# sharp_window_gen_flat

**sharp_window_gen_flat: placed standard cells**

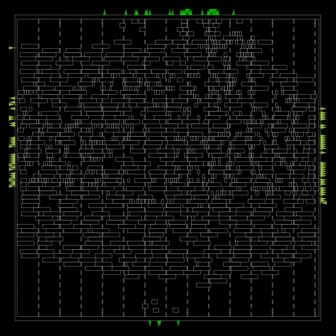

[config.mk]
export PLATFORM = sky130hd
export DESIGN_NAME = sharp_window_gen_flat
export DESIGN_NICKNAME = d
export VERILOG_FILES = /design/src/rtl/sharp_pkg.sv /design/src/rtl/sharp_window_gen_if.sv /design/src/rtl/sharp_line_fifo.sv /design/src/rtl/sharp_window_gen.sv /design/src/flat_wrapper.sv
export SDC_FILE = /design/constraint.sdc
export NUM_CORES = 1
export LEC_CHECK = 0
export ABC_AREA = 1
export CAP_MARGIN = 20
export CORE_UTILIZATION = 34
export DETAILED_ROUTE_END_ITERATION = 16
export GPL_TIMING_DRIVEN = 0
export PLACE_DENSITY = 0.48
export SLEW_MARGIN = 20
export SYNTH_ARGS = -nofsm -noshare
export SYNTH_HDL_FRONTEND = slang
export SYNTH_SLANG_ARGS = --single-unit
[constraint.sdc]
create_clock -name CLK -period 6.5 [get_ports CLK]
set_clock_uncertainty 0.05 [all_clocks]
set_input_delay 1.3 -clock CLK [delete_from_list [all_inputs] [get_ports CLK]]
set_output_delay 1.3 -clock CLK [all_outputs]
set_load 0.05 [all_outputs]
[src/rtl/sharp_pkg.sv]
// Shared constants and encodings for the 3x3 sharpening window generator.
// Holds the default geometry, the FSM state encoding and the mode field values.
package sharp_pkg;

    localparam int DEF_PIX_W = 8;
    localparam int DEF_IMG_W = 16;
    localparam int DEF_IMG_H = 16;

    typedef enum logic [1:0] {
        ST_IDLE  = 2'd0,
        ST_RUN   = 2'd1,
        ST_DRAIN = 2'd2
    } state_e;

    // Mode is carried through untouched; the kernel downstream interprets it.
    localparam logic [1:0] MODE_NONE   = 2'b00;
    localparam logic [1:0] MODE_LIGHT  = 2'b01;
    localparam logic [1:0] MODE_MEDIUM = 2'b10;
    localparam logic [1:0] MODE_STRONG = 2'b11;

endpackage

[src/rtl/sharp_window_gen_if.sv]
// Pixel-in / window-out bundle of the window generator.
// The slave modport is the generator, the master modport is its environment.
interface sharp_window_gen_if #(
    parameter int PIX_W = sharp_pkg::DEF_PIX_W
);
    logic                 START;
    logic [1:0]           MODE_IN;
    logic [PIX_W-1:0]     PIX_IN;
    logic                 PIX_VALID;
    logic                 PIX_READY;
    logic [9*PIX_W-1:0]   WIN;
    logic                 WIN_VALID;
    logic                 WIN_READY;
    logic [1:0]           MODE_OUT;
    logic                 FRAME_DONE;

    modport master (
        output START, MODE_IN, PIX_IN, PIX_VALID, WIN_READY,
        input  PIX_READY, WIN, WIN_VALID, MODE_OUT, FRAME_DONE
    );

    modport slave (
        input  START, MODE_IN, PIX_IN, PIX_VALID, WIN_READY,
        output PIX_READY, WIN, WIN_VALID, MODE_OUT, FRAME_DONE
    );
endinterface

[src/rtl/sharp_line_fifo.sv]
// One-line pixel delay: the output is the pixel shifted in DEPTH enables earlier.
// Two of these in series supply the rows above the incoming pixel.
module sharp_line_fifo #(
    parameter int PIX_W = 8,
    parameter int DEPTH = 16
) (
    input  logic             clk,
    input  logic             shift_en,
    input  logic [PIX_W-1:0] din,
    output logic [PIX_W-1:0] dout
);
    logic [PIX_W-1:0] mem_q [DEPTH];

    // NOTE: storage has no reset; every entry is rewritten before any window uses it.
    always_ff @(posedge clk) begin
        if (shift_en) begin
            mem_q[0] <= din;
            for (int i = 1; i < DEPTH; i++) begin
                mem_q[i] <= mem_q[i-1];
            end
        end
    end

    assign dout = mem_q[DEPTH-1];
endmodule

[src/rtl/sharp_window_gen.sv]
// Raster-scan 3x3 window generator: two line delays plus per-row column shifters,
// with a one-deep registered window output under valid/ready flow control.
module sharp_window_gen
    import sharp_pkg::*;
#(
    parameter int PIX_W = DEF_PIX_W,
    parameter int IMG_W = DEF_IMG_W,
    parameter int IMG_H = DEF_IMG_H
) (
    input  logic               CLK,
    input  logic               RST_N,
    sharp_window_gen_if.slave  bus
);
    localparam int CW = $clog2(IMG_W);
    localparam int RW = $clog2(IMG_H);
    localparam logic [CW-1:0] COL_LAST = CW'(IMG_W - 1);
    localparam logic [RW-1:0] ROW_LAST = RW'(IMG_H - 1);

    typedef logic [PIX_W-1:0] pix_t;

    state_e        state_q, state_d;
    logic [CW-1:0] col_q, col_d;
    logic [RW-1:0] row_q, row_d;
    logic [1:0]    mode_q, mode_d;
    pix_t          sh_q [3][2];
    pix_t          sh_d [3][2];
    pix_t          win_q [9];
    pix_t          win_d [9];
    logic          win_valid_q, win_valid_d;

    logic pix_ready, accept, win_fire, frame_done;
    pix_t line1, line2;
    pix_t new_col [3];

    sharp_line_fifo #(.PIX_W(PIX_W), .DEPTH(IMG_W)) u_line1 (
        .clk(CLK), .shift_en(accept), .din(bus.PIX_IN), .dout(line1)
    );
    sharp_line_fifo #(.PIX_W(PIX_W), .DEPTH(IMG_W)) u_line2 (
        .clk(CLK), .shift_en(accept), .din(line1), .dout(line2)
    );

    // Newest column, top to bottom: two rows up, one row up, current pixel.
    assign new_col[0] = line2;
    assign new_col[1] = line1;
    assign new_col[2] = bus.PIX_IN;

    assign pix_ready = (state_q == ST_RUN) && (!win_valid_q || bus.WIN_READY);
    assign accept    = pix_ready && bus.PIX_VALID;
    assign win_fire  = win_valid_q && bus.WIN_READY;

    // NOTE: every signal gets its default before the case, so no path can infer a latch.
    always_comb begin
        state_d     = state_q;
        col_d       = col_q;
        row_d       = row_q;
        mode_d      = mode_q;
        sh_d        = sh_q;
        win_d       = win_q;
        win_valid_d = win_valid_q && !win_fire;
        frame_done  = 1'b0;

        unique case (state_q)
            ST_IDLE: begin
                if (bus.START) begin
                    state_d = ST_RUN;
                    col_d   = '0;
                    row_d   = '0;
                    mode_d  = bus.MODE_IN;
                end
            end
            ST_RUN: begin
                if (accept) begin
                    if (col_q == COL_LAST) begin
                        col_d = '0;
                        row_d = (row_q == ROW_LAST) ? '0 : row_q + 1'b1;
                    end else begin
                        col_d = col_q + 1'b1;
                    end
                    // At the start of a line the older columns are cleared so no
                    // pixel of the previous line can reach a window.
                    for (int r = 0; r < 3; r++) begin
                        sh_d[r][0] = (col_q == '0) ? '0 : sh_q[r][1];
                        sh_d[r][1] = new_col[r];
                    end
                    if (row_q >= RW'(2) && col_q >= CW'(2)) begin
                        win_valid_d = 1'b1;
                        for (int r = 0; r < 3; r++) begin
                            win_d[r*3 + 0] = sh_q[r][0];
                            win_d[r*3 + 1] = sh_q[r][1];
                            win_d[r*3 + 2] = new_col[r];
                        end
                    end
                    if (row_q == ROW_LAST && col_q == COL_LAST) begin
                        state_d = ST_DRAIN;
                    end
                end
            end
            ST_DRAIN: begin
                if (!win_valid_q || win_fire) begin
                    state_d    = ST_IDLE;
                    frame_done = 1'b1;
                end
            end
            default: state_d = ST_IDLE;
        endcase
    end

    // NOTE: non-blocking assignments keep every flop sampling pre-edge values.
    always_ff @(posedge CLK or negedge RST_N) begin
        if (!RST_N) begin
            state_q     <= ST_IDLE;
            col_q       <= '0;
            row_q       <= '0;
            mode_q      <= MODE_NONE;
            win_valid_q <= 1'b0;
            for (int r = 0; r < 3; r++) begin
                sh_q[r][0] <= '0;
                sh_q[r][1] <= '0;
            end
            for (int k = 0; k < 9; k++) begin
                win_q[k] <= '0;
            end
        end else begin
            state_q     <= state_d;
            col_q       <= col_d;
            row_q       <= row_d;
            mode_q      <= mode_d;
            win_valid_q <= win_valid_d;
            sh_q        <= sh_d;
            win_q       <= win_d;
        end
    end

    // Top-left pixel lands in the most significant slice.
    always_comb begin
        bus.WIN = '0;
        for (int k = 0; k < 9; k++) begin
            bus.WIN[(8-k)*PIX_W +: PIX_W] = win_q[k];
        end
    end

    assign bus.PIX_READY  = pix_ready;
    assign bus.WIN_VALID  = win_valid_q;
    assign bus.MODE_OUT   = mode_q;
    assign bus.FRAME_DONE = frame_done;
endmodule

[src/flat_wrapper.sv]
// flat-port wrapper written by rule: the top's interface ports become plain ports
module sharp_window_gen_flat import sharp_pkg::*;
#(
    parameter int PIX_W = DEF_PIX_W,
    parameter int IMG_W = DEF_IMG_W,
    parameter int IMG_H = DEF_IMG_H
)
  (CLK, RST_N, bus_START, bus_MODE_IN, bus_PIX_IN, bus_PIX_VALID, bus_WIN_READY, bus_PIX_READY, bus_WIN, bus_WIN_VALID, bus_MODE_OUT, bus_FRAME_DONE);
  sharp_window_gen_if #(.PIX_W(PIX_W)) bus_i ();
  input  logic CLK;
  input  logic RST_N;
  input wire logic [$bits(bus_i.START)-1:0] bus_START;
  input wire logic [$bits(bus_i.MODE_IN)-1:0] bus_MODE_IN;
  input wire logic [$bits(bus_i.PIX_IN)-1:0] bus_PIX_IN;
  input wire logic [$bits(bus_i.PIX_VALID)-1:0] bus_PIX_VALID;
  input wire logic [$bits(bus_i.WIN_READY)-1:0] bus_WIN_READY;
  output wire logic [$bits(bus_i.PIX_READY)-1:0] bus_PIX_READY;
  output wire logic [$bits(bus_i.WIN)-1:0] bus_WIN;
  output wire logic [$bits(bus_i.WIN_VALID)-1:0] bus_WIN_VALID;
  output wire logic [$bits(bus_i.MODE_OUT)-1:0] bus_MODE_OUT;
  output wire logic [$bits(bus_i.FRAME_DONE)-1:0] bus_FRAME_DONE;
  assign bus_i.START = bus_START;
  assign bus_i.MODE_IN = bus_MODE_IN;
  assign bus_i.PIX_IN = bus_PIX_IN;
  assign bus_i.PIX_VALID = bus_PIX_VALID;
  assign bus_i.WIN_READY = bus_WIN_READY;
  assign bus_PIX_READY = bus_i.PIX_READY;
  assign bus_WIN = bus_i.WIN;
  assign bus_WIN_VALID = bus_i.WIN_VALID;
  assign bus_MODE_OUT = bus_i.MODE_OUT;
  assign bus_FRAME_DONE = bus_i.FRAME_DONE;
  sharp_window_gen #(.PIX_W(PIX_W), .IMG_W(IMG_W), .IMG_H(IMG_H)) u_core (.CLK(CLK), .RST_N(RST_N), .bus(bus_i));
endmodule
# layer2_linebuf_ctrl_flat

$ cat src/rtl/layer2_linebuf_if.sv
// Layer-2 line-buffer sequencer bus.
// master: layer controller + line-buffer/PE side (drives start/stall, observes the rest).
// slave : layer2_linebuf_ctrl (drives busy/done, SRAM read strobe/address, shift/window info).
interface layer2_linebuf_if #(
  parameter int unsigned ADDR_W = 10,
  parameter int unsigned CNT_W  = 6
) ();
  logic              start;
  logic              stall;
  logic              busy;
  logic              done;
  logic              rd_en;
  logic [ADDR_W-1:0] rd_addr;
  logic              shift_en;
  logic              window_valid;
  logic [CNT_W-1:0]  win_row;
  logic [CNT_W-1:0]  win_col;

  modport master (
    output start, stall,
    input  busy, done, rd_en, rd_addr, shift_en, window_valid, win_row, win_col
  );

  modport slave (
    input  start, stall,
    output busy, done, rd_en, rd_addr, shift_en, window_valid, win_row, win_col
  );
endinterface

$ cat src/rtl/layer2_linebuf_ctrl.sv
// Line-buffer sequencer for layer-2 convolution: streams one IMG_W x IMG_H frame
// from SRAM in raster order, drives the line-buffer shift and flags full KxK windows.
// Ports: clk, rst (async, active-high), bus (slave modport):
//   start/stall in; busy, done, rd_en, rd_addr, shift_en, window_valid, win_row, win_col out.
module layer2_linebuf_ctrl #(
  parameter int unsigned IMG_W  = 32,
  parameter int unsigned IMG_H  = 32,
  parameter int unsigned K      = 3,
  parameter int unsigned ADDR_W = 10,
  parameter int unsigned CNT_W  = 6
) (
  input logic            clk,
  input logic            rst,
  layer2_linebuf_if.slave bus
);

  localparam int unsigned N_PIX = IMG_W * IMG_H;

  localparam logic [1:0] S_IDLE  = 2'd0;
  localparam logic [1:0] S_FEED  = 2'd1;
  localparam logic [1:0] S_DRAIN = 2'd2;
  localparam logic [1:0] S_DONE  = 2'd3;

  logic [1:0]        state_q, state_d;
  logic [ADDR_W-1:0] addr_q;
  logic [CNT_W-1:0]  row_q, col_q;
  logic              rd_en_c;
  logic              last_rd_c;
  logic              shift_q;
  logic              win_valid_q;
  logic [CNT_W-1:0]  win_row_q, win_col_q;
  logic              win_full_c;

  // State register
  always_ff @(posedge clk or posedge rst) begin
    if (rst) state_q <= S_IDLE;
    else     state_q <= state_d;
  end

  // Next state and read strobe; stall only gates new reads in FEED
  always_comb begin
    state_d   = state_q;
    rd_en_c   = 1'b0;
    last_rd_c = 1'b0;
    case (state_q)
      S_IDLE:  if (bus.start) state_d = S_FEED;
      S_FEED: begin
        rd_en_c   = ~bus.stall;
        last_rd_c = rd_en_c && (addr_q == ADDR_W'(N_PIX - 1));
        if (last_rd_c) state_d = S_DRAIN;
      end
      S_DRAIN: state_d = S_DONE;
      S_DONE:  state_d = S_IDLE;
      default: state_d = S_IDLE;
    endcase
  end

  // Raster position of the next read; cleared after the last pixel so the next frame starts at 0
  always_ff @(posedge clk or posedge rst) begin
    if (rst) begin
      addr_q <= '0;
      row_q  <= '0;
      col_q  <= '0;
    end else if (rd_en_c) begin
      if (last_rd_c) begin
        addr_q <= '0;
        row_q  <= '0;
        col_q  <= '0;
      end else begin
        addr_q <= addr_q + ADDR_W'(1);
        if (col_q == CNT_W'(IMG_W - 1)) begin
          col_q <= '0;
          row_q <= row_q + CNT_W'(1);
        end else begin
          col_q <= col_q + CNT_W'(1);
        end
      end
    end
  end

  // The pixel being read completes a window when it is at least K-1 rows and columns in
  assign win_full_c = (row_q >= CNT_W'(K - 1)) && (col_q >= CNT_W'(K - 1));

  // One-cycle SRAM latency: shift and window info follow the read by one cycle
  always_ff @(posedge clk or posedge rst) begin
    if (rst) begin
      shift_q     <= 1'b0;
      win_valid_q <= 1'b0;
      win_row_q   <= '0;
      win_col_q   <= '0;
    end else begin
      shift_q     <= rd_en_c;
      win_valid_q <= rd_en_c && win_full_c;
      win_row_q   <= (rd_en_c && win_full_c) ? row_q - CNT_W'(K - 1) : '0;
      win_col_q   <= (rd_en_c && win_full_c) ? col_q - CNT_W'(K - 1) : '0;
    end
  end

  assign bus.rd_en        = rd_en_c;
  assign bus.rd_addr      = addr_q;
  assign bus.busy         = (state_q != S_IDLE);
  assign bus.done         = (state_q == S_DONE);
  assign bus.shift_en     = shift_q;
  assign bus.window_valid = win_valid_q;
  assign bus.win_row      = win_row_q;
  assign bus.win_col      = win_col_q;

endmodule

$ cat src/flat_wrapper.sv
// flat-port wrapper written by rule: the top's interface ports become plain ports
module layer2_linebuf_ctrl_flat 
#(
  parameter int unsigned IMG_W  = 32,
  parameter int unsigned IMG_H  = 32,
  parameter int unsigned K      = 3,
  parameter int unsigned ADDR_W = 10,
  parameter int unsigned CNT_W  = 6
)
  (clk, rst, bus_start, bus_stall, bus_busy, bus_done, bus_rd_en, bus_rd_addr, bus_shift_en, bus_window_valid, bus_win_row, bus_win_col);
  layer2_linebuf_if #(.ADDR_W(ADDR_W), .CNT_W(CNT_W)) bus_i ();
  input logic clk;
  input logic rst;
  input wire logic [$bits(bus_i.start)-1:0] bus_start;
  input wire logic [$bits(bus_i.stall)-1:0] bus_stall;
  output wire logic [$bits(bus_i.busy)-1:0] bus_busy;
  output wire logic [$bits(bus_i.done)-1:0] bus_done;
  output wire logic [$bits(bus_i.rd_en)-1:0] bus_rd_en;
  output wire logic [$bits(bus_i.rd_addr)-1:0] bus_rd_addr;
  output wire logic [$bits(bus_i.shift_en)-1:0] bus_shift_en;
  output wire logic [$bits(bus_i.window_valid)-1:0] bus_window_valid;
  output wire logic [$bits(bus_i.win_row)-1:0] bus_win_row;
  output wire logic [$bits(bus_i.win_col)-1:0] bus_win_col;
  assign bus_i.start = bus_start;
  assign bus_i.stall = bus_stall;
  assign bus_busy = bus_i.busy;
  assign bus_done = bus_i.done;
  assign bus_rd_en = bus_i.rd_en;
  assign bus_rd_addr = bus_i.rd_addr;
  assign bus_shift_en = bus_i.shift_en;
  assign bus_window_valid = bus_i.window_valid;
  assign bus_win_row = bus_i.win_row;
  assign bus_win_col = bus_i.win_col;
  layer2_linebuf_ctrl #(.IMG_W(IMG_W), .IMG_H(IMG_H), .K(K), .ADDR_W(ADDR_W), .CNT_W(CNT_W)) u_core (.clk(clk), .rst(rst), .bus(bus_i));
endmodule
$ cat config.mk
export PLATFORM = sky130hd
export DESIGN_NAME = layer2_linebuf_ctrl_flat
export DESIGN_NICKNAME = d
export VERILOG_FILES = /design/src/rtl/layer2_linebuf_if.sv /design/src/rtl/layer2_linebuf_ctrl.sv /design/src/flat_wrapper.sv
export SDC_FILE = /design/constraint.sdc
export NUM_CORES = 1
export LEC_CHECK = 0
export CORE_MARGIN = 10
export CORE_UTILIZATION = 40
export DETAILED_ROUTE_END_ITERATION = 12
export GPL_TIMING_DRIVEN = 0
export PLACE_DENSITY = 0.65
export RECOVER_POWER = 25
export SLEW_MARGIN = 10
export SYNTH_ARGS = -nofsm -noshare
export SYNTH_HDL_FRONTEND = slang
export SYNTH_SLANG_ARGS = --single-unit
export TNS_END_PERCENT = 20
$ cat constraint.sdc
create_clock -name clk -period 1.75 [get_ports clk]
set_input_delay 0.2625 -clock clk [delete_from_list [all_inputs] [get_ports clk]]
set_output_delay 0.2625 -clock clk [all_outputs]
set_load 0.01 [all_outputs]
# uart_tx_fifo

[src/rtl/uart_tx_fifo.sv]
// Byte FIFO between the CPU and the UART transmitter: buffers pushes and
// launches one byte per tx_strobe pulse, paced by the UART's tx_busy.
module uart_tx_fifo #(
    parameter int DEPTH_LOG2 = 4
) (
    input  logic                  raw_clk,
    input  logic                  reset_n,
    input  logic [7:0]            wr_data,
    input  logic                  wr_strobe,
    output logic                  full,
    output logic                  empty,
    output logic [DEPTH_LOG2:0]   count,
    output logic                  overflow,
    input  logic                  overflow_clear,
    output logic [7:0]            uart_tx_data,
    output logic                  uart_tx_strobe,
    input  logic                  uart_tx_busy
);
    localparam int DEPTH = 1 << DEPTH_LOG2;
    localparam logic [DEPTH_LOG2:0]   COUNT_FULL = (DEPTH_LOG2+1)'(DEPTH);
    localparam logic [DEPTH_LOG2:0]   COUNT_ONE  = (DEPTH_LOG2+1)'(1);
    localparam logic [DEPTH_LOG2-1:0] PTR_ONE    = (DEPTH_LOG2)'(1);

    typedef enum logic [1:0] {
        S_IDLE      = 2'd0,
        S_WAIT_BUSY = 2'd1,
        S_WAIT_DONE = 2'd2
    } state_t;

    state_t state;
    state_t state_next;

    logic [7:0]            mem [DEPTH];
    logic [DEPTH_LOG2-1:0] wr_ptr;
    logic [DEPTH_LOG2-1:0] rd_ptr;
    logic                  push;
    logic                  drop;
    logic                  launch;

    assign full  = (count == COUNT_FULL);
    assign empty = (count == '0);
    assign push  = wr_strobe && !full;
    assign drop  = wr_strobe && full;

    always_comb begin
        state_next = state;
        launch     = 1'b0;
        case (state)
            S_IDLE: begin
                if (!empty && !uart_tx_busy) begin
                    launch     = 1'b1;
                    state_next = S_WAIT_BUSY;
                end
            end
            S_WAIT_BUSY: begin
                if (uart_tx_busy) state_next = S_WAIT_DONE;
            end
            S_WAIT_DONE: begin
                if (!uart_tx_busy) state_next = S_IDLE;
            end
            default: state_next = S_IDLE;
        endcase
    end

    always_ff @(posedge raw_clk or negedge reset_n) begin
        if (!reset_n) state <= S_IDLE;
        else          state <= state_next;
    end

    always_ff @(posedge raw_clk) begin
        if (push) mem[wr_ptr] <= wr_data;
    end

    // rd_ptr moves at launch; count drops at the end of the strobe cycle, so a
    // push in that cycle still sees full and is dropped.
    always_ff @(posedge raw_clk or negedge reset_n) begin
        if (!reset_n) begin
            wr_ptr         <= '0;
            rd_ptr         <= '0;
            count          <= '0;
            overflow       <= 1'b0;
            uart_tx_data   <= 8'h00;
            uart_tx_strobe <= 1'b0;
        end else begin
            if (push)   wr_ptr <= wr_ptr + PTR_ONE;
            if (launch) rd_ptr <= rd_ptr + PTR_ONE;

            if (push && !uart_tx_strobe)      count <= count + COUNT_ONE;
            else if (!push && uart_tx_strobe) count <= count - COUNT_ONE;

            if (drop)                overflow <= 1'b1;
            else if (overflow_clear) overflow <= 1'b0;

            uart_tx_strobe <= launch;
            if (launch) uart_tx_data <= mem[rd_ptr];
        end
    end

endmodule

[config.mk]
export PLATFORM = sky130hd
export DESIGN_NAME = uart_tx_fifo
export DESIGN_NICKNAME = d
export VERILOG_FILES = /design/src/rtl/uart_tx_fifo.sv
export SDC_FILE = /design/constraint.sdc
export NUM_CORES = 1
export LEC_CHECK = 0
export CAP_MARGIN = 20
export CORE_MARGIN = 4
export CORE_UTILIZATION = 50
export CTS_CLUSTER_DIAMETER = 200
export DETAILED_ROUTE_END_ITERATION = 10
export GPL_ROUTABILITY_DRIVEN = 0
export PLACE_DENSITY_LB_ADDON = 0.25
export SYNTH_ARGS = -nofsm -noshare
export SYNTH_HDL_FRONTEND = slang
export SYNTH_SLANG_ARGS = --single-unit
[constraint.sdc]
create_clock -name raw_clk -period 5.4 [get_ports raw_clk]
set_clock_uncertainty 0.05 [all_clocks]
set_input_delay 1.08 -clock raw_clk [delete_from_list [all_inputs] [get_ports raw_clk]]
set_output_delay 1.08 -clock raw_clk [all_outputs]
set_load 0.02 [all_outputs]
# rtc_bus_arbiter

## config.mk

```make
export PLATFORM = sky130hd
export DESIGN_NAME = rtc_bus_arbiter
export DESIGN_NICKNAME = d
export VERILOG_FILES = /design/src/rtl/rtc_bus_arbiter.sv
export SDC_FILE = /design/constraint.sdc
export NUM_CORES = 1
export LEC_CHECK = 0
export ABC_AREA = 0
export CORE_MARGIN = 5
export CORE_UTILIZATION = 50
export CTS_BUF_LIST = sky130_fd_sc_hd__clkbuf_16
export DETAILED_ROUTE_END_ITERATION = 6
export GPL_ROUTABILITY_DRIVEN = 0
export GPL_TIMING_DRIVEN = 0
export PLACE_DENSITY_LB_ADDON = 0.08
export RECOVER_POWER = 50
export SLEW_MARGIN = 20
export SYNTH_ARGS = -nofsm -noshare
export SYNTH_HDL_FRONTEND = slang
export SYNTH_SLANG_ARGS = --single-unit
```

## constraint.sdc

```tcl
create_clock -name clock -period 5.7 [get_ports clock]
set_input_delay 0.855 -clock clock [delete_from_list [all_inputs] [get_ports clock]]
set_output_delay 0.855 -clock clock [all_outputs]
set_load 0.01 [all_outputs]
```

## src/rtl/rtc_bus_arbiter.sv

```systemverilog
// rtc_bus_arbiter
// Shares the RTC multiplexed address/data bus between a write port (user
// time/date edits) and a read port (periodic refresh). Each grant runs one
// complete bus cycle: ADDR -> GAP -> DATA -> RECOV -> ACK -> IDLE.
//
// Ports:
//   clock, reset          system clock, asynchronous active-low reset
//   req_w/addr_w/wdata_w  write request (held until ack_w), address, data
//   ack_w                 one-cycle write-done pulse
//   req_r/addr_r          read request (held until ack_r), address
//   ack_r                 one-cycle read-done pulse
//   rdata                 data of the last completed read
//   busy                  high in every state except IDLE
//   ADo/CSo/RDo/WRo       active-low RTC strobes
//   AdressDatao/_oe/i     bidirectional pad: output data, output enable, input
//
// Configuration macro:
//   RTC_ARB_WRPRIO_EN     when defined, the write port always wins a tie
//                         (read may starve); otherwise ties are round-robin.

module rtc_bus_arbiter #(
    parameter int T_ADDR   = 4,
    parameter int T_HOLD   = 2,
    parameter int T_STROBE = 8,
    parameter int T_IDLE   = 2
) (
    input  logic       clock,
    input  logic       reset,
    input  logic       req_w,
    input  logic [7:0] addr_w,
    input  logic [7:0] wdata_w,
    output logic       ack_w,
    input  logic       req_r,
    input  logic [7:0] addr_r,
    output logic       ack_r,
    output logic [7:0] rdata,
    output logic       busy,
    output logic       ADo,
    output logic       CSo,
    output logic       RDo,
    output logic       WRo,
    output logic [7:0] AdressDatao,
    output logic       AdressData_oe,
    input  logic [7:0] AdressDatai
);

    // Phase lengths must fit the 8-bit down-counter and be non-zero.
    if (T_ADDR < 1 || T_ADDR > 255) begin : g_bad_t_addr
        $error("rtc_bus_arbiter: T_ADDR must be in 1..255");
    end
    if (T_HOLD < 1 || T_HOLD > 255) begin : g_bad_t_hold
        $error("rtc_bus_arbiter: T_HOLD must be in 1..255");
    end
    if (T_STROBE < 1 || T_STROBE > 255) begin : g_bad_t_strobe
        $error("rtc_bus_arbiter: T_STROBE must be in 1..255");
    end
    if (T_IDLE < 1 || T_IDLE > 255) begin : g_bad_t_idle
        $error("rtc_bus_arbiter: T_IDLE must be in 1..255");
    end

    // The counter is loaded with length-1 on phase entry and the phase ends
    // on the edge where it reads zero, so each phase lasts exactly T cycles.
    localparam logic [7:0] LOAD_ADDR   = 8'(T_ADDR - 1);
    localparam logic [7:0] LOAD_HOLD   = 8'(T_HOLD - 1);
    localparam logic [7:0] LOAD_STROBE = 8'(T_STROBE - 1);
    localparam logic [7:0] LOAD_IDLE   = 8'(T_IDLE - 1);

    typedef enum logic [2:0] {
        IDLE,
        ADDR,
        GAP,
        DATA,
        RECOV,
        ACK
    } state_t;

    state_t     state, state_next;
    logic [7:0] cnt, cnt_next;
    logic       grant_w, grant_r;
    logic       dir_write;
    logic       last_grant_write;
    logic [7:0] addr_q, wdata_q;

    // Grant decision, only meaningful in IDLE. A request that drops before
    // IDLE samples it simply never produces a grant.
    always_comb begin
        grant_w = 1'b0;
        grant_r = 1'b0;
        if (state == IDLE) begin
`ifdef RTC_ARB_WRPRIO_EN
            grant_w = req_w;
            grant_r = req_r & ~req_w;
`else
            if (req_w && req_r) begin
                grant_w = ~last_grant_write;
                grant_r = last_grant_write;
            end else begin
                grant_w = req_w;
                grant_r = req_r;
            end
`endif
        end
    end

    // Next-state, counter reload and Moore outputs. Outputs decode straight
    // from the state so an asynchronous reset releases the bus immediately.
    always_comb begin
        state_next    = state;
        cnt_next      = cnt;
        ADo           = 1'b1;
        CSo           = 1'b1;
        RDo           = 1'b1;
        WRo           = 1'b1;
        AdressDatao   = 8'h00;
        AdressData_oe = 1'b0;
        ack_w         = 1'b0;
        ack_r         = 1'b0;
        busy          = (state != IDLE);
        case (state)
            IDLE: begin
                if (grant_w || grant_r) begin
                    state_next = ADDR;
                    cnt_next   = LOAD_ADDR;
                end
            end
            ADDR: begin
                CSo           = 1'b0;
                ADo           = 1'b0;
                WRo           = 1'b0;
                AdressData_oe = 1'b1;
                AdressDatao   = addr_q;
                if (cnt == 8'd0) begin
                    state_next = GAP;
                    cnt_next   = LOAD_HOLD;
                end else begin
                    cnt_next = cnt - 8'd1;
                end
            end
            GAP: begin
                CSo           = 1'b0;
                AdressData_oe = 1'b1;
                AdressDatao   = addr_q;
                if (cnt == 8'd0) begin
                    state_next = DATA;
                    cnt_next   = LOAD_STROBE;
                end else begin
                    cnt_next = cnt - 8'd1;
                end
            end
            DATA: begin
                CSo = 1'b0;
                if (dir_write) begin
                    WRo           = 1'b0;
                    AdressData_oe = 1'b1;
                    AdressDatao   = wdata_q;
                end else begin
                    RDo = 1'b0;
                end
                if (cnt == 8'd0) begin
                    state_next = RECOV;
                    cnt_next   = LOAD_IDLE;
                end else begin
                    cnt_next = cnt - 8'd1;
                end
            end
            RECOV: begin
                if (cnt == 8'd0) begin
                    state_next = ACK;
                    cnt_next   = 8'd0;
                end else begin
                    cnt_next = cnt - 8'd1;
                end
            end
            ACK: begin
                ack_w      = dir_write;
                ack_r      = ~dir_write;
                state_next = IDLE;
            end
            default: begin
                state_next = IDLE;
                cnt_next   = 8'd0;
            end
        endcase
    end

    // State and phase counter.
    always_ff @(posedge clock or negedge reset) begin
        if (!reset) begin
            state <= IDLE;
            cnt   <= 8'd0;
        end else begin
            state <= state_next;
            cnt   <= cnt_next;
        end
    end

    // Transaction latch at grant time (requester inputs are ignored after
    // this) and read-data capture on the edge that ends the DATA phase.
    always_ff @(posedge clock or negedge reset) begin
        if (!reset) begin
            dir_write        <= 1'b0;
            addr_q           <= 8'h00;
            wdata_q          <= 8'h00;
            last_grant_write <= 1'b0;
            rdata            <= 8'h00;
        end else begin
            if (grant_w || grant_r) begin
                dir_write        <= grant_w;
                addr_q           <= grant_w ? addr_w : addr_r;
                wdata_q          <= wdata_w;
                last_grant_write <= grant_w;
            end
            if (state == DATA && cnt == 8'd0 && !dir_write) begin
                rdata <= AdressDatai;
            end
        end
    end

endmodule

```

**rtc_bus_arbiter: placed standard cells**

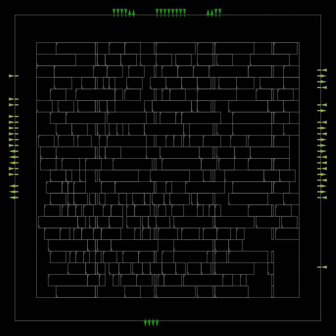
Layout Cells excl Fill: 287
registers: 36
row count: 22

**rtc_bus_arbiter: I/O nets highlighted**

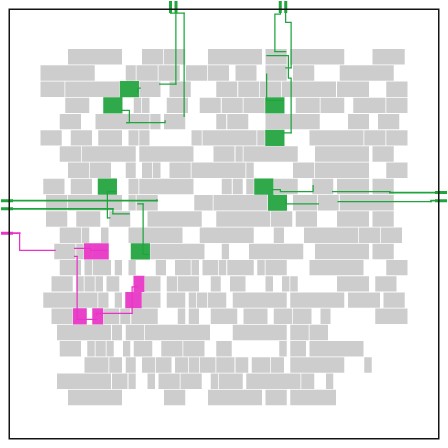
legend:
  green:
    port: `AdressDatao`
    bits: 8
    direction: output
    edge: 4 north, 2 west, 2 east
    end_cells: 8
    buffers: 8
    wire: 203 um
  magenta:
    port: `req_r`
    bits: 1
    direction: input
    edge: west
    end_cells: 6
    buffers: 1
    wire: 41.8 um

==> metrics.cfg, rtc_bus_arbiter <==
[worst_hold_path]
hold_path_end = rdata[1]$_DFFE_PN0P_
hold_class = register to register

[sta]
period_used_pct = 57.7
setup_tns_ns = 0
finalHoldViolCount = 0
finalSetupViolations = 0

[grt]
top_usage_layer = met2
antenna_found_initial = 0
track_usage_pct = 19.1
use_met2_pct = 34.3
grt_max_degree = 27

[setup_path]
startpoint = state[2]$_DFFE_PN0P_

[die]
ioPinCount = 60
nWellTaps = 48
fp_util_pct = 51.7

[logic_synthesis]
adder_share_pct = 1.31
yosys_area_um2 = 1910

[power_and_ir_drop]
clkPwrFrac_pct = 18.9
top_power_group = combinational logic
seqPwrFrac_pct = 29.8
leakage_nw = 1.17

[final_layout]
logic_gates = 124
flop_area_um2 = 901

[drt]
routed-wl-met2_um = 2380
route.met3.wl_um = 309
via_count = 1608

[status]
status = finished, final reports clean

[place]
place_ws_ns = 2.75

-- rtc_bus_arbiter: registers in the layout (all words and copies together), names as in the netlist --
signal / count
addr_q: 8
cnt: 8
last_grant_write: 1
rdata: 8
state: 3
wdata_q: 8
-- rtc_bus_arbiter: synthesized netlist by cell type (2+ instances only) --
master and number:
dfrtp_1 36, nor2_1 21, a21oi_1 12, a22o_1 9
mux2i_1 9, mux2_2 8, mux2_4 8, nand2_1 6
nor3_1 5, buf_2 4, inv_1 4, nand3_1 3
xor2_1 3, a21bo_2 2, a21boi_0 2, a22oi_1 2
ha_1 2, nand2b_1 2, nor4_1 2, o21ai_0 2
o31ai_1 2, xnor2_1 2
-- rtc_bus_arbiter: stage by stage --
step / area (um^2) / util, % / power (mW) / hold slack, ns
after floorplan: 1910 / - / 0.947 / 0.482
after global placement: 2560 / 69.3 / 1.26 / 0.490
after detailed placement: 2570 / 69.7 / 1.30 / 0.499
after CTS: 2740 / 74.2 / 1.61 / 0.453
after global routing: 2710 / 73.6 / 1.69 / 0.524
final: 2710 / 73.6 / 1.58 / 0.503
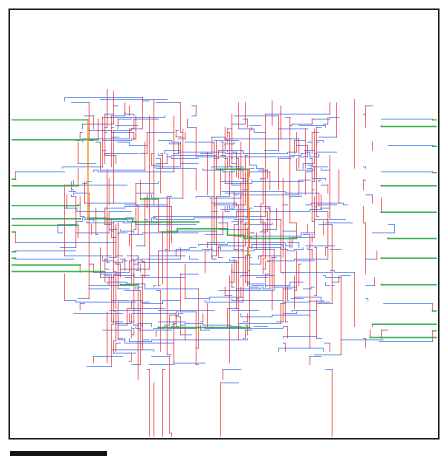
**Above:** layer2_linebuf_ctrl_flat (metal layers overlaid).
Scale bar: 20 um.
legend:
  orange:
    layer: M4
    wire_length: 38.1 um
  green:
    layer: M3
    wire_length: 307 um
  red:
    layer: M2
    wire_length: 1770 um
  blue:
    layer: M1
    wire_length: 1860 um
Total Routing Usage GR: 10.5%
Vias: 1394
final WL: 3980 um
routed length per instance: 14.2 um

**layer2_linebuf_ctrl_flat: pin placement**

Pins as bars across the die edge, other pins in gray.
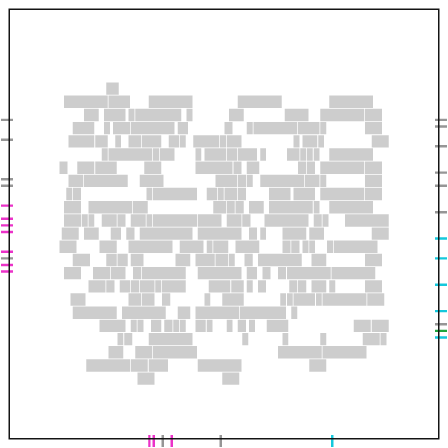
legend:
  green:
    port: `bus_window_valid`
    pins: 1
    direction: output
    edge: east
  cyan:
    port: `bus_win_col`
    pins: 6
    direction: output
    edge: 5 east, 1 south
  magenta:
    port: `bus_rd_addr`
    pins: 10
    direction: output
    edge: 7 west, 3 south
all pins by edge: 13 east, 12 west, 6 south
input/output buffers: 30
Die Wd: 88.3 um
Die Y-Extent: 88.3 um

==> metrics.cfg, layer2_linebuf_ctrl_flat <==
[sta]
setup_tns_ns = -0.00773
finalHoldViolCount = 0
fin_skew_ns = 0.00700
finalSetupViolations = 1
slew_headroom_pct = 47.7
setup_ws_ns = -0.00773
rsz0062_at_grt = true
hold_ws_ns = 0.438
min_period_ns = 1.76

[status]
failed_checks = setup timing
status = complete, but fails checks

[place]
gp_congestion = 0.793
post_dp_cell_area_um2 = 2230
place_inst = 264

[drt]
dr.first_iter.drc_count = 83
via_per_inst = 4.98
ant_nets = 0
drt_first_pass_iters = 5

[final_layout]
fin_util_pct = 55.7
area_growth_pct = 32.8
n_all_inverters = 12
nonClkBufAreaFrac_pct = 17.0
largest_reg_flops = 10
nNetsFinal = 245
layout.area.comb_um2 = 883
buffers = 46
stdcell_area_um2 = 2480

[die]
dieArea_um2 = 7800
fp_util_pct = 42.0
nWellTaps = 52
placementRows = 24

[power_and_ir_drop]
ir_worst_vdd_mv = 0.561
total_power_mw = 2.98

[clock_network]
path_clk_slew_ns = 0.08
hold_buffers = 0
clock_path_buffers = 2
clk_latency_ns = 0.29
root_buffer = clkbuf_8

[logic_synthesis]
syn_area_per_cell_um2 = 10.3
synth_top_cell_by_area = dfrtp_1
syn_nets = 200
synth_top_area_share_pct = 51.0
ys_sh_mux_pct = 1.14
ys_seq_share_pct = 51.0
ys_sh_xor_pct = 7.51
yosys_area_um2 = 1870
synthCells = 182
synth.distinct_cells = 34

[setup_path]
r2r_end = u_core.state_q[1]$_DFFE_PP0P_
cpPeakStageDelay_ns = 0.39
path_delay_family = buffers and inverters
critical_path_depth = 6
r2r-start = u_core.bus.rd_addr[0]$_DFFE_PP0P_
cp_max_fo = 10

[grt]
overflow = 0
antenna_found_initial = 0
grt_pass1_vias = 1390

[flow_run]
warning_count = 36

-- layer2_linebuf_ctrl_flat: routing by layer --
metal | track usage [%] | part of all wire [%] | vias up
li1 | - | - | 701
met2 | 16.2 | 45 | 37
met4 | 5.73 | 0.96 | 0
met1 | 12.2 | 47 | 652
met5 | 0 | 0 | -
met3 | 4.32 | 7.7 | 4
-- layer2_linebuf_ctrl_flat: power breakdown --
group | total [mW] | internal (mW) | leakage (nW) | switching [mW]
sequential | 1.28 | 1.08 | 0.482 | 0.194
clock | 0.742 | 0.420 | 0.0579 | 0.322
combinational | 0.959 | 0.510 | 0.612 | 0.449
-- layer2_linebuf_ctrl_flat: layout by cell type (no fill, tap or decap), types with 3 or more instances in the layout --
cell type / Yosys / layout
a21oi_1: 3 / 3
and3_1: 3 / 3
buf_2: 6 / 4
buf_4: 0 / 7
buf_6: 0 / 3
clkbuf_8: 0 / 5
clkdlybuf4s50_1: 0 / 27
dfrtp_1: 38 / 37
ha_1: 14 / 12
inv_1: 12 / 9
nand2_1: 18 / 18
nand3_1: 10 / 10
nor2_1: 24 / 23
nor3_1: 5 / 5
o21ai_0: 4 / 3
xnor2_1: 8 / 8
xor2_1: 8 / 8
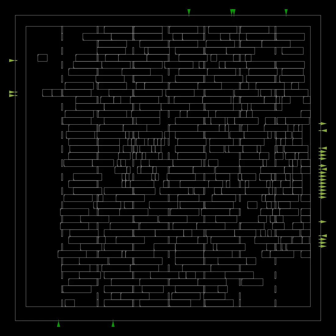
**Above:** uart_tx_fifo (placed standard cells).
final core utilization: 59.1%
Layout Cells excl Fill: 514
row count: 40
Well Taps: 147
flop share of the area: 63.0%

==> metrics.cfg, uart_tx_fifo <==
[sta]
setup_ws_ns = 2.18
rsz0062_at_grt = false

[drt]
dr.first_iter.drc_count = 254
drt-total-wl_um = 11100
drt-met1-wl_um = 4840
ant_nets = 0

[logic_synthesis]
ys_seq_share_pct = 73.2
adder_share_pct = 2.17
logic_family = multiplexers
area_leaders = edfxtp_1 (63%), mux4_2 (12%), dfrtp_1 (10%)

[setup_path]
path_class = register to output port
end_kind = output port
cp_data_arrival_time_ns = 2.09
cpPeakStageDelay_ns = 0.64

[final_layout]
stdcell_area_um2 = 7100
nonClkBufAreaFrac_pct = 4.76
nNetsFinal = 377
buffers = 36
final-clk-cell-share_pct = 7.88
layout_top_cells = edfxtp_1 (128), mux4_2 (32), clkdlybuf4s50_1 (29), dfrtp_1 (24), nor2_1 (22)
fillers = 865

[clock_network]
path_clk_slew_ns = 0.06
clock_path_buffers = 2

[grt]
overflow = 0
grtUsageMet1_pct = 24.1
antenna_found_initial = 0

[status]
status = finished, final reports clean

[die]
fp.dieH_um = 119

[power_and_ir_drop]
ir_worst_vdd_mv = 0.220

-- uart_tx_fifo: worst paths after layout --
| check | from | to | slack (ns) |
|---|---|---|---|
| hold / removal | state[1]$_DFFE_PN0P_ | state[0]$_DFFE_PN0P_ | 0.45 |
| setup reg to reg | count[3]$_DFFE_PN0P_ | count[4]$_DFFE_PN0P_ | 2.60 |
| min in group asynchronous | reset_n | count[1]$_DFFE_PN0P_ | 0.99 |
| max in group asynchronous | reset_n | rd_ptr[2]$_DFFE_PN0P_ | 4.02 |
| hold reg to reg | state[1]$_DFFE_PN0P_ | state[0]$_DFFE_PN0P_ | 0.45 |
| setup / recovery | count[3]$_DFFE_PN0P_ | full | 2.18 |
-- uart_tx_fifo: critical path: cells and delay by family (launching register included) --
kind	cells	cell delay (ns)
AND/OR/NAND/NOR	2	0.62
buffers and inverters	1	0.64
flip-flops	1	0.41
-- uart_tx_fifo: power by group --
part           leakage (nW)  internal [mW]  switching, mW
sequential             1.45           1.47          0.131
clock                 0.260          0.661          0.437
combinational         0.687          0.545          0.607
**sharp_window_gen_flat: pin placement**

Pins as bars across the die edge, other pins in gray.
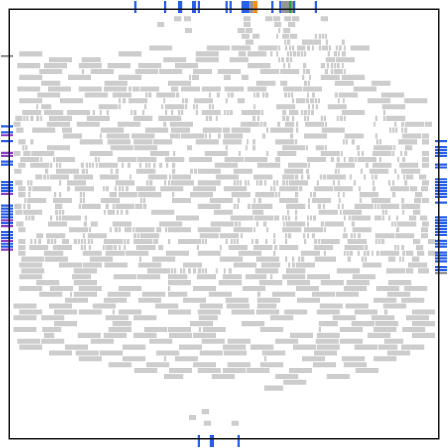
legend:
  orange:
    port: `bus_MODE_OUT`
    pins: 2
    direction: output
    edge: north
  blue:
    port: `bus_WIN`
    pins: 72
    direction: output
    edge: 31 east, 20 west, 17 north, 4 south
  purple:
    port: `bus_PIX_IN`
    pins: 8
    direction: input
    edge: west
  green:
    port: `bus_WIN_READY`
    pins: 1
    direction: input
    edge: north
all pins by edge: 32 east, 29 west, 27 north, 4 south
Die Y-Extent: 199 um
input/output buffers: 91
Die Wd: 199 um

Notes on 'placed standard cells' of sharp_window_gen_flat above:
Core Region: 37800 um^2
final core utilization: 42.5%
registers: 389
flop share of the area: 68.5%

==> metrics.cfg, sharp_window_gen_flat <==
[setup_path]
critPathLaunchType = input pin
cp_data_arrival_time_ns = 2.84
reg2reg_depth = 8

[status]
status = finished, final reports clean

[power_and_ir_drop]
p_sw_share_pct = 34.5
total_power_mw = 8.52

[logic_synthesis]
synthCells = 877
ys_cells = 877
synth_top_area_share_pct = 58.5
syn_area_per_cell_um2 = 15.0
area_leaders = edfxtp_1 (59%), dfrtp_1 (25%), nand2_1 (8.4%)

[grt]
antenna_found_initial = 0
use_met2_pct = 18.5

[drt]
ant_nets = 0
route.detailed.drc = 0

[sta]
setup_tns_ns = 0
setup_ws_ns = 2.31
report.final.slew_viol_count = 0

[final_layout]
stdcell_area_um2 = 16100

[die]
dieArea_um2 = 39400

[place]
post_dp_cell_area_um2 = 14800

[clock_network]
postCtsSetupRepairBufs = 0
cts_tree = done

-- sharp_window_gen_flat: cells by family (layout without fill, tap and decap cells) --
kind of cell,count (synthesis),count (layout),synth area share (%)
flops,389,389,83.9
simple gates,326,326,9.69
compound gates,105,105,4.00
buf+inv,49,217,1.70
fa+ha+maj,5,5,0.476
mux,2,2,0.172
xor+xnor,1,1,0.0667
-- sharp_window_gen_flat: final cells by class --
| class | count | area (um^2) | area share [%] |
|---|---|---|---|
| multi-input cells | 439 | 1890 | 11.8 |
| plain buffers | 35 | 180 | 1.12 |
| clock inverters | 13 | 149 | 0.925 |
| flip-flops and latches | 389 | 11000 | 68.5 |
| repair buffers | 94 | 998 | 6.21 |
| clock buffers | 61 | 1160 | 7.22 |
| inverters | 14 | 52.6 | 0.327 |
| well taps | 511 | 639 | 3.97 |
-- sharp_window_gen_flat: per-stage QoR --
stage / hold slack [ns] / util [%]
floorplan: 0.350 / -
global placement: 0.350 / 38.8
detailed placement: 0.355 / 39.0
CTS: 0.365 / 42.5
global route: 0.367 / 42.5
finish: 0.363 / 42.5

==> notes/layouts.md <==
Pictures saved along the way, in no particular order.

Clock network drawn from the DEF.
(a)
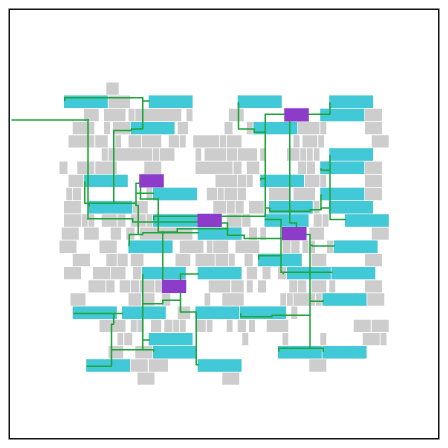
(b)
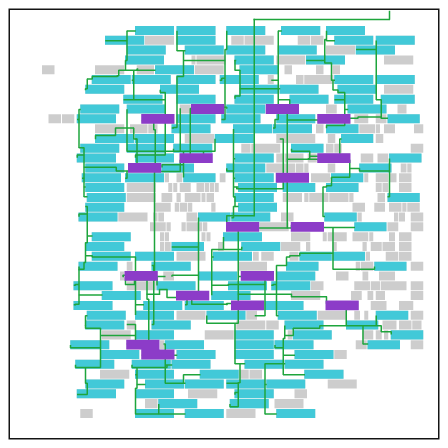
(c)
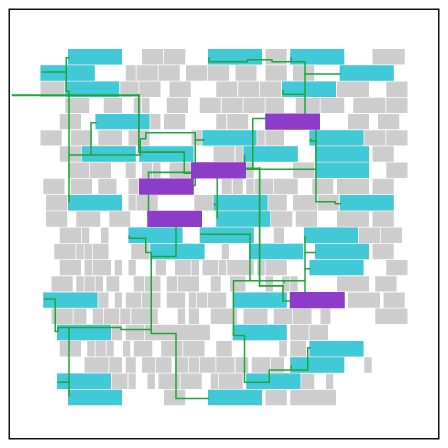
(d)
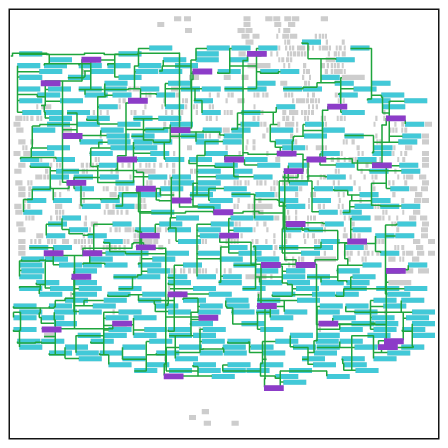
The one with the most sequential cells is (d).
- uart_tx_fifo = (b)
- rtc_bus_arbiter = (c)
- layer2_linebuf_ctrl_flat = (a)
- sharp_window_gen_flat = (d)


# sipo_rx_flat

**sipo_rx_flat: metal layers overlaid**

Scale bar: 50 um.
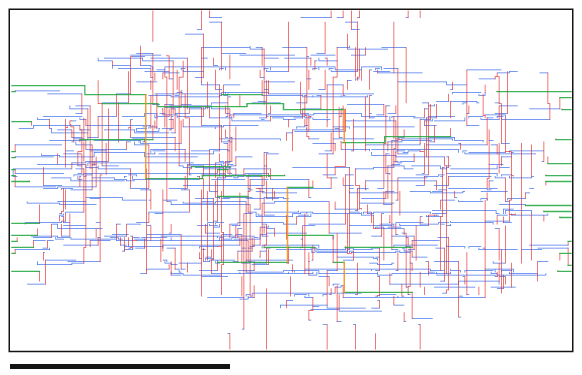

===== src/rtl/sipo_rx_if.sv =====
// Bundle between a serial link driver (master) and the sipo_rx deserialiser (slave).
// Strobes: start/shift_en qualify data_in on the rising edge they are high; data_valid,
// overrun and parity_err are outputs only, there is no back-pressure on this link.
interface sipo_rx_if #(
  parameter int WIDTH = 32
);
  logic             start;
  logic             shift_en;
  logic             data_in;
  logic [WIDTH-1:0] data_out;
  logic             data_valid;
  logic             busy;
  logic             overrun;
  logic             parity_err;
  logic [1:0]       fsm_state;

  modport master (
    output start, shift_en, data_in,
    input  data_out, data_valid, busy, overrun, parity_err, fsm_state
  );

  modport slave (
    input  start, shift_en, data_in,
    output data_out, data_valid, busy, overrun, parity_err, fsm_state
  );
endinterface


===== src/rtl/sipo_rx.sv =====
// Serial-in/parallel-out receiver: assembles a framed bit stream into a WIDTH-bit word.
// Optional even-parity bit per frame when SIPO_PARITY_EN is defined.
module sipo_rx #(
  parameter int WIDTH     = 32,
  parameter bit MSB_FIRST = 1'b1
) (
  input logic      clk,
  input logic      rst,
  sipo_rx_if.slave bus
);
  localparam int               CNT_W    = $clog2(WIDTH + 1);
  localparam logic [CNT_W-1:0] LAST_CNT = CNT_W'(WIDTH - 1);

`ifdef SIPO_PARITY_EN
  typedef enum logic [1:0] {IDLE = 2'd0, SHIFT = 2'd1, PARITY = 2'd2} state_t;
`else
  typedef enum logic [1:0] {IDLE = 2'd0, SHIFT = 2'd1} state_t;
`endif

  state_t           state;
  logic [CNT_W-1:0] cnt;
  logic [WIDTH-1:0] shreg;
  logic [WIDTH-1:0] data_q;
  logic             valid_q;
  logic             busy_q;
  logic             overrun_q;
`ifdef SIPO_PARITY_EN
  logic             perr_q;
`endif

  function automatic logic [WIDTH-1:0] shift_in(input logic [WIDTH-1:0] r, input logic b);
    if (MSB_FIRST) return {r[WIDTH-2:0], b};
    else           return {b, r[WIDTH-1:1]};
  endfunction

  always_ff @(posedge clk or negedge rst) begin
    if (!rst) begin
      state     <= IDLE;
      cnt       <= '0;
      shreg     <= '0;
      data_q    <= '0;
      valid_q   <= 1'b0;
      busy_q    <= 1'b0;
      overrun_q <= 1'b0;
`ifdef SIPO_PARITY_EN
      perr_q    <= 1'b0;
`endif
    end else begin
      valid_q   <= 1'b0;
      overrun_q <= 1'b0;
      // A start always opens a new frame; outside IDLE it also aborts the current one.
      if (bus.start) begin
        overrun_q <= (state != IDLE);
        shreg     <= shift_in('0, bus.data_in);
        cnt       <= CNT_W'(1);
        state     <= SHIFT;
        busy_q    <= 1'b1;
      end else begin
        case (state)
          IDLE: ;
          SHIFT: begin
            if (bus.shift_en) begin
              shreg <= shift_in(shreg, bus.data_in);
              cnt   <= cnt + 1'b1;
              if (cnt == LAST_CNT) begin
`ifdef SIPO_PARITY_EN
                state <= PARITY;
`else
                data_q  <= shift_in(shreg, bus.data_in);
                valid_q <= 1'b1;
                state   <= IDLE;
                busy_q  <= 1'b0;
`endif
              end
            end
          end
`ifdef SIPO_PARITY_EN
          PARITY: begin
            if (bus.shift_en) begin
              data_q  <= shreg;
              perr_q  <= ^{shreg, bus.data_in};
              valid_q <= 1'b1;
              state   <= IDLE;
              busy_q  <= 1'b0;
            end
          end
`endif
          default: state <= IDLE;
        endcase
      end
    end
  end

  assign bus.data_out   = data_q;
  assign bus.data_valid = valid_q;
  assign bus.busy       = busy_q;
  assign bus.overrun    = overrun_q;
  assign bus.fsm_state  = state;
`ifdef SIPO_PARITY_EN
  assign bus.parity_err = perr_q;
`else
  assign bus.parity_err = 1'b0;
`endif
endmodule

===== src/flat_wrapper.sv =====
// flat-port wrapper written by rule: the top's interface ports become plain ports
module sipo_rx_flat 
#(
  parameter int WIDTH     = 32,
  parameter bit MSB_FIRST = 1'b1
)
  (clk, rst, bus_start, bus_shift_en, bus_data_in, bus_data_out, bus_data_valid, bus_busy, bus_overrun, bus_parity_err, bus_fsm_state);
  sipo_rx_if #(.WIDTH(WIDTH)) bus_i ();
  input logic clk;
  input logic rst;
  input wire logic [$bits(bus_i.start)-1:0] bus_start;
  input wire logic [$bits(bus_i.shift_en)-1:0] bus_shift_en;
  input wire logic [$bits(bus_i.data_in)-1:0] bus_data_in;
  output wire logic [$bits(bus_i.data_out)-1:0] bus_data_out;
  output wire logic [$bits(bus_i.data_valid)-1:0] bus_data_valid;
  output wire logic [$bits(bus_i.busy)-1:0] bus_busy;
  output wire logic [$bits(bus_i.overrun)-1:0] bus_overrun;
  output wire logic [$bits(bus_i.parity_err)-1:0] bus_parity_err;
  output wire logic [$bits(bus_i.fsm_state)-1:0] bus_fsm_state;
  assign bus_i.start = bus_start;
  assign bus_i.shift_en = bus_shift_en;
  assign bus_i.data_in = bus_data_in;
  assign bus_data_out = bus_i.data_out;
  assign bus_data_valid = bus_i.data_valid;
  assign bus_busy = bus_i.busy;
  assign bus_overrun = bus_i.overrun;
  assign bus_parity_err = bus_i.parity_err;
  assign bus_fsm_state = bus_i.fsm_state;
  sipo_rx #(.WIDTH(WIDTH), .MSB_FIRST(MSB_FIRST)) u_core (.clk(clk), .rst(rst), .bus(bus_i));
endmodule

===== config.mk =====
export PLATFORM = sky130hd
export DESIGN_NAME = sipo_rx_flat
export DESIGN_NICKNAME = d
export VERILOG_FILES = /design/src/rtl/sipo_rx_if.sv /design/src/rtl/sipo_rx.sv /design/src/flat_wrapper.sv
export SDC_FILE = /design/constraint.sdc
export NUM_CORES = 1
export LEC_CHECK = 0
export ABC_AREA = 1
export CORE_ASPECT_RATIO = 0.6
export CORE_UTILIZATION = 30
export CTS_CLUSTER_SIZE = 40
export DETAILED_ROUTE_END_ITERATION = 6
export PLACE_DENSITY = 0.54
export SLEW_MARGIN = 20
export SYNTH_ARGS = -nofsm -noshare
export SYNTH_HDL_FRONTEND = slang
export SYNTH_SLANG_ARGS = --single-unit

===== constraint.sdc =====
create_clock -name clk -period 1.9 [get_ports clk]
set_input_delay 0.57 -clock clk [delete_from_list [all_inputs] [get_ports clk]]
set_output_delay 0.57 -clock clk [all_outputs]
set_load 0.03 [all_outputs]

# mbist_march_ctrl

<file path="config.mk">
export PLATFORM = sky130hd
export DESIGN_NAME = mbist_march_ctrl
export DESIGN_NICKNAME = d
export VERILOG_FILES = /design/src/rtl/mbist_march_ctrl.sv
export SDC_FILE = /design/constraint.sdc
export NUM_CORES = 1
export LEC_CHECK = 0
export ABC_AREA = 1
export CAP_MARGIN = 20
export CELL_PAD_IN_SITES_DETAIL_PLACEMENT = 0
export CELL_PAD_IN_SITES_GLOBAL_PLACEMENT = 1
export CORE_UTILIZATION = 28
export CTS_CLUSTER_DIAMETER = 50
export DETAILED_ROUTE_END_ITERATION = 7
export PLACE_DENSITY_LB_ADDON = 0.2
export SKIP_CTS_REPAIR_TIMING = 1
export SLEW_MARGIN = 20
export SYNTH_ARGS = -nofsm -noshare
export SYNTH_HDL_FRONTEND = slang
export SYNTH_SLANG_ARGS = --single-unit
</file>
<file path="constraint.sdc">
create_clock -name clk -period 5.61 [get_ports clk]
set_input_delay 1.122 -clock clk [delete_from_list [all_inputs] [get_ports clk]]
set_output_delay 1.122 -clock clk [all_outputs]
set_load 0.1 [all_outputs]
</file>
<file path="src/rtl/mbist_march_ctrl.sv">
// March C- BIST engine for a single-port word memory with first-fail capture.
// Optional MBIST_DIAG_EN: run through all elements after mismatches and count them in fail_cnt.
module mbist_march_ctrl #(
  parameter int unsigned DATA_WIDTH = 8,
  parameter int unsigned ADDR_WIDTH = 4,
  parameter int unsigned LAST_ADDR  = 2**ADDR_WIDTH - 1,
  parameter int unsigned RD_LAT     = 2
) (
  input  logic                  clk,
  input  logic                  rst_n,
  input  logic                  start,
  output logic                  busy,
  output logic                  done,
  output logic                  pass,
  output logic                  mem_write_read,
  output logic [ADDR_WIDTH-1:0] mem_address,
  output logic [DATA_WIDTH-1:0] mem_wdata,
  input  logic [DATA_WIDTH-1:0] mem_rdata,
  output logic [ADDR_WIDTH-1:0] fail_addr,
  output logic [2:0]            fail_element,
  output logic [DATA_WIDTH-1:0] fail_data,
  output logic [7:0]            fail_cnt
);

  localparam int unsigned DRW = (RD_LAT > 1) ? $clog2(RD_LAT) : 1;

  typedef enum logic [2:0] {S_IDLE, S_PREP, S_RUN, S_DRAIN, S_DONE} state_t;

  typedef struct packed {
    logic                  valid;
    logic [DATA_WIDTH-1:0] exp;
    logic [ADDR_WIDTH-1:0] addr;
    logic [2:0]            elem;
  } cmp_t;

  state_t                state_q, state_d;
  logic [2:0]            elem_q, elem_d;
  logic                  op_q, op_d;
  logic [ADDR_WIDTH-1:0] addr_d;
  logic [DRW-1:0]        drain_q, drain_d;
  logic                  busy_d, done_d, pass_d, wr_d;
  logic [DATA_WIDTH-1:0] wdata_d, fail_data_d;
  logic [ADDR_WIDTH-1:0] fail_addr_d;
  logic [2:0]            fail_elem_d;
  logic [7:0]            fail_cnt_d;
  cmp_t [RD_LAT-1:0]     pipe_q, pipe_d;
  cmp_t                  tail_c;
  logic                  mismatch_c, at_end_c;

  // Elements 3 and 4 walk the address space downward.
  function automatic logic elem_desc(input logic [2:0] e);
    return (e == 3'd3) || (e == 3'd4);
  endfunction

  function automatic logic elem_two_op(input logic [2:0] e);
    return (e != 3'd0) && (e != 3'd5);
  endfunction

  function automatic logic op_write(input logic [2:0] e, input logic o);
    return (e == 3'd0) || (elem_two_op(e) && o);
  endfunction

  function automatic logic [DATA_WIDTH-1:0] wr_data(input logic [2:0] e);
    return ((e == 3'd1) || (e == 3'd3)) ? {DATA_WIDTH{1'b1}} : {DATA_WIDTH{1'b0}};
  endfunction

  function automatic logic [DATA_WIDTH-1:0] rd_exp(input logic [2:0] e);
    return ((e == 3'd2) || (e == 3'd4)) ? {DATA_WIDTH{1'b1}} : {DATA_WIDTH{1'b0}};
  endfunction

  always_comb begin
    state_d     = state_q;
    elem_d      = elem_q;
    op_d        = op_q;
    addr_d      = mem_address;
    drain_d     = drain_q;
    busy_d      = busy;
    done_d      = done;
    pass_d      = pass;
    wr_d        = 1'b0;
    wdata_d     = mem_wdata;
    fail_addr_d = fail_addr;
    fail_elem_d = fail_element;
    fail_data_d = fail_data;
    fail_cnt_d  = fail_cnt;
    at_end_c    = 1'b0;
    tail_c      = pipe_q[RD_LAT-1];
    mismatch_c  = ((state_q == S_RUN) || (state_q == S_DRAIN)) && tail_c.valid &&
                  (mem_rdata != tail_c.exp);

    // Head of the compare pipe describes the read on the bus this cycle.
    pipe_d[0].valid = (state_q == S_RUN) && !mem_write_read;
    pipe_d[0].exp   = rd_exp(elem_q);
    pipe_d[0].addr  = mem_address;
    pipe_d[0].elem  = elem_q;
    for (int i = 1; i < int'(RD_LAT); i++) pipe_d[i] = pipe_q[i-1];

    if (mismatch_c && pass) begin
      pass_d      = 1'b0;
      fail_addr_d = tail_c.addr;
      fail_elem_d = tail_c.elem;
      fail_data_d = mem_rdata;
    end

    case (state_q)
      S_IDLE, S_DONE: begin
        if (start) begin
          state_d     = S_PREP;
          busy_d      = 1'b1;
          done_d      = 1'b0;
          pass_d      = 1'b1;
          fail_addr_d = '0;
          fail_elem_d = '0;
          fail_data_d = '0;
          fail_cnt_d  = '0;
          elem_d      = '0;
          op_d        = 1'b0;
          addr_d      = '0;
          drain_d     = '0;
          for (int i = 0; i < int'(RD_LAT); i++) pipe_d[i] = '0;
        end
      end
      S_PREP: state_d = S_RUN;
      S_RUN: begin
        at_end_c = elem_desc(elem_q) ? (mem_address == '0)
                                     : (mem_address == ADDR_WIDTH'(LAST_ADDR));
        if (elem_two_op(elem_q) && !op_q) begin
          op_d = 1'b1;
        end else begin
          op_d = 1'b0;
          if (!at_end_c) begin
            addr_d = elem_desc(elem_q) ? mem_address - ADDR_WIDTH'(1)
                                       : mem_address + ADDR_WIDTH'(1);
          end else if (elem_q == 3'd5) begin
            state_d = S_DRAIN;
            drain_d = '0;
          end else begin
            elem_d = elem_q + 3'd1;
            addr_d = elem_desc(elem_q + 3'd1) ? ADDR_WIDTH'(LAST_ADDR) : '0;
          end
        end
      end
      S_DRAIN: begin
        if (drain_q == DRW'(RD_LAT - 1)) begin
          state_d = S_DONE;
          busy_d  = 1'b0;
          done_d  = 1'b1;
        end else begin
          drain_d = drain_q + DRW'(1);
        end
      end
      default: state_d = S_IDLE;
    endcase

`ifdef MBIST_DIAG_EN
    if (mismatch_c && (fail_cnt != 8'hFF)) fail_cnt_d = fail_cnt + 8'd1;
`else
    if (mismatch_c) begin
      state_d = S_DONE;
      busy_d  = 1'b0;
      done_d  = 1'b1;
    end
`endif

    // Write data leads by one cycle; a write always follows an op of its own element (or PREP).
    wr_d    = (state_d == S_RUN) && op_write(elem_d, op_d);
    wdata_d = wr_data(elem_d);
  end

  always_ff @(posedge clk) begin
    if (!rst_n) begin
      state_q        <= S_IDLE;
      elem_q         <= '0;
      op_q           <= 1'b0;
      drain_q        <= '0;
      pipe_q         <= '0;
      busy           <= 1'b0;
      done           <= 1'b0;
      pass           <= 1'b0;
      mem_write_read <= 1'b0;
      mem_address    <= '0;
      mem_wdata      <= '0;
      fail_addr      <= '0;
      fail_element   <= '0;
      fail_data      <= '0;
      fail_cnt       <= '0;
    end else begin
      state_q        <= state_d;
      elem_q         <= elem_d;
      op_q           <= op_d;
      drain_q        <= drain_d;
      pipe_q         <= pipe_d;
      busy           <= busy_d;
      done           <= done_d;
      pass           <= pass_d;
      mem_write_read <= wr_d;
      mem_address    <= addr_d;
      mem_wdata      <= wdata_d;
      fail_addr      <= fail_addr_d;
      fail_element   <= fail_elem_d;
      fail_data      <= fail_data_d;
      fail_cnt       <= fail_cnt_d;
    end
  end

endmodule
</file>
# mem_store_buffer_flat

`src/rtl/mem_store_buffer_if.sv`:
```
// rtl/mem_store_buffer_if.sv - MEM-stage and data-memory signals of the posted-store buffer
interface mem_store_buffer_if #(
  parameter int DEPTH = 4
);
  localparam int CW = $clog2(DEPTH) + 1;

  logic          st_valid;
  logic [31:0]   st_addr;
  logic [31:0]   st_data;
  logic [1:0]    st_size;
  logic [31:0]   st_pc;
  logic          ld_valid;
  logic [31:0]   ld_addr;
  logic [31:0]   dm_rdata;
  logic [31:0]   ld_word;
  logic          stall;
  logic [31:0]   dm_addr;
  logic          dm_en;
  logic [31:0]   dm_wdata;
  logic [1:0]    dm_savesel;
  logic [31:0]   dm_pc8;
  logic [CW-1:0] count;

  modport master (
    output st_valid, st_addr, st_data, st_size, st_pc, ld_valid, ld_addr, dm_rdata,
    input  ld_word, stall, dm_addr, dm_en, dm_wdata, dm_savesel, dm_pc8, count
  );

  modport slave (
    input  st_valid, st_addr, st_data, st_size, st_pc, ld_valid, ld_addr, dm_rdata,
    output ld_word, stall, dm_addr, dm_en, dm_wdata, dm_savesel, dm_pc8, count
  );
endinterface

```
`src/rtl/mem_store_buffer.sv`:
```
// rtl/mem_store_buffer.sv - posted-store FIFO with byte-merging load forwarding
module mem_store_buffer #(
  parameter int DEPTH = 4
) (
  input  logic          clk,
  input  logic          reset,
  mem_store_buffer_if.slave bus
);
  localparam int PW = $clog2(DEPTH);
  localparam int CW = PW + 1;

  typedef struct packed {
    logic [31:0] addr;
    logic [31:0] data;
    logic [1:0]  size;
    logic [31:0] pc;
  } entry_t;

  entry_t        mem [DEPTH];
  logic [PW-1:0] head;
  logic [PW-1:0] tail;
  logic [CW-1:0] count;
  logic          drain;
  logic          accept;
  logic [31:0]   merged;
  entry_t        slot;

  function automatic logic [31:0] merge_entry(input logic [31:0] base, input entry_t e);
    logic [3:0]  be;
    logic [31:0] lanes;
    logic [31:0] r;
    case (e.size)
      2'd1: begin
        be    = 4'b0011 << {e.addr[1], 1'b0};
        lanes = {2{e.data[15:0]}};
      end
      2'd2: begin
        be    = 4'b0001 << e.addr[1:0];
        lanes = {4{e.data[7:0]}};
      end
      default: begin
        be    = 4'b1111;
        lanes = e.data;
      end
    endcase
    r = base;
    for (int b = 0; b < 4; b++) begin
      if (be[b]) r[8*b +: 8] = lanes[8*b +: 8];
    end
    return r;
  endfunction

  // Loads own the DM port; stores only retire in cycles without a load.
  assign drain  = (count != '0) && !bus.ld_valid;
  assign accept = bus.st_valid && ((count < CW'(DEPTH)) || drain);

  always_ff @(posedge clk) begin
    if (reset) begin
      head  <= '0;
      tail  <= '0;
      count <= '0;
      for (int i = 0; i < DEPTH; i++) mem[i] <= '0;
    end else begin
      if (accept) begin
        mem[tail] <= '{addr: bus.st_addr,
                       data: bus.st_data,
                       size: (bus.st_size == 2'd3) ? 2'd0 : bus.st_size,
                       pc:   bus.st_pc};
        tail <= tail + PW'(1);
      end
      if (drain) head <= head + PW'(1);
      count <= count + CW'(accept) - CW'(drain);
    end
  end

  // Walk oldest to youngest so the youngest matching store overwrites each byte last.
  always_comb begin
    merged = bus.dm_rdata;
    slot   = '0;
    for (int i = 0; i < DEPTH; i++) begin
      if (CW'(i) < count) begin
        slot = mem[head + PW'(i)];
        if (slot.addr[31:2] == bus.ld_addr[31:2]) merged = merge_entry(merged, slot);
      end
    end
  end

  assign bus.ld_word    = reset ? bus.dm_rdata : merged;
  assign bus.stall      = bus.st_valid && !accept && !reset;
  assign bus.dm_en      = drain && !reset;
  assign bus.dm_addr    = bus.ld_valid ? bus.ld_addr : mem[head].addr;
  assign bus.dm_wdata   = mem[head].data;
  assign bus.dm_savesel = mem[head].size;
  assign bus.dm_pc8     = mem[head].pc + 32'd8;
  assign bus.count      = count;
endmodule

```
`src/flat_wrapper.sv`:
```
// flat-port wrapper written by rule: the top's interface ports become plain ports
module mem_store_buffer_flat 
#(
  parameter int DEPTH = 4
)
  (clk, reset, bus_st_valid, bus_st_addr, bus_st_data, bus_st_size, bus_st_pc, bus_ld_valid, bus_ld_addr, bus_dm_rdata, bus_ld_word, bus_stall, bus_dm_addr, bus_dm_en, bus_dm_wdata, bus_dm_savesel, bus_dm_pc8, bus_count);
  mem_store_buffer_if #(.DEPTH(DEPTH)) bus_i ();
  input  logic clk;
  input  logic reset;
  input wire logic [$bits(bus_i.st_valid)-1:0] bus_st_valid;
  input wire logic [$bits(bus_i.st_addr)-1:0] bus_st_addr;
  input wire logic [$bits(bus_i.st_data)-1:0] bus_st_data;
  input wire logic [$bits(bus_i.st_size)-1:0] bus_st_size;
  input wire logic [$bits(bus_i.st_pc)-1:0] bus_st_pc;
  input wire logic [$bits(bus_i.ld_valid)-1:0] bus_ld_valid;
  input wire logic [$bits(bus_i.ld_addr)-1:0] bus_ld_addr;
  input wire logic [$bits(bus_i.dm_rdata)-1:0] bus_dm_rdata;
  output wire logic [$bits(bus_i.ld_word)-1:0] bus_ld_word;
  output wire logic [$bits(bus_i.stall)-1:0] bus_stall;
  output wire logic [$bits(bus_i.dm_addr)-1:0] bus_dm_addr;
  output wire logic [$bits(bus_i.dm_en)-1:0] bus_dm_en;
  output wire logic [$bits(bus_i.dm_wdata)-1:0] bus_dm_wdata;
  output wire logic [$bits(bus_i.dm_savesel)-1:0] bus_dm_savesel;
  output wire logic [$bits(bus_i.dm_pc8)-1:0] bus_dm_pc8;
  output wire logic [$bits(bus_i.count)-1:0] bus_count;
  assign bus_i.st_valid = bus_st_valid;
  assign bus_i.st_addr = bus_st_addr;
  assign bus_i.st_data = bus_st_data;
  assign bus_i.st_size = bus_st_size;
  assign bus_i.st_pc = bus_st_pc;
  assign bus_i.ld_valid = bus_ld_valid;
  assign bus_i.ld_addr = bus_ld_addr;
  assign bus_i.dm_rdata = bus_dm_rdata;
  assign bus_ld_word = bus_i.ld_word;
  assign bus_stall = bus_i.stall;
  assign bus_dm_addr = bus_i.dm_addr;
  assign bus_dm_en = bus_i.dm_en;
  assign bus_dm_wdata = bus_i.dm_wdata;
  assign bus_dm_savesel = bus_i.dm_savesel;
  assign bus_dm_pc8 = bus_i.dm_pc8;
  assign bus_count = bus_i.count;
  mem_store_buffer #(.DEPTH(DEPTH)) u_core (.clk(clk), .reset(reset), .bus(bus_i));
endmodule
```
`config.mk`:
```
export PLATFORM = sky130hd
export DESIGN_NAME = mem_store_buffer_flat
export DESIGN_NICKNAME = d
export VERILOG_FILES = /design/src/rtl/mem_store_buffer_if.sv /design/src/rtl/mem_store_buffer.sv /design/src/flat_wrapper.sv
export SDC_FILE = /design/constraint.sdc
export NUM_CORES = 1
export LEC_CHECK = 0
export CELL_PAD_IN_SITES_DETAIL_PLACEMENT = 0
export CELL_PAD_IN_SITES_GLOBAL_PLACEMENT = 1
export CORE_UTILIZATION = 40
export CTS_BUF_LIST = sky130_fd_sc_hd__clkbuf_8
export DETAILED_ROUTE_END_ITERATION = 16
export PLACE_DENSITY_LB_ADDON = 0.1
export SETUP_SLACK_MARGIN = 0.1
export SLEW_MARGIN = 5
export SYNTH_ARGS = -nofsm -noshare
export SYNTH_HDL_FRONTEND = slang
export SYNTH_SLANG_ARGS = --single-unit
export TNS_END_PERCENT = 20
```
`constraint.sdc`:
```
create_clock -name clk -period 12.1 [get_ports clk]
set_input_delay 2.42 -clock clk [delete_from_list [all_inputs] [get_ports clk]]
set_output_delay 2.42 -clock clk [all_outputs]
set_load 0.005 [all_outputs]
```

## Gallery

Pin placement.
Pins as bars across the die edge, other pins in gray.
picture 1
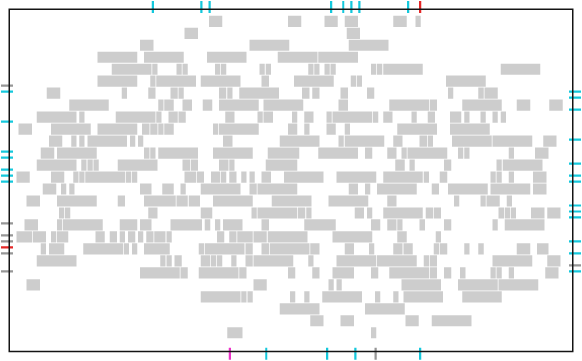
picture 2
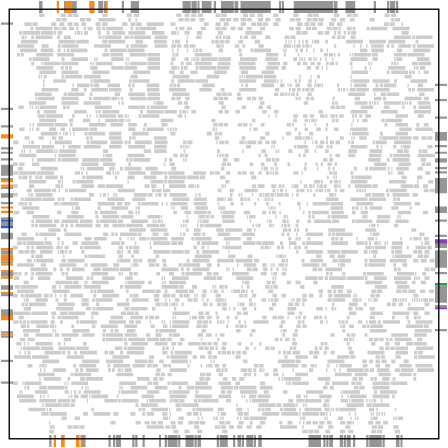
picture 3
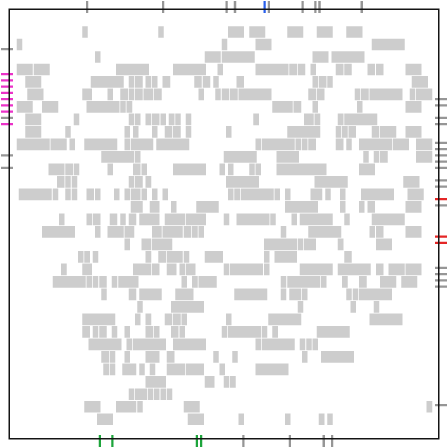
mem_store_buffer_flat is picture 2.
mbist_march_ctrl is picture 3.
sipo_rx_flat is picture 1.
The one with the most pins is picture 2.

Key to picture 2:
legend:
  purple:
    port: `bus_count`
    pins: 3
    direction: output
    edge: east
  blue:
    port: `bus_dm_savesel`
    pins: 2
    direction: output
    edge: west
  orange:
    port: `bus_dm_pc8`
    pins: 32
    direction: output
    edge: 17 west, 9 north, 6 south
  green:
    port: `bus_ld_valid`
    pins: 1
    direction: input
    edge: east

**mbist_march_ctrl: placed standard cells**

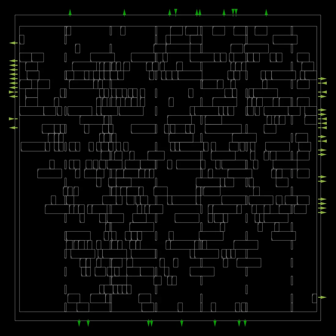
final core utilization: 36.4%
Core Region: 7890 um^2
FILL cells: 861
Well Taps: 102

**mbist_march_ctrl: metal layers overlaid**

Scale bar: 20 um.
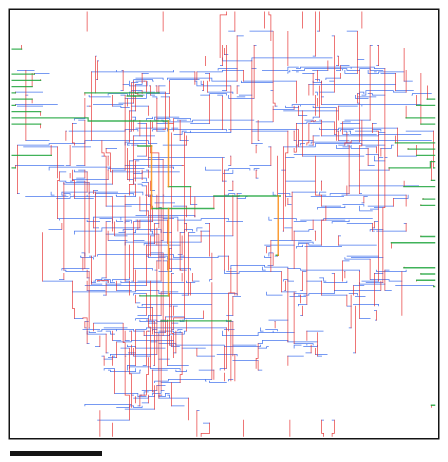
legend:
  red:
    layer: M2
    wire_length: 2070 um
  green:
    layer: M3
    wire_length: 240 um
  blue:
    layer: M1
    wire_length: 2410 um
  orange:
    layer: M4
    wire_length: 59.8 um

==> metrics.cfg, mbist_march_ctrl <==
[power_and_ir_drop]
p_per_area_nw_per_um2 = 252
seqPwrFrac_pct = 50.0
cell_internal_pwr_mw = 0.516
switching_power_mw = 0.209
ir_worst_vdd_mv = 0.126

[final_layout]
diodes = 0
drive_above_1_share_pct = 8.55
area_growth_pct = 23.3
layout_top_cells = nor2_1 (59), dfxtp_1 (50), nand2_1 (45), inv_1 (44), clkdlybuf4s50_1 (41)
layout.cells.non_filler = 453

[grt]
grtUsageMet1_pct = 16.1
met3_usage_pct = 2.60
track_usage_pct = 12.0
grt_max_degree = 21
overflow = 0

[die]
placementRows = 32
fp_util_pct = 29.5
ioPinCount = 50

[place]
gp_congestion = 0.806
post_dp_cell_area_um2 = 2750
portBuffers = 41
place_ws_ns = 2.00

[drt]
drt_first_pass_iters = 4
ant_nets = 0
routedWlPerCell_um = 10.6
via_count = 1885
drt-met1-wl_um = 2410
drt-total-wl_um = 4780

[setup_path]
cp_max_fo = 20
cp_cell_sequence = clkdlybuf4s50_1 > inv_1 > nor2_1 > inv_1 > a211oi_1
crit_buf_inv = 3
critPathLaunchType = input pin
end_kind = register

[sta]
min_period_ns = 3.22
finalHoldViolCount = 0
fin_skew_ns = 0.00293
hold_ws_ns = 0.410
setup_ws_ns = 2.39
report.final.slew_viol_count = 0
finalSetupViolations = 0

[logic_synthesis]
ys.flops = 50
syn_area_per_cell_um2 = 7.37
synth.most_common_cell = nor2_1
synth-edff-count = 0
synth_top_cell_by_area = dfxtp_1

[clock_network]
cts.sink_count = 50
cts_made_buffers = 5
clk_latency_ns = 0.31
cts_tree = done

[status]
status = finished, final reports clean

[mbist_march_ctrl: final cells by class]
type | instances | area, um^2
fillers | 861 | 5020
multi-input cells | 202 | 1030
clock buffers | 5 | 68.8
clock inverters | 3 | 48.8
repair buffers | 41 | 410
well taps | 102 | 128
flip-flops and latches | 50 | 1000
inverters | 50 | 188
[mbist_march_ctrl: power groups by stage]
stage | sequential (mW) | combinational [mW] | clock [mW]
4_1_cts | 0.363 | 0.0948 | 0.280
3_5_place_dp | 0.371 | 0.0943 | 0
3_3_place_gp | 0.371 | 0.0951 | 0
6_report | 0.363 | 0.0938 | 0.269
5_1_grt | 0.364 | 0.102 | 0.295
2_1_floorplan | 0.389 | 0.0583 | 0
[mbist_march_ctrl: worst paths after layout]
kind	to	depth (start not counted)	slack, ns	start
worst max-delay path	fail_addr[3]$_SDFF_PN0_	5	2.39	rst_n
worst min-delay path	pipe_q[17]$_SDFF_PN0_	2	0.41	pipe_q[1]$_SDFF_PN0_
worst max register to register	mem_address[3]$_SDFFE_PN0P_	11	3.49	elem_q[0]$_SDFF_PN0_
worst min register to register	pipe_q[17]$_SDFF_PN0_	2	0.41	pipe_q[1]$_SDFF_PN0_
**mem_store_buffer_flat: metal layers overlaid**

Scale bar: 100 um.
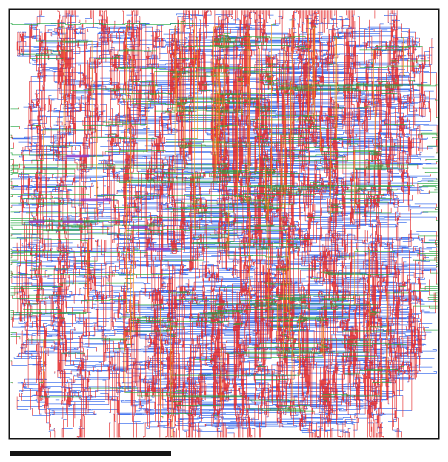
legend:
  red:
    layer: M2
    wire_length: 47.9 mm
  green:
    layer: M3
    wire_length: 9320 um
  blue:
    layer: M1
    wire_length: 45.8 mm
  orange:
    layer: M4
    wire_length: 3530 um
  purple:
    layer: M5
    wire_length: 72.7 um
Vias: 22127
Total Routing Usage GR: 29.8%
final WL: 107000 um

**mem_store_buffer_flat: placed standard cells**

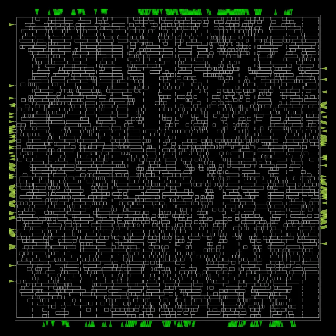
registers: 401
flop share of the area: 36.4%
Core Region: 68700 um^2
final core utilization: 47.8%
Layout Cells excl Fill: 3641

==> metrics.cfg, mem_store_buffer_flat <==
[logic_synthesis]
syn_nets = 2612
top_cells_by_count = edfxtp_1 (392), and2_1 (237), nand2_1 (220)
ys.flops = 401
synth-edff-count = 392
area_leaders = edfxtp_1 (42%), mux4_2 (15%), and2_1 (5.3%)
synth_top_area_share_pct = 42.3
ff_type = edfxtp_1
synthArstFlopShare_pct = 0

[power_and_ir_drop]
pg_clk_mw = 1.24
top_power_group = combinational logic
switching_power_mw = 2.41
clkPwrFrac_pct = 21.3

[flow_run]
warning_count = 31

[place]
gp_congestion = 0.962

[grt]
overflow = 0
grtUsageMet1_pct = 41.4
grt_pass1_wl_um = 152000
grt_pass1_vias = 21525

[clock_network]
root_buffer = clkbuf_8
cts_made_buffers = 76
cts_tree = done
clk_latency_ns = 0.73
path_clk_slew_ns = 0.05

[sta]
finalHoldViolCount = 0
setup_tns_ns = 0
fmax_ghz = 0.101
finalSetupViolations = 0
rsz0062_at_grt = false
period_used_pct = 81.4

[status]
status = finished, final reports clean

[final_layout]
fillers = 6332
drive_above_1_share_pct = 14.9
layout_top_cells = edfxtp_1 (392), clkdlybuf4s50_1 (299), and2_1 (236), nand2_1 (218), mux4_2 (191)

[setup_path]
critical_path_depth = 12
cp_data_arrival_time_ns = 7.43
crit_buf_inv = 4
r2r-start = u_core.bus.count[2]$_SDFF_PP0_
cp_max_fo = 35

[drt]
via_per_inst = 6.08
dr.first_iter.drc_count = 2247

[die]
dieArea_um2 = 70600
fp.dieH_um = 266
die_w_um = 266

[worst_hold_path]
hold-path-cell-count = 2

-- mem_store_buffer_flat: cell type report --
cell class,instances,area [um^2],area share [%]
Antenna cell,3,7.51,0.0228
Clock buffer,77,1060,3.22
Clock inverter,60,313,0.952
Inverter,75,283,0.860
Multi-Input combinational cell,1753,14800,44.9
Sequential cell,401,12000,36.4
Tap cell,931,1160,3.54
Timing Repair Buffer,341,3320,10.1
-- mem_store_buffer_flat: per-stage QoR --
stage	setup slack, ns	hold slack [ns]	power (mW)	instances
final	2.25	0.649	5.83	3641
after global routing	1.98	0.723	6.07	3640
after CTS	2.44	0.638	5.81	3638
after detailed placement	2.48	0.632	4.56	3501
after global placement	2.52	0.600	4.55	3501
after floorplan	1.37	0.549	3.51	2432
-- mem_store_buffer_flat: metal layers --
metal / part of all wire (%) / up-vias
met5: 0.068 / -
met4: 3.3 / 12
met3: 8.7 / 182
met2: 45 / 1085
met1: 43 / 11165
li1: - / 9683
-- mem_store_buffer_flat: registers in the layout (all words and copies together) (netlist names), named ones only --
register and count:
u_core.head 2, u_core.bus.count 3, u_core.tail 2, u_core.mem 392
**sipo_rx_flat: I/O nets highlighted**

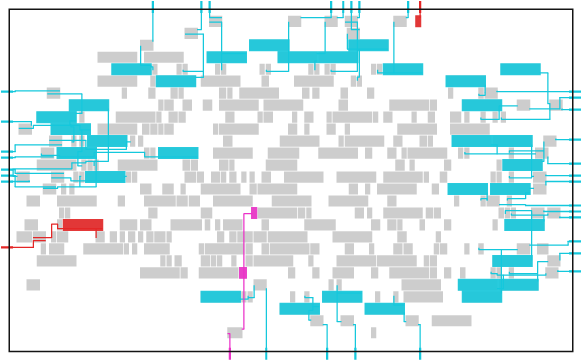
legend:
  magenta:
    port: `bus_data_in`
    bits: 1
    direction: input
    edge: south
    end_cells: 2
    buffers: 1
    wire: 32.5 um
  cyan:
    port: `bus_data_out`
    bits: 32
    direction: output
    edge: 13 east, 8 north, 7 west, 4 south
    end_cells: 32
    buffers: 32
    wire: 777 um
  red:
    port: `bus_fsm_state`
    bits: 2
    direction: output
    edge: 1 west, 1 north
    end_cells: 2
    buffers: 1
    wire: 32.4 um

**sipo_rx_flat: clock network drawn from the DEF**

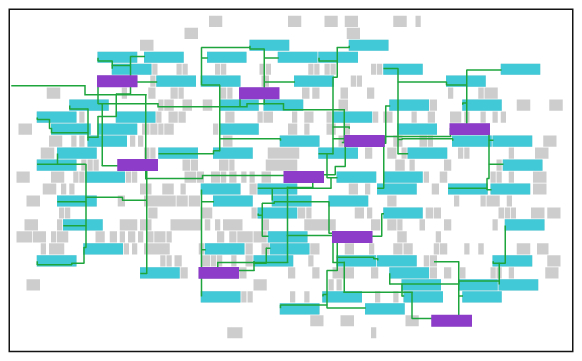
legend:
  green:
    item: clock wires
    length: 1000 um
  cyan:
    item: flip-flops
    count: 73
  purple:
    item: clock-net drivers
    count: 9
routed clock nets: 10
Latency at later pin: 0.33 ns
skew final: 0.00738 ns
Clk pwr share: 46.8%

## Picture notes: 'metal layers overlaid' of sipo_rx_flat
legend:
  orange:
    layer: M4
    wire_length: 50.3 um
  green:
    layer: M3
    wire_length: 372 um
  blue:
    layer: M1
    wire_length: 3240 um
  red:
    layer: M2
    wire_length: 2260 um

==> metrics.cfg, sipo_rx_flat <==
[status]
status = finished, final reports clean

[worst_hold_path]
hold_class = input pin to async pin

[logic_synthesis]
synth.distinct_cells = 21
top_cells_by_count = dfrtp_1 (73), nand2_1 (72), nand3_1 (37)
yosys_area_um2 = 2840
syn_area_per_cell_um2 = 9.79
netlist_area_um2 = 2840
synthArstFlopShare_pct = 100
synth.most_common_cell = dfrtp_1

[setup_path]
r2r-start = u_core.cnt[0]$_DFFE_PN0P_
cp_data_arrival_time_ns = 1.15
reg2reg_depth = 6
startpoint = u_core.bus.fsm_state[0]$_DFFE_PN0P_

[drt]
drt_first_pass_iters = 4
dr.first_iter.drc_count = 127
routedWlPerCell_um = 12.5
drt-total-wl_um = 5920

[place]
place_inst = 458
portBuffers = 40

[power_and_ir_drop]
ir_worst_vdd_mv = 0.465
leakage_nw = 1.93

[final_layout]
comb_area_share_pct = 21.5

[sta]
hold_ws_ns = 0.142

[flow_run]
max-cap-violations = 0

## sipo_rx_flat: routing by layer
| metal | track usage [%] | part of all wire (%) | up-vias |
|---|---|---|---|
| li1 | - | - | 1043 |
| met1 | 20.1 | 55 | 966 |
| met2 | 18.2 | 38 | 51 |
| met3 | 6.14 | 6.3 | 9 |
| met4 | 4.59 | 0.85 | 0 |
| met5 | 0 | 0 | - |
## sipo_rx_flat: through the flow
step / setup slack [ns] / area, um^2
final: 0.180 / 3700
after global routing: 0.110 / 3700
after global placement: 0.0845 / 3490
after floorplan: 0.497 / 2840
after detailed placement: 0.0641 / 3490
after CTS: 0.162 / 3700
## sipo_rx_flat: cell families (layout without fill, tap and decap cells)
family / after synthesis / after routing / share of synthesized area (%)
simple gates: 125 / 125 / 19.3
flops: 73 / 73 / 64.3
buf+inv: 53 / 105 / 7.80
compound gates: 36 / 36 / 7.66
fa+ha+maj: 1 / 1 / 0.440
other cells: 1 / 2 / 0.132
xor+xnor: 1 / 1 / 0.308

# mem_router

[src/rtl/mem_router_pkg.sv]
// Shared types, default memory map and address decoder for mem_router.
package mem_router_pkg;

  localparam int MAX_DEV = 8;

  localparam logic [31:0] GPIO_BASE    = 32'h0000_0100;
  localparam logic [31:0] GPIO_MASK    = 32'hFFFF_FFF0;
  localparam logic [31:0] TIMER_BASE   = 32'h0000_010B;
  localparam logic [31:0] TIMER_MASK   = 32'hFFFF_FFFF;
  localparam logic [31:0] STORAGE_BASE = 32'h0000_1000;
  localparam logic [31:0] STORAGE_MASK = 32'hFFFF_F000;
  localparam logic [31:0] EXT_SPI_BASE = 32'h8000_0000;
  localparam logic [31:0] EXT_SPI_MASK = 32'h8000_0000;

  typedef struct packed {
    logic       unmapped;
    logic [2:0] sel;
  } tag_t;

  // Scan downwards so the lowest-index matching region is the one left standing.
  function automatic tag_t decode(input logic [31:0]                  addr,
                                  input logic [MAX_DEV-1:0][31:0]     base,
                                  input logic [MAX_DEV-1:0][31:0]     mask,
                                  input logic [MAX_DEV-1:0]           en);
    tag_t t;
    t.unmapped = 1'b1;
    t.sel      = 3'd0;
    for (int i = MAX_DEV - 1; i >= 0; i--) begin
      if (en[i] && ((addr & mask[i]) == base[i])) begin
        t.unmapped = 1'b0;
        t.sel      = 3'(i);
      end
    end
    return t;
  endfunction

endpackage

[src/rtl/mem_router_fifo.sv]
// Synchronous tag FIFO tracking outstanding requests in issue order.
module mem_router_fifo #(
  parameter int DEPTH = 4,
  parameter int WIDTH = 4
) (
  input  logic             clk,
  input  logic             rst,
  input  logic             push_i,
  input  logic             pop_i,
  input  logic [WIDTH-1:0] wdata_i,
  output logic             full_o,
  output logic             empty_o,
  output logic [WIDTH-1:0] head_o
);

  localparam int AW = $clog2(DEPTH);

  logic [WIDTH-1:0] r_mem [DEPTH];
  logic [AW-1:0]    r_wp, r_rp;
  logic [AW:0]      r_cnt;
  logic             w_push, w_pop;

  assign full_o  = (r_cnt == (AW+1)'(DEPTH));
  assign empty_o = (r_cnt == '0);
  assign head_o  = r_mem[r_rp];
  assign w_push  = push_i & ~full_o;
  assign w_pop   = pop_i & ~empty_o;

  always_ff @(posedge clk) begin
    if (w_push) r_mem[r_wp] <= wdata_i;
  end

  always_ff @(posedge clk) begin
    if (rst) begin
      r_wp  <= '0;
      r_rp  <= '0;
      r_cnt <= '0;
    end else begin
      if (w_push) r_wp <= r_wp + AW'(1);
      if (w_pop)  r_rp <= r_rp + AW'(1);
      case ({w_push, w_pop})
        2'b10:   r_cnt <= r_cnt + (AW+1)'(1);
        2'b01:   r_cnt <= r_cnt - (AW+1)'(1);
        default: r_cnt <= r_cnt;
      endcase
    end
  end

endmodule

[src/rtl/mem_router.sv]
// Region-table memory router with in-order response tracking.
// Optional response timeout with sticky dead-target marking: MEM_ROUTER_TIMEOUT_EN.
module mem_router
  import mem_router_pkg::*;
#(
  parameter int                       MEM_W       = 32,
  parameter int                       N_DEV       = 4,
  parameter int                       MAX_OUTST   = 4,
  parameter logic [N_DEV-1:0][31:0]   DEV_BASE    = {EXT_SPI_BASE, STORAGE_BASE, TIMER_BASE, GPIO_BASE},
  parameter logic [N_DEV-1:0][31:0]   DEV_MASK    = {EXT_SPI_MASK, STORAGE_MASK, TIMER_MASK, GPIO_MASK},
  parameter int                       TIMEOUT_CYC = 1024
) (
  input  logic                   clk,
  input  logic                   rst,
  input  logic                   host_req_i,
  output logic                   host_gnt_o,
  input  logic [31:0]            host_addr_i,
  input  logic                   host_we_i,
  input  logic [MEM_W/8-1:0]     host_be_i,
  input  logic [MEM_W-1:0]       host_wdata_i,
  output logic                   host_rvalid_o,
  output logic                   host_err_o,
  output logic [MEM_W-1:0]       host_rdata_o,
  output logic [N_DEV-1:0]       dev_req_o,
  input  logic [N_DEV-1:0]       dev_gnt_i,
  output logic [31:0]            dev_addr_o,
  output logic                   dev_we_o,
  output logic [MEM_W/8-1:0]     dev_be_o,
  output logic [MEM_W-1:0]       dev_wdata_o,
  input  logic [N_DEV-1:0]       dev_rvalid_i,
  input  logic [N_DEV-1:0]       dev_err_i,
  input  logic [N_DEV*MEM_W-1:0] dev_rdata_i
);

  if ((MEM_W % 8) != 0 || N_DEV < 1 || N_DEV > MAX_DEV || MAX_OUTST < 2 ||
      (MAX_OUTST & (MAX_OUTST - 1)) != 0 || TIMEOUT_CYC < 1) begin : g_bad_param
    $error("mem_router: illegal parameter set");
  end

  logic [MAX_DEV-1:0][31:0] w_base, w_mask;
  logic [MAX_DEV-1:0]       w_en, w_dead;
  tag_t                     w_req_tag, w_head;
  logic                     w_full, w_empty, w_push, w_pop;
  logic                     w_sel_gnt, w_hd_rv_raw, w_hd_rv, w_hd_err, w_tmo;
  logic                     w_err_rsp, w_dev_rsp;
  logic [MEM_W-1:0]         w_hd_rdata;

  always_comb begin
    w_base = '0;
    w_mask = '0;
    w_en   = '0;
    for (int i = 0; i < N_DEV; i++) begin
      w_base[i] = DEV_BASE[i];
      w_mask[i] = DEV_MASK[i];
      w_en[i]   = ~w_dead[i];
    end
  end

  assign w_req_tag = decode(host_addr_i, w_base, w_mask, w_en);

  always_comb begin
    w_sel_gnt   = 1'b0;
    w_hd_rv_raw = 1'b0;
    w_hd_err    = 1'b0;
    w_hd_rdata  = '0;
    dev_req_o   = '0;
    for (int i = 0; i < N_DEV; i++) begin
      if (w_req_tag.sel == 3'(i)) w_sel_gnt = dev_gnt_i[i];
      if (w_head.sel == 3'(i)) begin
        w_hd_rv_raw = dev_rvalid_i[i];
        w_hd_err    = dev_err_i[i];
        w_hd_rdata  = dev_rdata_i[i*MEM_W +: MEM_W];
      end
      dev_req_o[i] = host_req_i & ~w_full & ~w_req_tag.unmapped & (w_req_tag.sel == 3'(i));
    end
  end

  // full comes from the registered count only, keeping rvalid out of the gnt path.
  assign host_gnt_o = host_req_i & ~w_full & (w_req_tag.unmapped | w_sel_gnt);
  assign w_push     = host_gnt_o;

  assign dev_addr_o  = host_addr_i;
  assign dev_we_o    = host_we_i;
  assign dev_be_o    = host_be_i;
  assign dev_wdata_o = host_wdata_i;

  assign w_hd_rv   = w_hd_rv_raw & ~w_dead[w_head.sel];
  assign w_err_rsp = ~w_empty & (w_head.unmapped | w_tmo);
  assign w_dev_rsp = ~w_empty & ~w_head.unmapped & w_hd_rv;

  assign host_rvalid_o = w_err_rsp | w_dev_rsp;
  assign host_err_o    = w_err_rsp | (w_dev_rsp & w_hd_err);
  assign host_rdata_o  = w_dev_rsp ? w_hd_rdata : '0;
  assign w_pop         = host_rvalid_o;

  mem_router_fifo #(
    .DEPTH (MAX_OUTST),
    .WIDTH ($bits(tag_t))
  ) u_fifo (
    .clk     (clk),
    .rst     (rst),
    .push_i  (w_push),
    .pop_i   (w_pop),
    .wdata_i (w_req_tag),
    .full_o  (w_full),
    .empty_o (w_empty),
    .head_o  (w_head)
  );

`ifdef MEM_ROUTER_TIMEOUT_EN
  localparam int TW = $clog2(TIMEOUT_CYC + 1);

  logic [TW-1:0]    r_tmo_cnt;
  logic [N_DEV-1:0] r_dead;

  assign w_dead = MAX_DEV'(r_dead);
  // A real response in the same cycle as expiry wins over the timeout.
  assign w_tmo  = ~w_empty & ~w_head.unmapped & ~w_hd_rv & (r_tmo_cnt == TW'(TIMEOUT_CYC));

  always_ff @(posedge clk) begin
    if (rst) begin
      r_tmo_cnt <= '0;
      r_dead    <= '0;
    end else begin
      if (w_pop)                              r_tmo_cnt <= '0;
      else if (~w_empty & ~w_head.unmapped)   r_tmo_cnt <= r_tmo_cnt + TW'(1);
      if (w_tmo) begin
        for (int i = 0; i < N_DEV; i++)
          if (w_head.sel == 3'(i)) r_dead[i] <= 1'b1;
      end
    end
  end
`else
  assign w_dead = '0;
  assign w_tmo  = 1'b0;
`endif

endmodule

[config.mk]
export PLATFORM = sky130hd
export DESIGN_NAME = mem_router
export DESIGN_NICKNAME = d
export VERILOG_FILES = /design/src/rtl/mem_router_pkg.sv /design/src/rtl/mem_router_fifo.sv /design/src/rtl/mem_router.sv
export SDC_FILE = /design/constraint.sdc
export NUM_CORES = 1
export LEC_CHECK = 0
export CELL_PAD_IN_SITES_DETAIL_PLACEMENT = 1
export CELL_PAD_IN_SITES_GLOBAL_PLACEMENT = 2
export CORE_MARGIN = 2
export CORE_UTILIZATION = 13
export CTS_CLUSTER_DIAMETER = 150
export DETAILED_ROUTE_END_ITERATION = 16
export GPL_TIMING_DRIVEN = 0
export HOLD_SLACK_MARGIN = 0.03
export PLACE_DENSITY = 0.92
export SLEW_MARGIN = 20
export SYNTH_ARGS = -nofsm -noshare
export SYNTH_HDL_FRONTEND = slang
export SYNTH_SLANG_ARGS = --single-unit
[constraint.sdc]
create_clock -name clk -period 4.15 [get_ports clk]
set_input_delay 1.245 -clock clk [delete_from_list [all_inputs] [get_ports clk]]
set_output_delay 1.245 -clock clk [all_outputs]
set_load 0.05 [all_outputs]
# twobit_comparator_flat

File: src/rtl/twobit_comparator_pkg.sv
`default_nettype none
// ============================================================================
// Module   : twobit_cmp_pkg
// Brief    : Shared relation-select encoding and default operand width.
// Revision : 1.0 - initial release
// ============================================================================
package twobit_cmp_pkg;

  localparam int CMP_WIDTH_DEFAULT = 2;

  typedef enum logic [2:0] {
    OP_EQ   = 3'b000,
    OP_NE   = 3'b001,
    OP_GT   = 3'b010,
    OP_GE   = 3'b011,
    OP_LT   = 3'b100,
    OP_LE   = 3'b101,
    OP_ZERO = 3'b110,
    OP_ONE  = 3'b111
  } cmp_op_t;

endpackage
`default_nettype wire

File: src/rtl/twobit_comparator_if.sv
`default_nettype none
// ============================================================================
// Module   : twobit_comparator_if
// Brief    : Operand/result bundle between a requester and the comparator.
// Revision : 1.0 - initial release
// ============================================================================
interface twobit_comparator_if #(
  parameter int WIDTH = twobit_cmp_pkg::CMP_WIDTH_DEFAULT
);
  logic [WIDTH-1:0] a;
  logic [WIDTH-1:0] b;
  logic [2:0]       op;
  logic             in_vld;
  logic             y;
  logic             gt;
  logic             eq;
  logic             lt;
  logic             out_vld;

  modport master (output a, b, op, in_vld, input y, gt, eq, lt, out_vld);
  modport slave  (input a, b, op, in_vld, output y, gt, eq, lt, out_vld);
endinterface
`default_nettype wire

File: src/rtl/twobit_comparator_core.sv
`default_nettype none
// ============================================================================
// Module   : twobit_cmp_core
// Brief    : Combinational relation flags and op-selected result.
//            TWOBIT_COMPARATOR_SIGNED_EN selects two's-complement ordering.
// Revision : 1.0 - initial release
// ============================================================================
module twobit_cmp_core
  import twobit_cmp_pkg::*;
#(
  parameter int WIDTH = CMP_WIDTH_DEFAULT
) (
  input  wire logic [WIDTH-1:0] a,
  input  wire logic [WIDTH-1:0] b,
  input  wire logic [2:0]       op,
  output logic                  y,
  output logic                  gt,
  output logic                  eq,
  output logic                  lt
);

  logic w_gt;
  logic w_lt;

`ifdef TWOBIT_COMPARATOR_SIGNED_EN
  assign w_gt = $signed(a) > $signed(b);
  assign w_lt = $signed(a) < $signed(b);
`else
  assign w_gt = a > b;
  assign w_lt = a < b;
`endif

  assign gt = w_gt;
  assign lt = w_lt;
  assign eq = (a == b);

  always_comb begin
    y = 1'b0;
    case (cmp_op_t'(op))
      OP_EQ:   y = eq;
      OP_NE:   y = !eq;
      OP_GT:   y = w_gt;
      OP_GE:   y = !w_lt;
      OP_LT:   y = w_lt;
      OP_LE:   y = !w_gt;
      OP_ZERO: y = 1'b0;
      OP_ONE:  y = 1'b1;
      default: y = 1'b0;
    endcase
  end

endmodule
`default_nettype wire

File: src/rtl/twobit_comparator.sv
`default_nettype none
// ============================================================================
// Module   : twobit_comparator
// Brief    : Registered magnitude comparator, 1-cycle latency, pulsed valid.
//            TWOBIT_COMPARATOR_SIGNED_EN selects two's-complement ordering.
// Revision : 1.0 - initial release
// ============================================================================
module twobit_comparator
  import twobit_cmp_pkg::*;
#(
  parameter int WIDTH = CMP_WIDTH_DEFAULT
) (
  input  wire logic           clk,
  input  wire logic           rst,
  twobit_comparator_if.slave  bus
);

  logic w_y;
  logic w_gt;
  logic w_eq;
  logic w_lt;

  logic r_y;
  logic r_gt;
  logic r_eq;
  logic r_lt;
  logic r_out_vld;

  twobit_cmp_core #(
    .WIDTH (WIDTH)
  ) u_core (
    .a  (bus.a),
    .b  (bus.b),
    .op (bus.op),
    .y  (w_y),
    .gt (w_gt),
    .eq (w_eq),
    .lt (w_lt)
  );

  // Results hold between accepts; only the valid strobe drops back to 0.
  always_ff @(posedge clk) begin
    if (!rst) begin
      r_y       <= 1'b0;
      r_gt      <= 1'b0;
      r_eq      <= 1'b0;
      r_lt      <= 1'b0;
      r_out_vld <= 1'b0;
    end else begin
      r_out_vld <= bus.in_vld;
      if (bus.in_vld) begin
        r_y  <= w_y;
        r_gt <= w_gt;
        r_eq <= w_eq;
        r_lt <= w_lt;
      end
    end
  end

  assign bus.y       = r_y;
  assign bus.gt      = r_gt;
  assign bus.eq      = r_eq;
  assign bus.lt      = r_lt;
  assign bus.out_vld = r_out_vld;

endmodule
`default_nettype wire

File: src/flat_wrapper.sv
// flat-port wrapper written by rule: the top's interface ports become plain ports
module twobit_comparator_flat import twobit_cmp_pkg::*;
#(
  parameter int WIDTH = CMP_WIDTH_DEFAULT
)
  (clk, rst, bus_a, bus_b, bus_op, bus_in_vld, bus_y, bus_gt, bus_eq, bus_lt, bus_out_vld);
  twobit_comparator_if #(.WIDTH(WIDTH)) bus_i ();
  input  wire logic clk;
  input  wire logic rst;
  input wire logic [$bits(bus_i.a)-1:0] bus_a;
  input wire logic [$bits(bus_i.b)-1:0] bus_b;
  input wire logic [$bits(bus_i.op)-1:0] bus_op;
  input wire logic [$bits(bus_i.in_vld)-1:0] bus_in_vld;
  output wire logic [$bits(bus_i.y)-1:0] bus_y;
  output wire logic [$bits(bus_i.gt)-1:0] bus_gt;
  output wire logic [$bits(bus_i.eq)-1:0] bus_eq;
  output wire logic [$bits(bus_i.lt)-1:0] bus_lt;
  output wire logic [$bits(bus_i.out_vld)-1:0] bus_out_vld;
  assign bus_i.a = bus_a;
  assign bus_i.b = bus_b;
  assign bus_i.op = bus_op;
  assign bus_i.in_vld = bus_in_vld;
  assign bus_y = bus_i.y;
  assign bus_gt = bus_i.gt;
  assign bus_eq = bus_i.eq;
  assign bus_lt = bus_i.lt;
  assign bus_out_vld = bus_i.out_vld;
  twobit_comparator #(.WIDTH(WIDTH)) u_core (.clk(clk), .rst(rst), .bus(bus_i));
endmodule
File: config.mk
export PLATFORM = sky130hd
export DESIGN_NAME = twobit_comparator_flat
export DESIGN_NICKNAME = d
export VERILOG_FILES = /design/src/rtl/twobit_comparator_pkg.sv /design/src/rtl/twobit_comparator_if.sv /design/src/rtl/twobit_comparator_core.sv /design/src/rtl/twobit_comparator.sv /design/src/flat_wrapper.sv
export SDC_FILE = /design/constraint.sdc
export NUM_CORES = 1
export LEC_CHECK = 0
export ABC_AREA = 1
export CAP_MARGIN = 5
export CORE_AREA = 2 2 39 41
export CTS_BUF_LIST = sky130_fd_sc_hd__clkbuf_2
export DETAILED_ROUTE_END_ITERATION = 16
export DIE_AREA = 0 0 41 43
export SLEW_MARGIN = 20
export SYNTH_ARGS = -nofsm -noshare
export SYNTH_HDL_FRONTEND = slang
export SYNTH_SLANG_ARGS = --single-unit
File: constraint.sdc
create_clock -name clk -period 3.8 [get_ports clk]
set_input_delay 0.95 -clock clk [delete_from_list [all_inputs] [get_ports clk]]
set_output_delay 0.95 -clock clk [all_outputs]
set_load 0.02 [all_outputs]
# ctrl_pipe_tracker

<file path="config.mk">
export PLATFORM = sky130hd
export DESIGN_NAME = ctrl_pipe_tracker
export DESIGN_NICKNAME = d
export VERILOG_FILES = /design/src/rtl/ctrl_pipe_tracker.sv
export SDC_FILE = /design/constraint.sdc
export NUM_CORES = 1
export LEC_CHECK = 0
export CORE_ASPECT_RATIO = 1.1
export CORE_UTILIZATION = 45
export CTS_CLUSTER_DIAMETER = 60
export DETAILED_ROUTE_END_ITERATION = 16
export PLACE_DENSITY = 0.86
export SETUP_SLACK_MARGIN = 0.1
export SYNTH_ARGS = -nofsm -noshare
export SYNTH_HDL_FRONTEND = slang
export SYNTH_SLANG_ARGS = --single-unit
</file>
<file path="constraint.sdc">
create_clock -name i_clk -period 4.5 [get_ports i_clk]
set_input_delay 0.9 -clock i_clk [delete_from_list [all_inputs] [get_ports i_clk]]
set_output_delay 0.9 -clock i_clk [all_outputs]
set_load 0.02 [all_outputs]
</file>
<file path="src/rtl/ctrl_pipe_tracker.sv">
// ctrl_pipe_tracker: carries the decoder control buses and register numbers
// through the ID/EX, EX/MEM and MEM/WB registers of the 5-stage MIPS. It
// detects data hazards, inserts bubbles, applies branch flushes and produces
// the EX-stage operand forwarding selects.
//
// Build option CTRL_PIPE_FWD_EN:
//   defined   - forwarding selects active, only load-use hazards stall.
//   undefined - forwarding selects tied to 00; any RAW against ID/EX or
//               EX/MEM stalls until the writer reaches MEM/WB.
module ctrl_pipe_tracker #(
    parameter int NB_CTRL_EX = 7,
    parameter int NB_CTRL_M  = 3,
    parameter int NB_CTRL_WB = 2,
    parameter int NB_REG     = 5
) (
    input  logic                  i_clk,
    input  logic                  i_rst,
    input  logic                  i_enable,
    input  logic                  i_flush,
    input  logic [NB_CTRL_WB-1:0] i_ctrl_wb_bus,
    input  logic [NB_CTRL_M-1:0]  i_ctrl_mem_bus,
    input  logic [NB_CTRL_EX-1:0] i_ctrl_exc_bus,
    input  logic [NB_REG-1:0]     i_rs,
    input  logic [NB_REG-1:0]     i_rt,
    input  logic [NB_REG-1:0]     i_rd,
    output logic                  o_stall,
    output logic [NB_CTRL_EX-1:0] o_ex_bus,
    output logic [NB_CTRL_M-1:0]  o_ex_mem_bus,
    output logic [NB_CTRL_WB-1:0] o_wb_bus,
    output logic [NB_REG-1:0]     o_ex_wreg,
    output logic [NB_REG-1:0]     o_mem_wreg,
    output logic [NB_REG-1:0]     o_wb_wreg,
    output logic [1:0]            o_fwd_a,
    output logic [1:0]            o_fwd_b
);

    // Control bit positions inside the decoder buses
    localparam int REGWRITE_BIT = NB_CTRL_WB - 1;  // wb  = {RegWrite, MemtoReg}
    localparam int MEMREAD_BIT  = 1;               // mem = {Branch, MemRead, MemWrite}
    localparam int REGDST_BIT   = 0;               // ex  = {..., RegDst}

    typedef enum logic [1:0] {
        ACT_HOLD,     // debug freeze: nothing moves
        ACT_SQUASH,   // ID/EX takes a bubble (flush or hazard), rest shift
        ACT_ADVANCE   // normal flow
    } stage_act_t;

    // ID/EX
    logic [NB_CTRL_WB-1:0] idex_wb;
    logic [NB_CTRL_M-1:0]  idex_mem;
    logic [NB_CTRL_EX-1:0] idex_ex;
    logic [NB_REG-1:0]     idex_rt;
    logic [NB_REG-1:0]     idex_wreg;
`ifdef CTRL_PIPE_FWD_EN
    logic [NB_REG-1:0]     idex_rs;
`endif
    // EX/MEM
    logic [NB_CTRL_WB-1:0] exmem_wb;
    logic [NB_CTRL_M-1:0]  exmem_mem;
    logic [NB_REG-1:0]     exmem_wreg;
    // MEM/WB
    logic [NB_CTRL_WB-1:0] memwb_wb;
    logic [NB_REG-1:0]     memwb_wreg;

    logic       load_use;
    logic       hazard;
    stage_act_t act;

    // Hazard detection against the instruction currently in ID
    always_comb begin
        load_use = idex_mem[MEMREAD_BIT] && (idex_rt != '0) &&
                   ((idex_rt == i_rs) || (idex_rt == i_rt));
`ifdef CTRL_PIPE_FWD_EN
        hazard = load_use;
`else
        hazard = load_use
               || (idex_wb[REGWRITE_BIT] && (idex_wreg != '0) &&
                   ((idex_wreg == i_rs) || (idex_wreg == i_rt)))
               || (exmem_wb[REGWRITE_BIT] && (exmem_wreg != '0) &&
                   ((exmem_wreg == i_rs) || (exmem_wreg == i_rt)));
`endif
    end

    // Edge action: freeze beats flush, flush and hazard both bubble ID/EX
    always_comb begin
        act     = ACT_ADVANCE;
        o_stall = 1'b0;
        if (!i_enable) begin
            act = ACT_HOLD;
        end else if (i_flush) begin
            act = ACT_SQUASH;
        end else if (hazard) begin
            act     = ACT_SQUASH;
            o_stall = 1'b1;
        end
    end

    // ID/EX register: captures decoder buses or a zero bubble
    always_ff @(posedge i_clk) begin
        if (i_rst) begin
            idex_wb   <= '0;
            idex_mem  <= '0;
            idex_ex   <= '0;
            idex_rt   <= '0;
            idex_wreg <= '0;
`ifdef CTRL_PIPE_FWD_EN
            idex_rs   <= '0;
`endif
        end else begin
            case (act)
                ACT_SQUASH: begin
                    idex_wb   <= '0;
                    idex_mem  <= '0;
                    idex_ex   <= '0;
                    idex_rt   <= '0;
                    idex_wreg <= '0;
`ifdef CTRL_PIPE_FWD_EN
                    idex_rs   <= '0;
`endif
                end
                ACT_ADVANCE: begin
                    idex_wb   <= i_ctrl_wb_bus;
                    idex_mem  <= i_ctrl_mem_bus;
                    idex_ex   <= i_ctrl_exc_bus;
                    idex_rt   <= i_rt;
                    idex_wreg <= i_ctrl_exc_bus[REGDST_BIT] ? i_rd : i_rt;
`ifdef CTRL_PIPE_FWD_EN
                    idex_rs   <= i_rs;
`endif
                end
                default: ;
            endcase
        end
    end

    // EX/MEM and MEM/WB registers: shift whenever the pipe is not frozen
    always_ff @(posedge i_clk) begin
        if (i_rst) begin
            exmem_wb   <= '0;
            exmem_mem  <= '0;
            exmem_wreg <= '0;
            memwb_wb   <= '0;
            memwb_wreg <= '0;
        end else if (act != ACT_HOLD) begin
            exmem_wb   <= idex_wb;
            exmem_mem  <= idex_mem;
            exmem_wreg <= idex_wreg;
            memwb_wb   <= exmem_wb;
            memwb_wreg <= exmem_wreg;
        end
    end

`ifdef CTRL_PIPE_FWD_EN
    function automatic logic [1:0] fwd_sel(
        input logic [NB_REG-1:0] src,
        input logic              mem_we,
        input logic [NB_REG-1:0] mem_wreg,
        input logic              wb_we,
        input logic [NB_REG-1:0] wb_wreg
    );
        if (mem_we && (mem_wreg != '0) && (mem_wreg == src))
            return 2'b10;
        else if (wb_we && (wb_wreg != '0) && (wb_wreg == src))
            return 2'b01;
        else
            return 2'b00;
    endfunction

    // Operand forwarding selects; EX/MEM (youngest) wins over MEM/WB
    always_comb begin
        o_fwd_a = fwd_sel(idex_rs, exmem_wb[REGWRITE_BIT], exmem_wreg,
                          memwb_wb[REGWRITE_BIT], memwb_wreg);
        o_fwd_b = fwd_sel(idex_rt, exmem_wb[REGWRITE_BIT], exmem_wreg,
                          memwb_wb[REGWRITE_BIT], memwb_wreg);
    end
`else
    // No forwarding path: operands always come from the register file
    always_comb begin
        o_fwd_a = 2'b00;
        o_fwd_b = 2'b00;
    end
`endif

    assign o_ex_bus     = idex_ex;
    assign o_ex_mem_bus = exmem_mem;
    assign o_wb_bus     = memwb_wb;
    assign o_ex_wreg    = idex_wreg;
    assign o_mem_wreg   = exmem_wreg;
    assign o_wb_wreg    = memwb_wreg;

endmodule

</file>
**twobit_comparator_flat: placed standard cells**

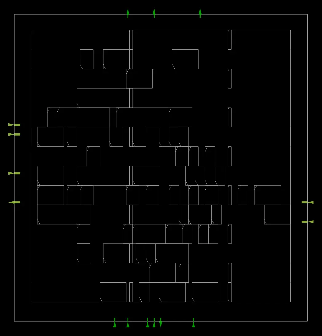
Layout Cells excl Fill: 76
FILL cells: 159

==> metrics.cfg, twobit_comparator_flat <==
[place]
dp_hpwl_um = 483
gp_congestion = 0.705
portBuffers = 14

[grt]
track_usage_pct = 8.64
met3_usage_pct = 1.57
grtUsageMet1_pct = 12.3
overflow = 0

[final_layout]
stdcell_area_um2 = 459
fin_util_pct = 33.2
buffers = 14
flop_area_um2 = 100
n_all_inverters = 9
final-clk-cell-share_pct = 4.36
logic_gates = 28
sh_seq_area_pct = 21.8

[logic_synthesis]
ys_seq_share_pct = 35.2
logic_family = simple AND/OR/NAND/NOR gates
adder_share_pct = 8.81
synthSimpleGateAreaFrac_pct = 23.8
synth-edff-count = 0
top_cells_by_count = nand2_1 (14), inv_1 (7), dfxtp_1 (5)

[drt]
drt-met1-wl_um = 267
ant_nets = 0
via_per_inst = 3.79
via_count = 288
dr.first_iter.drc_count = 1
routedWlPerCell_um = 7.74

[setup_path]
required_ns = 3.91
r2r_slack_ns = 3.17

[worst_hold_path]
hold-path-cell-count = 2
hp-start = u_core.bus.y$_SDFFE_PN0P_
hold_class = register to register

[status]
status = finished, final reports clean

[die]
fp.dieH_um = 43
ioPinCount = 15

[sta]
fin_skew_ns = 0
slew_headroom_pct = 79.9
period_used_pct = 57.2

[clock_network]
postCtsResizedCells = 0
hold_buffers = 0
cts_tree = done
path_clk_slew_ns = 0.05
postCtsSetupRepairBufs = 0

[power_and_ir_drop]
total_power_mw = 0.151

twobit_comparator_flat: state kept, by name (all words and copies together), names as in the netlist:
register,flops
u_core.bus.gt,1
u_core.bus.y,1
u_core.bus.eq,1
u_core.bus.lt,1
u_core.bus.out_vld,1
twobit_comparator_flat: where the power goes:
group / switching, mW / total, mW / leakage, nW / internal [mW]
clock network: 0.0207 / 0.0485 / 0.0166 / 0.0278
registers: 0.00173 / 0.0583 / 0.0415 / 0.0566
logic: 0.0219 / 0.0444 / 0.173 / 0.0225
total: 0.0443 / 0.151 / 0.231 / 0.107
twobit_comparator_flat: cell usage in the layout (no fill, tap or decap):
cell	instances
clkbuf_2	4
inv_1	7
a21oi_1	4
clkdlybuf4s50_1	14
o21ai_1	2
inv_2	2
nand2_1	14
a21oi_2	2
nor2_1	1
ha_1	2
nand2_2	1
nand3_1	1
dfxtp_1	5
o21ai_0	1
twobit_comparator_flat: worst max-delay path, cell delays in order:
cell and delay [ns]:
clkdlybuf4s50_1 0.45, inv_1 0.04, ha_1 0.29, nand2_1 0.09, nand2_2 0.07, nand2_1 0.11, nand2_1 0.06, nand2_1 0.06
nand2_1 0.04, nand2_1 0.06, a21oi_2 0.05
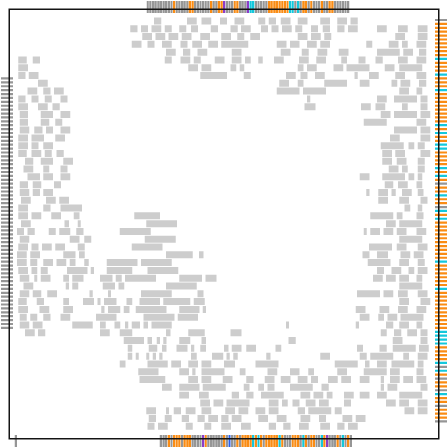
**Above:** mem_router (pin placement).
Pins as bars across the die edge, other pins in gray.
legend:
  blue:
    port: `host_err_o`
    pins: 1
    direction: output
    edge: south
  cyan:
    port: `host_rdata_o`
    pins: 32
    direction: output
    edge: 21 east, 6 south, 5 north
  purple:
    port: `host_be_i`
    pins: 4
    direction: input
    edge: 2 south, 2 north
  orange:
    port: `dev_rdata_i`
    pins: 128
    direction: input
    edge: 75 east, 31 south, 22 north
all pins by edge: 104 east, 77 north, 74 south, 65 west

==> metrics.cfg, mem_router <==
[final_layout]
stdcell_area_um2 = 5910

[logic_synthesis]
synthArstFlopShare_pct = 0
syn_nets = 471
synth.distinct_cells = 41
netlist_area_um2 = 2750
adder_share_pct = 3.01
syn_area_per_cell_um2 = 10.9
synthAoiAreaFrac_pct = 3.69
ys_sh_mux_pct = 33.7
synthCells = 253
yosys_area_um2 = 2750

[worst_hold_path]
hold_class = register to register
hold_path_end = u_fifo.r_cnt[2]$_SDFFE_PP0P_

[status]
status = finished, final reports clean

[grt]
grt_pass1_vias = 3276
grt_max_degree = 13

[setup_path]
critPathLaunchType = input pin
cp_data_arrival_time_ns = 2.83

[clock_network]
cts.sink_count = 21
path_clk_slew_ns = 0.06
clk_latency_ns = 0.26
hold_buffers = 0
root_buffer = clkbuf_16

[power_and_ir_drop]
top_power_group = combinational logic
switching_power_mw = 1.01
clkPwrFrac_pct = 9.6
p_seq_mw = 0.275
total_power_mw = 2.13
p_per_area_nw_per_um2 = 361

[drt]
via_per_inst = 3.80
route.detailed.drc = 0
drt-total-wl_um = 12500

[sta]
fmax_ghz = 0.246
min_period_ns = 4.07
rsz0062_at_grt = true

[flow_run]
warning_count = 31

[die]
fp.dieH_um = 149
dieArea_um2 = 22300
core_um2 = 20900

[place]
post_dp_cell_area_um2 = 5860

-- mem_router: metal layers --
metal	share of wire (%)	vias to the layer above	GRT usage (%)	routed length (um)
met5	0	-	0	0
met3	11	7	3.43	1390
li1	-	1441	-	-
met2	53	178	19.6	6560
met4	1.0	0	2.10	128
met1	35	1457	10.9	4380
-- mem_router: kinds of logic (layout without fill, tap and decap cells) --
| group | count (synthesis) | count (layout) |
|---|---|---|
| simple gates | 75 | 75 |
| other cells | 1 | 1 |
| mux | 43 | 43 |
| flops | 21 | 21 |
| buf+inv | 92 | 375 |
| compound gates | 13 | 13 |
| xor+xnor | 2 | 2 |
| fa+ha+maj | 6 | 6 |
-- mem_router: area by class of cell --
| cell class | count | area, um^2 |
|---|---|---|
| Multi-Input combinational cell | 140 | 1630 |
| Tap cell | 275 | 344 |
| Buffer | 85 | 619 |
| Clock inverter | 1 | 5.00 |
| Fill cell | 2418 | 15000 |
| Sequential cell | 21 | 541 |
| Clock buffer | 3 | 75.1 |
| Inverter | 6 | 22.5 |
| Timing Repair Buffer | 280 | 2680 |
**ctrl_pipe_tracker: placed standard cells**

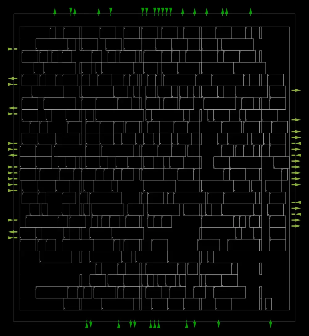
flop share of the area: 29.4%
FILL cells: 366
Layout Cells excl Fill: 330
Well Taps: 52
final core utilization: 65.5%

==> metrics.cfg, ctrl_pipe_tracker <==
[grt]
use_met2_pct = 36.6
grt_pass1_wl_um = 7760
met3_usage_pct = 5.48

[logic_synthesis]
netlist_area_um2 = 1950
ys_seq_share_pct = 40.1
ff_type = dfxtp_1
synth_top_cell_by_area = dfxtp_1
ys.flops = 39

[setup_path]
endpoint = o_stall
r2r_end = o_ex_bus[4]$_SDFFE_PP0P_
required_ns = 3.60
cp_max_fo = 5
reg2reg_depth = 8
cp_cell_sequence = clkdlybuf4s50_1 > xnor2_1 > nand3_1 > o22ai_1 > a222oi_1 > nor3_1 > clkdlybuf4s50_1

[die]
ioPinCount = 63

[sta]
setup_ws_ns = 0.571
finalSetupViolations = 0

[power_and_ir_drop]
switching_power_mw = 0.183
cell_internal_pwr_mw = 0.590
power_frac_comb_pct = 14.9

[clock_network]
clock_path_buffers = 2

[final_layout]
stdcell_area_um2 = 2650
nNetsFinal = 310
logic_gates = 168

[worst_hold_path]
hold_path_end = o_ex_mem_bus[0]$_SDFFE_PP0P_
hold_class = register to register

[place]
place_ws_ns = 0.585

[status]
status = finished, final reports clean

## ctrl_pipe_tracker: state kept, by name, summed over array words and instances (netlist names)
| signal | cells |
|---|---|
| o_wb_wreg | 5 |
| exmem_wb | 2 |
| o_ex_wreg | 5 |
| idex_wb | 2 |
| idex_rt | 5 |
| o_ex_mem_bus | 3 |
| o_wb_bus | 2 |
| o_mem_wreg | 5 |
| idex_mem | 3 |
| o_ex_bus | 7 |
## ctrl_pipe_tracker: worst max-delay path, delay by kind of cell
family                    cells  cell delay (ns)
AOI/OAI and AO/OA             2             0.66
xor gates and xnor gates      1             0.19
buffers and inverters         2             1.10
and+or+nand+nor               2             0.18
## ctrl_pipe_tracker: power by group through the flow
stage / combinational, mW / sequential [mW] / clock [mW]
6_report: 0.115 / 0.357 / 0.301
2_1_floorplan: 0.0671 / 0.367 / 0
3_5_place_dp: 0.115 / 0.365 / 0
5_1_grt: 0.126 / 0.357 / 0.325
4_1_cts: 0.116 / 0.357 / 0.307
3_3_place_gp: 0.114 / 0.365 / 0


## Gallery

I/O nets highlighted.
image #1
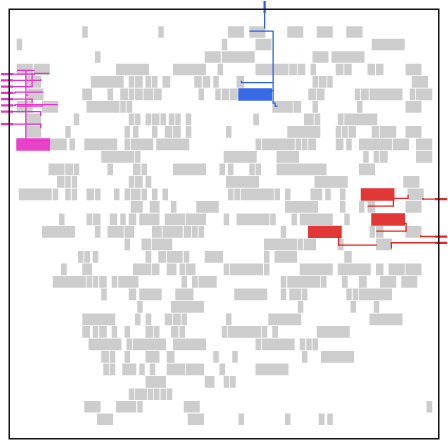
image #2
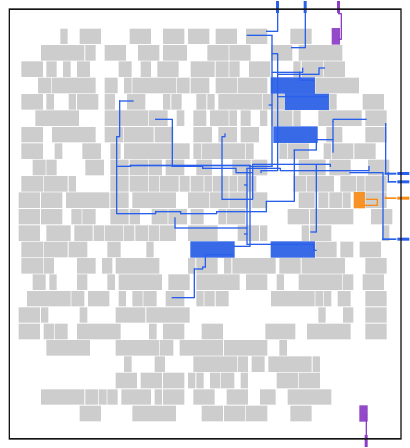
image #3
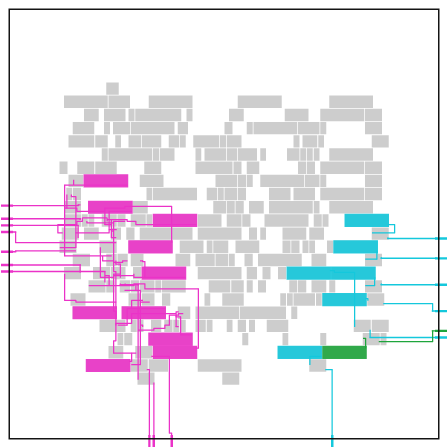
image #4
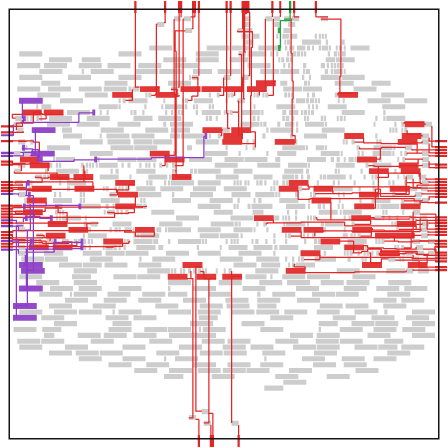
image #5
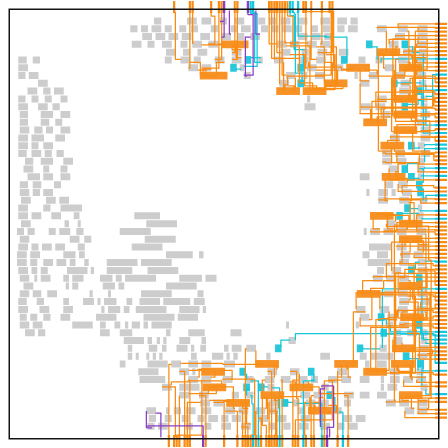
image #6
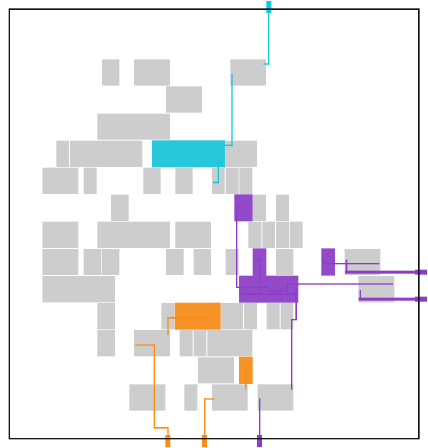
twobit_comparator_flat is image #6.
sharp_window_gen_flat is image #4.
mbist_march_ctrl is image #1.
mem_router is image #5.
ctrl_pipe_tracker is image #2.
layer2_linebuf_ctrl_flat is image #3.

Key to image #2:
legend:
  blue:
    port: `o_mem_wreg`
    bits: 5
    direction: output
    edge: 3 east, 2 north
    end_cells: 5
    buffers: 5
    wire: 395 um
  orange:
    port: `o_stall`
    bits: 1
    direction: output
    edge: east
    end_cells: 1
    buffers: 1
    wire: 7.40 um
  purple:
    port: `o_fwd_b`
    bits: 2
    direction: output
    edge: 1 south, 1 north
    end_cells: 2
    buffers: 0
    wire: 9.10 um


==> screenshots <==
Pin placement.
Pins as bars across the die edge, other pins in gray.
panel A
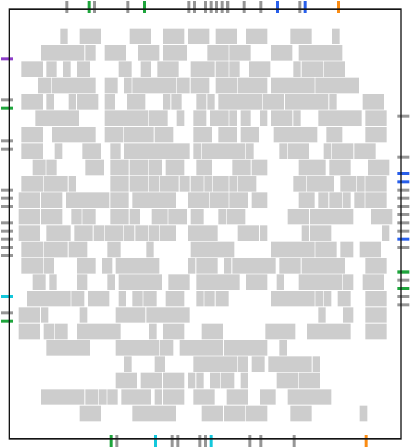
panel B
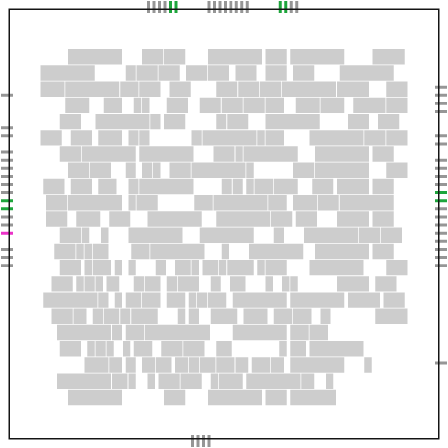
panel C
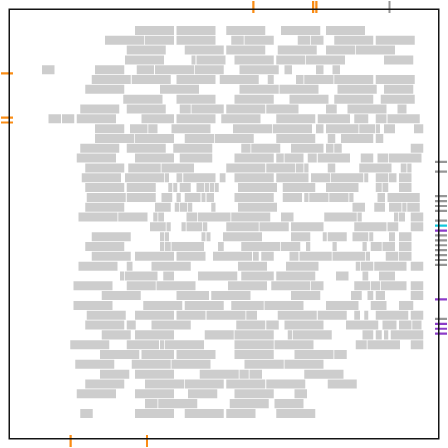
panel D
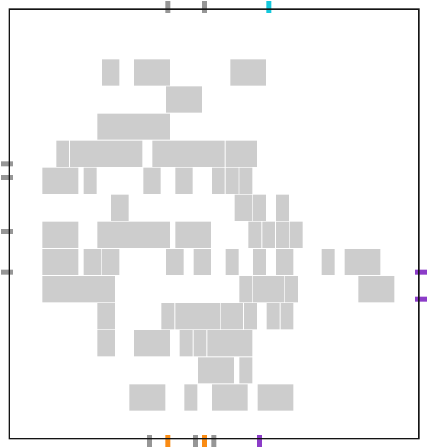
| picture | from |
|---|---|
| panel C | uart_tx_fifo |
| panel D | twobit_comparator_flat |
| panel A | ctrl_pipe_tracker |
| panel B | rtc_bus_arbiter |

Power is estimated from default activity; no workload was simulated.
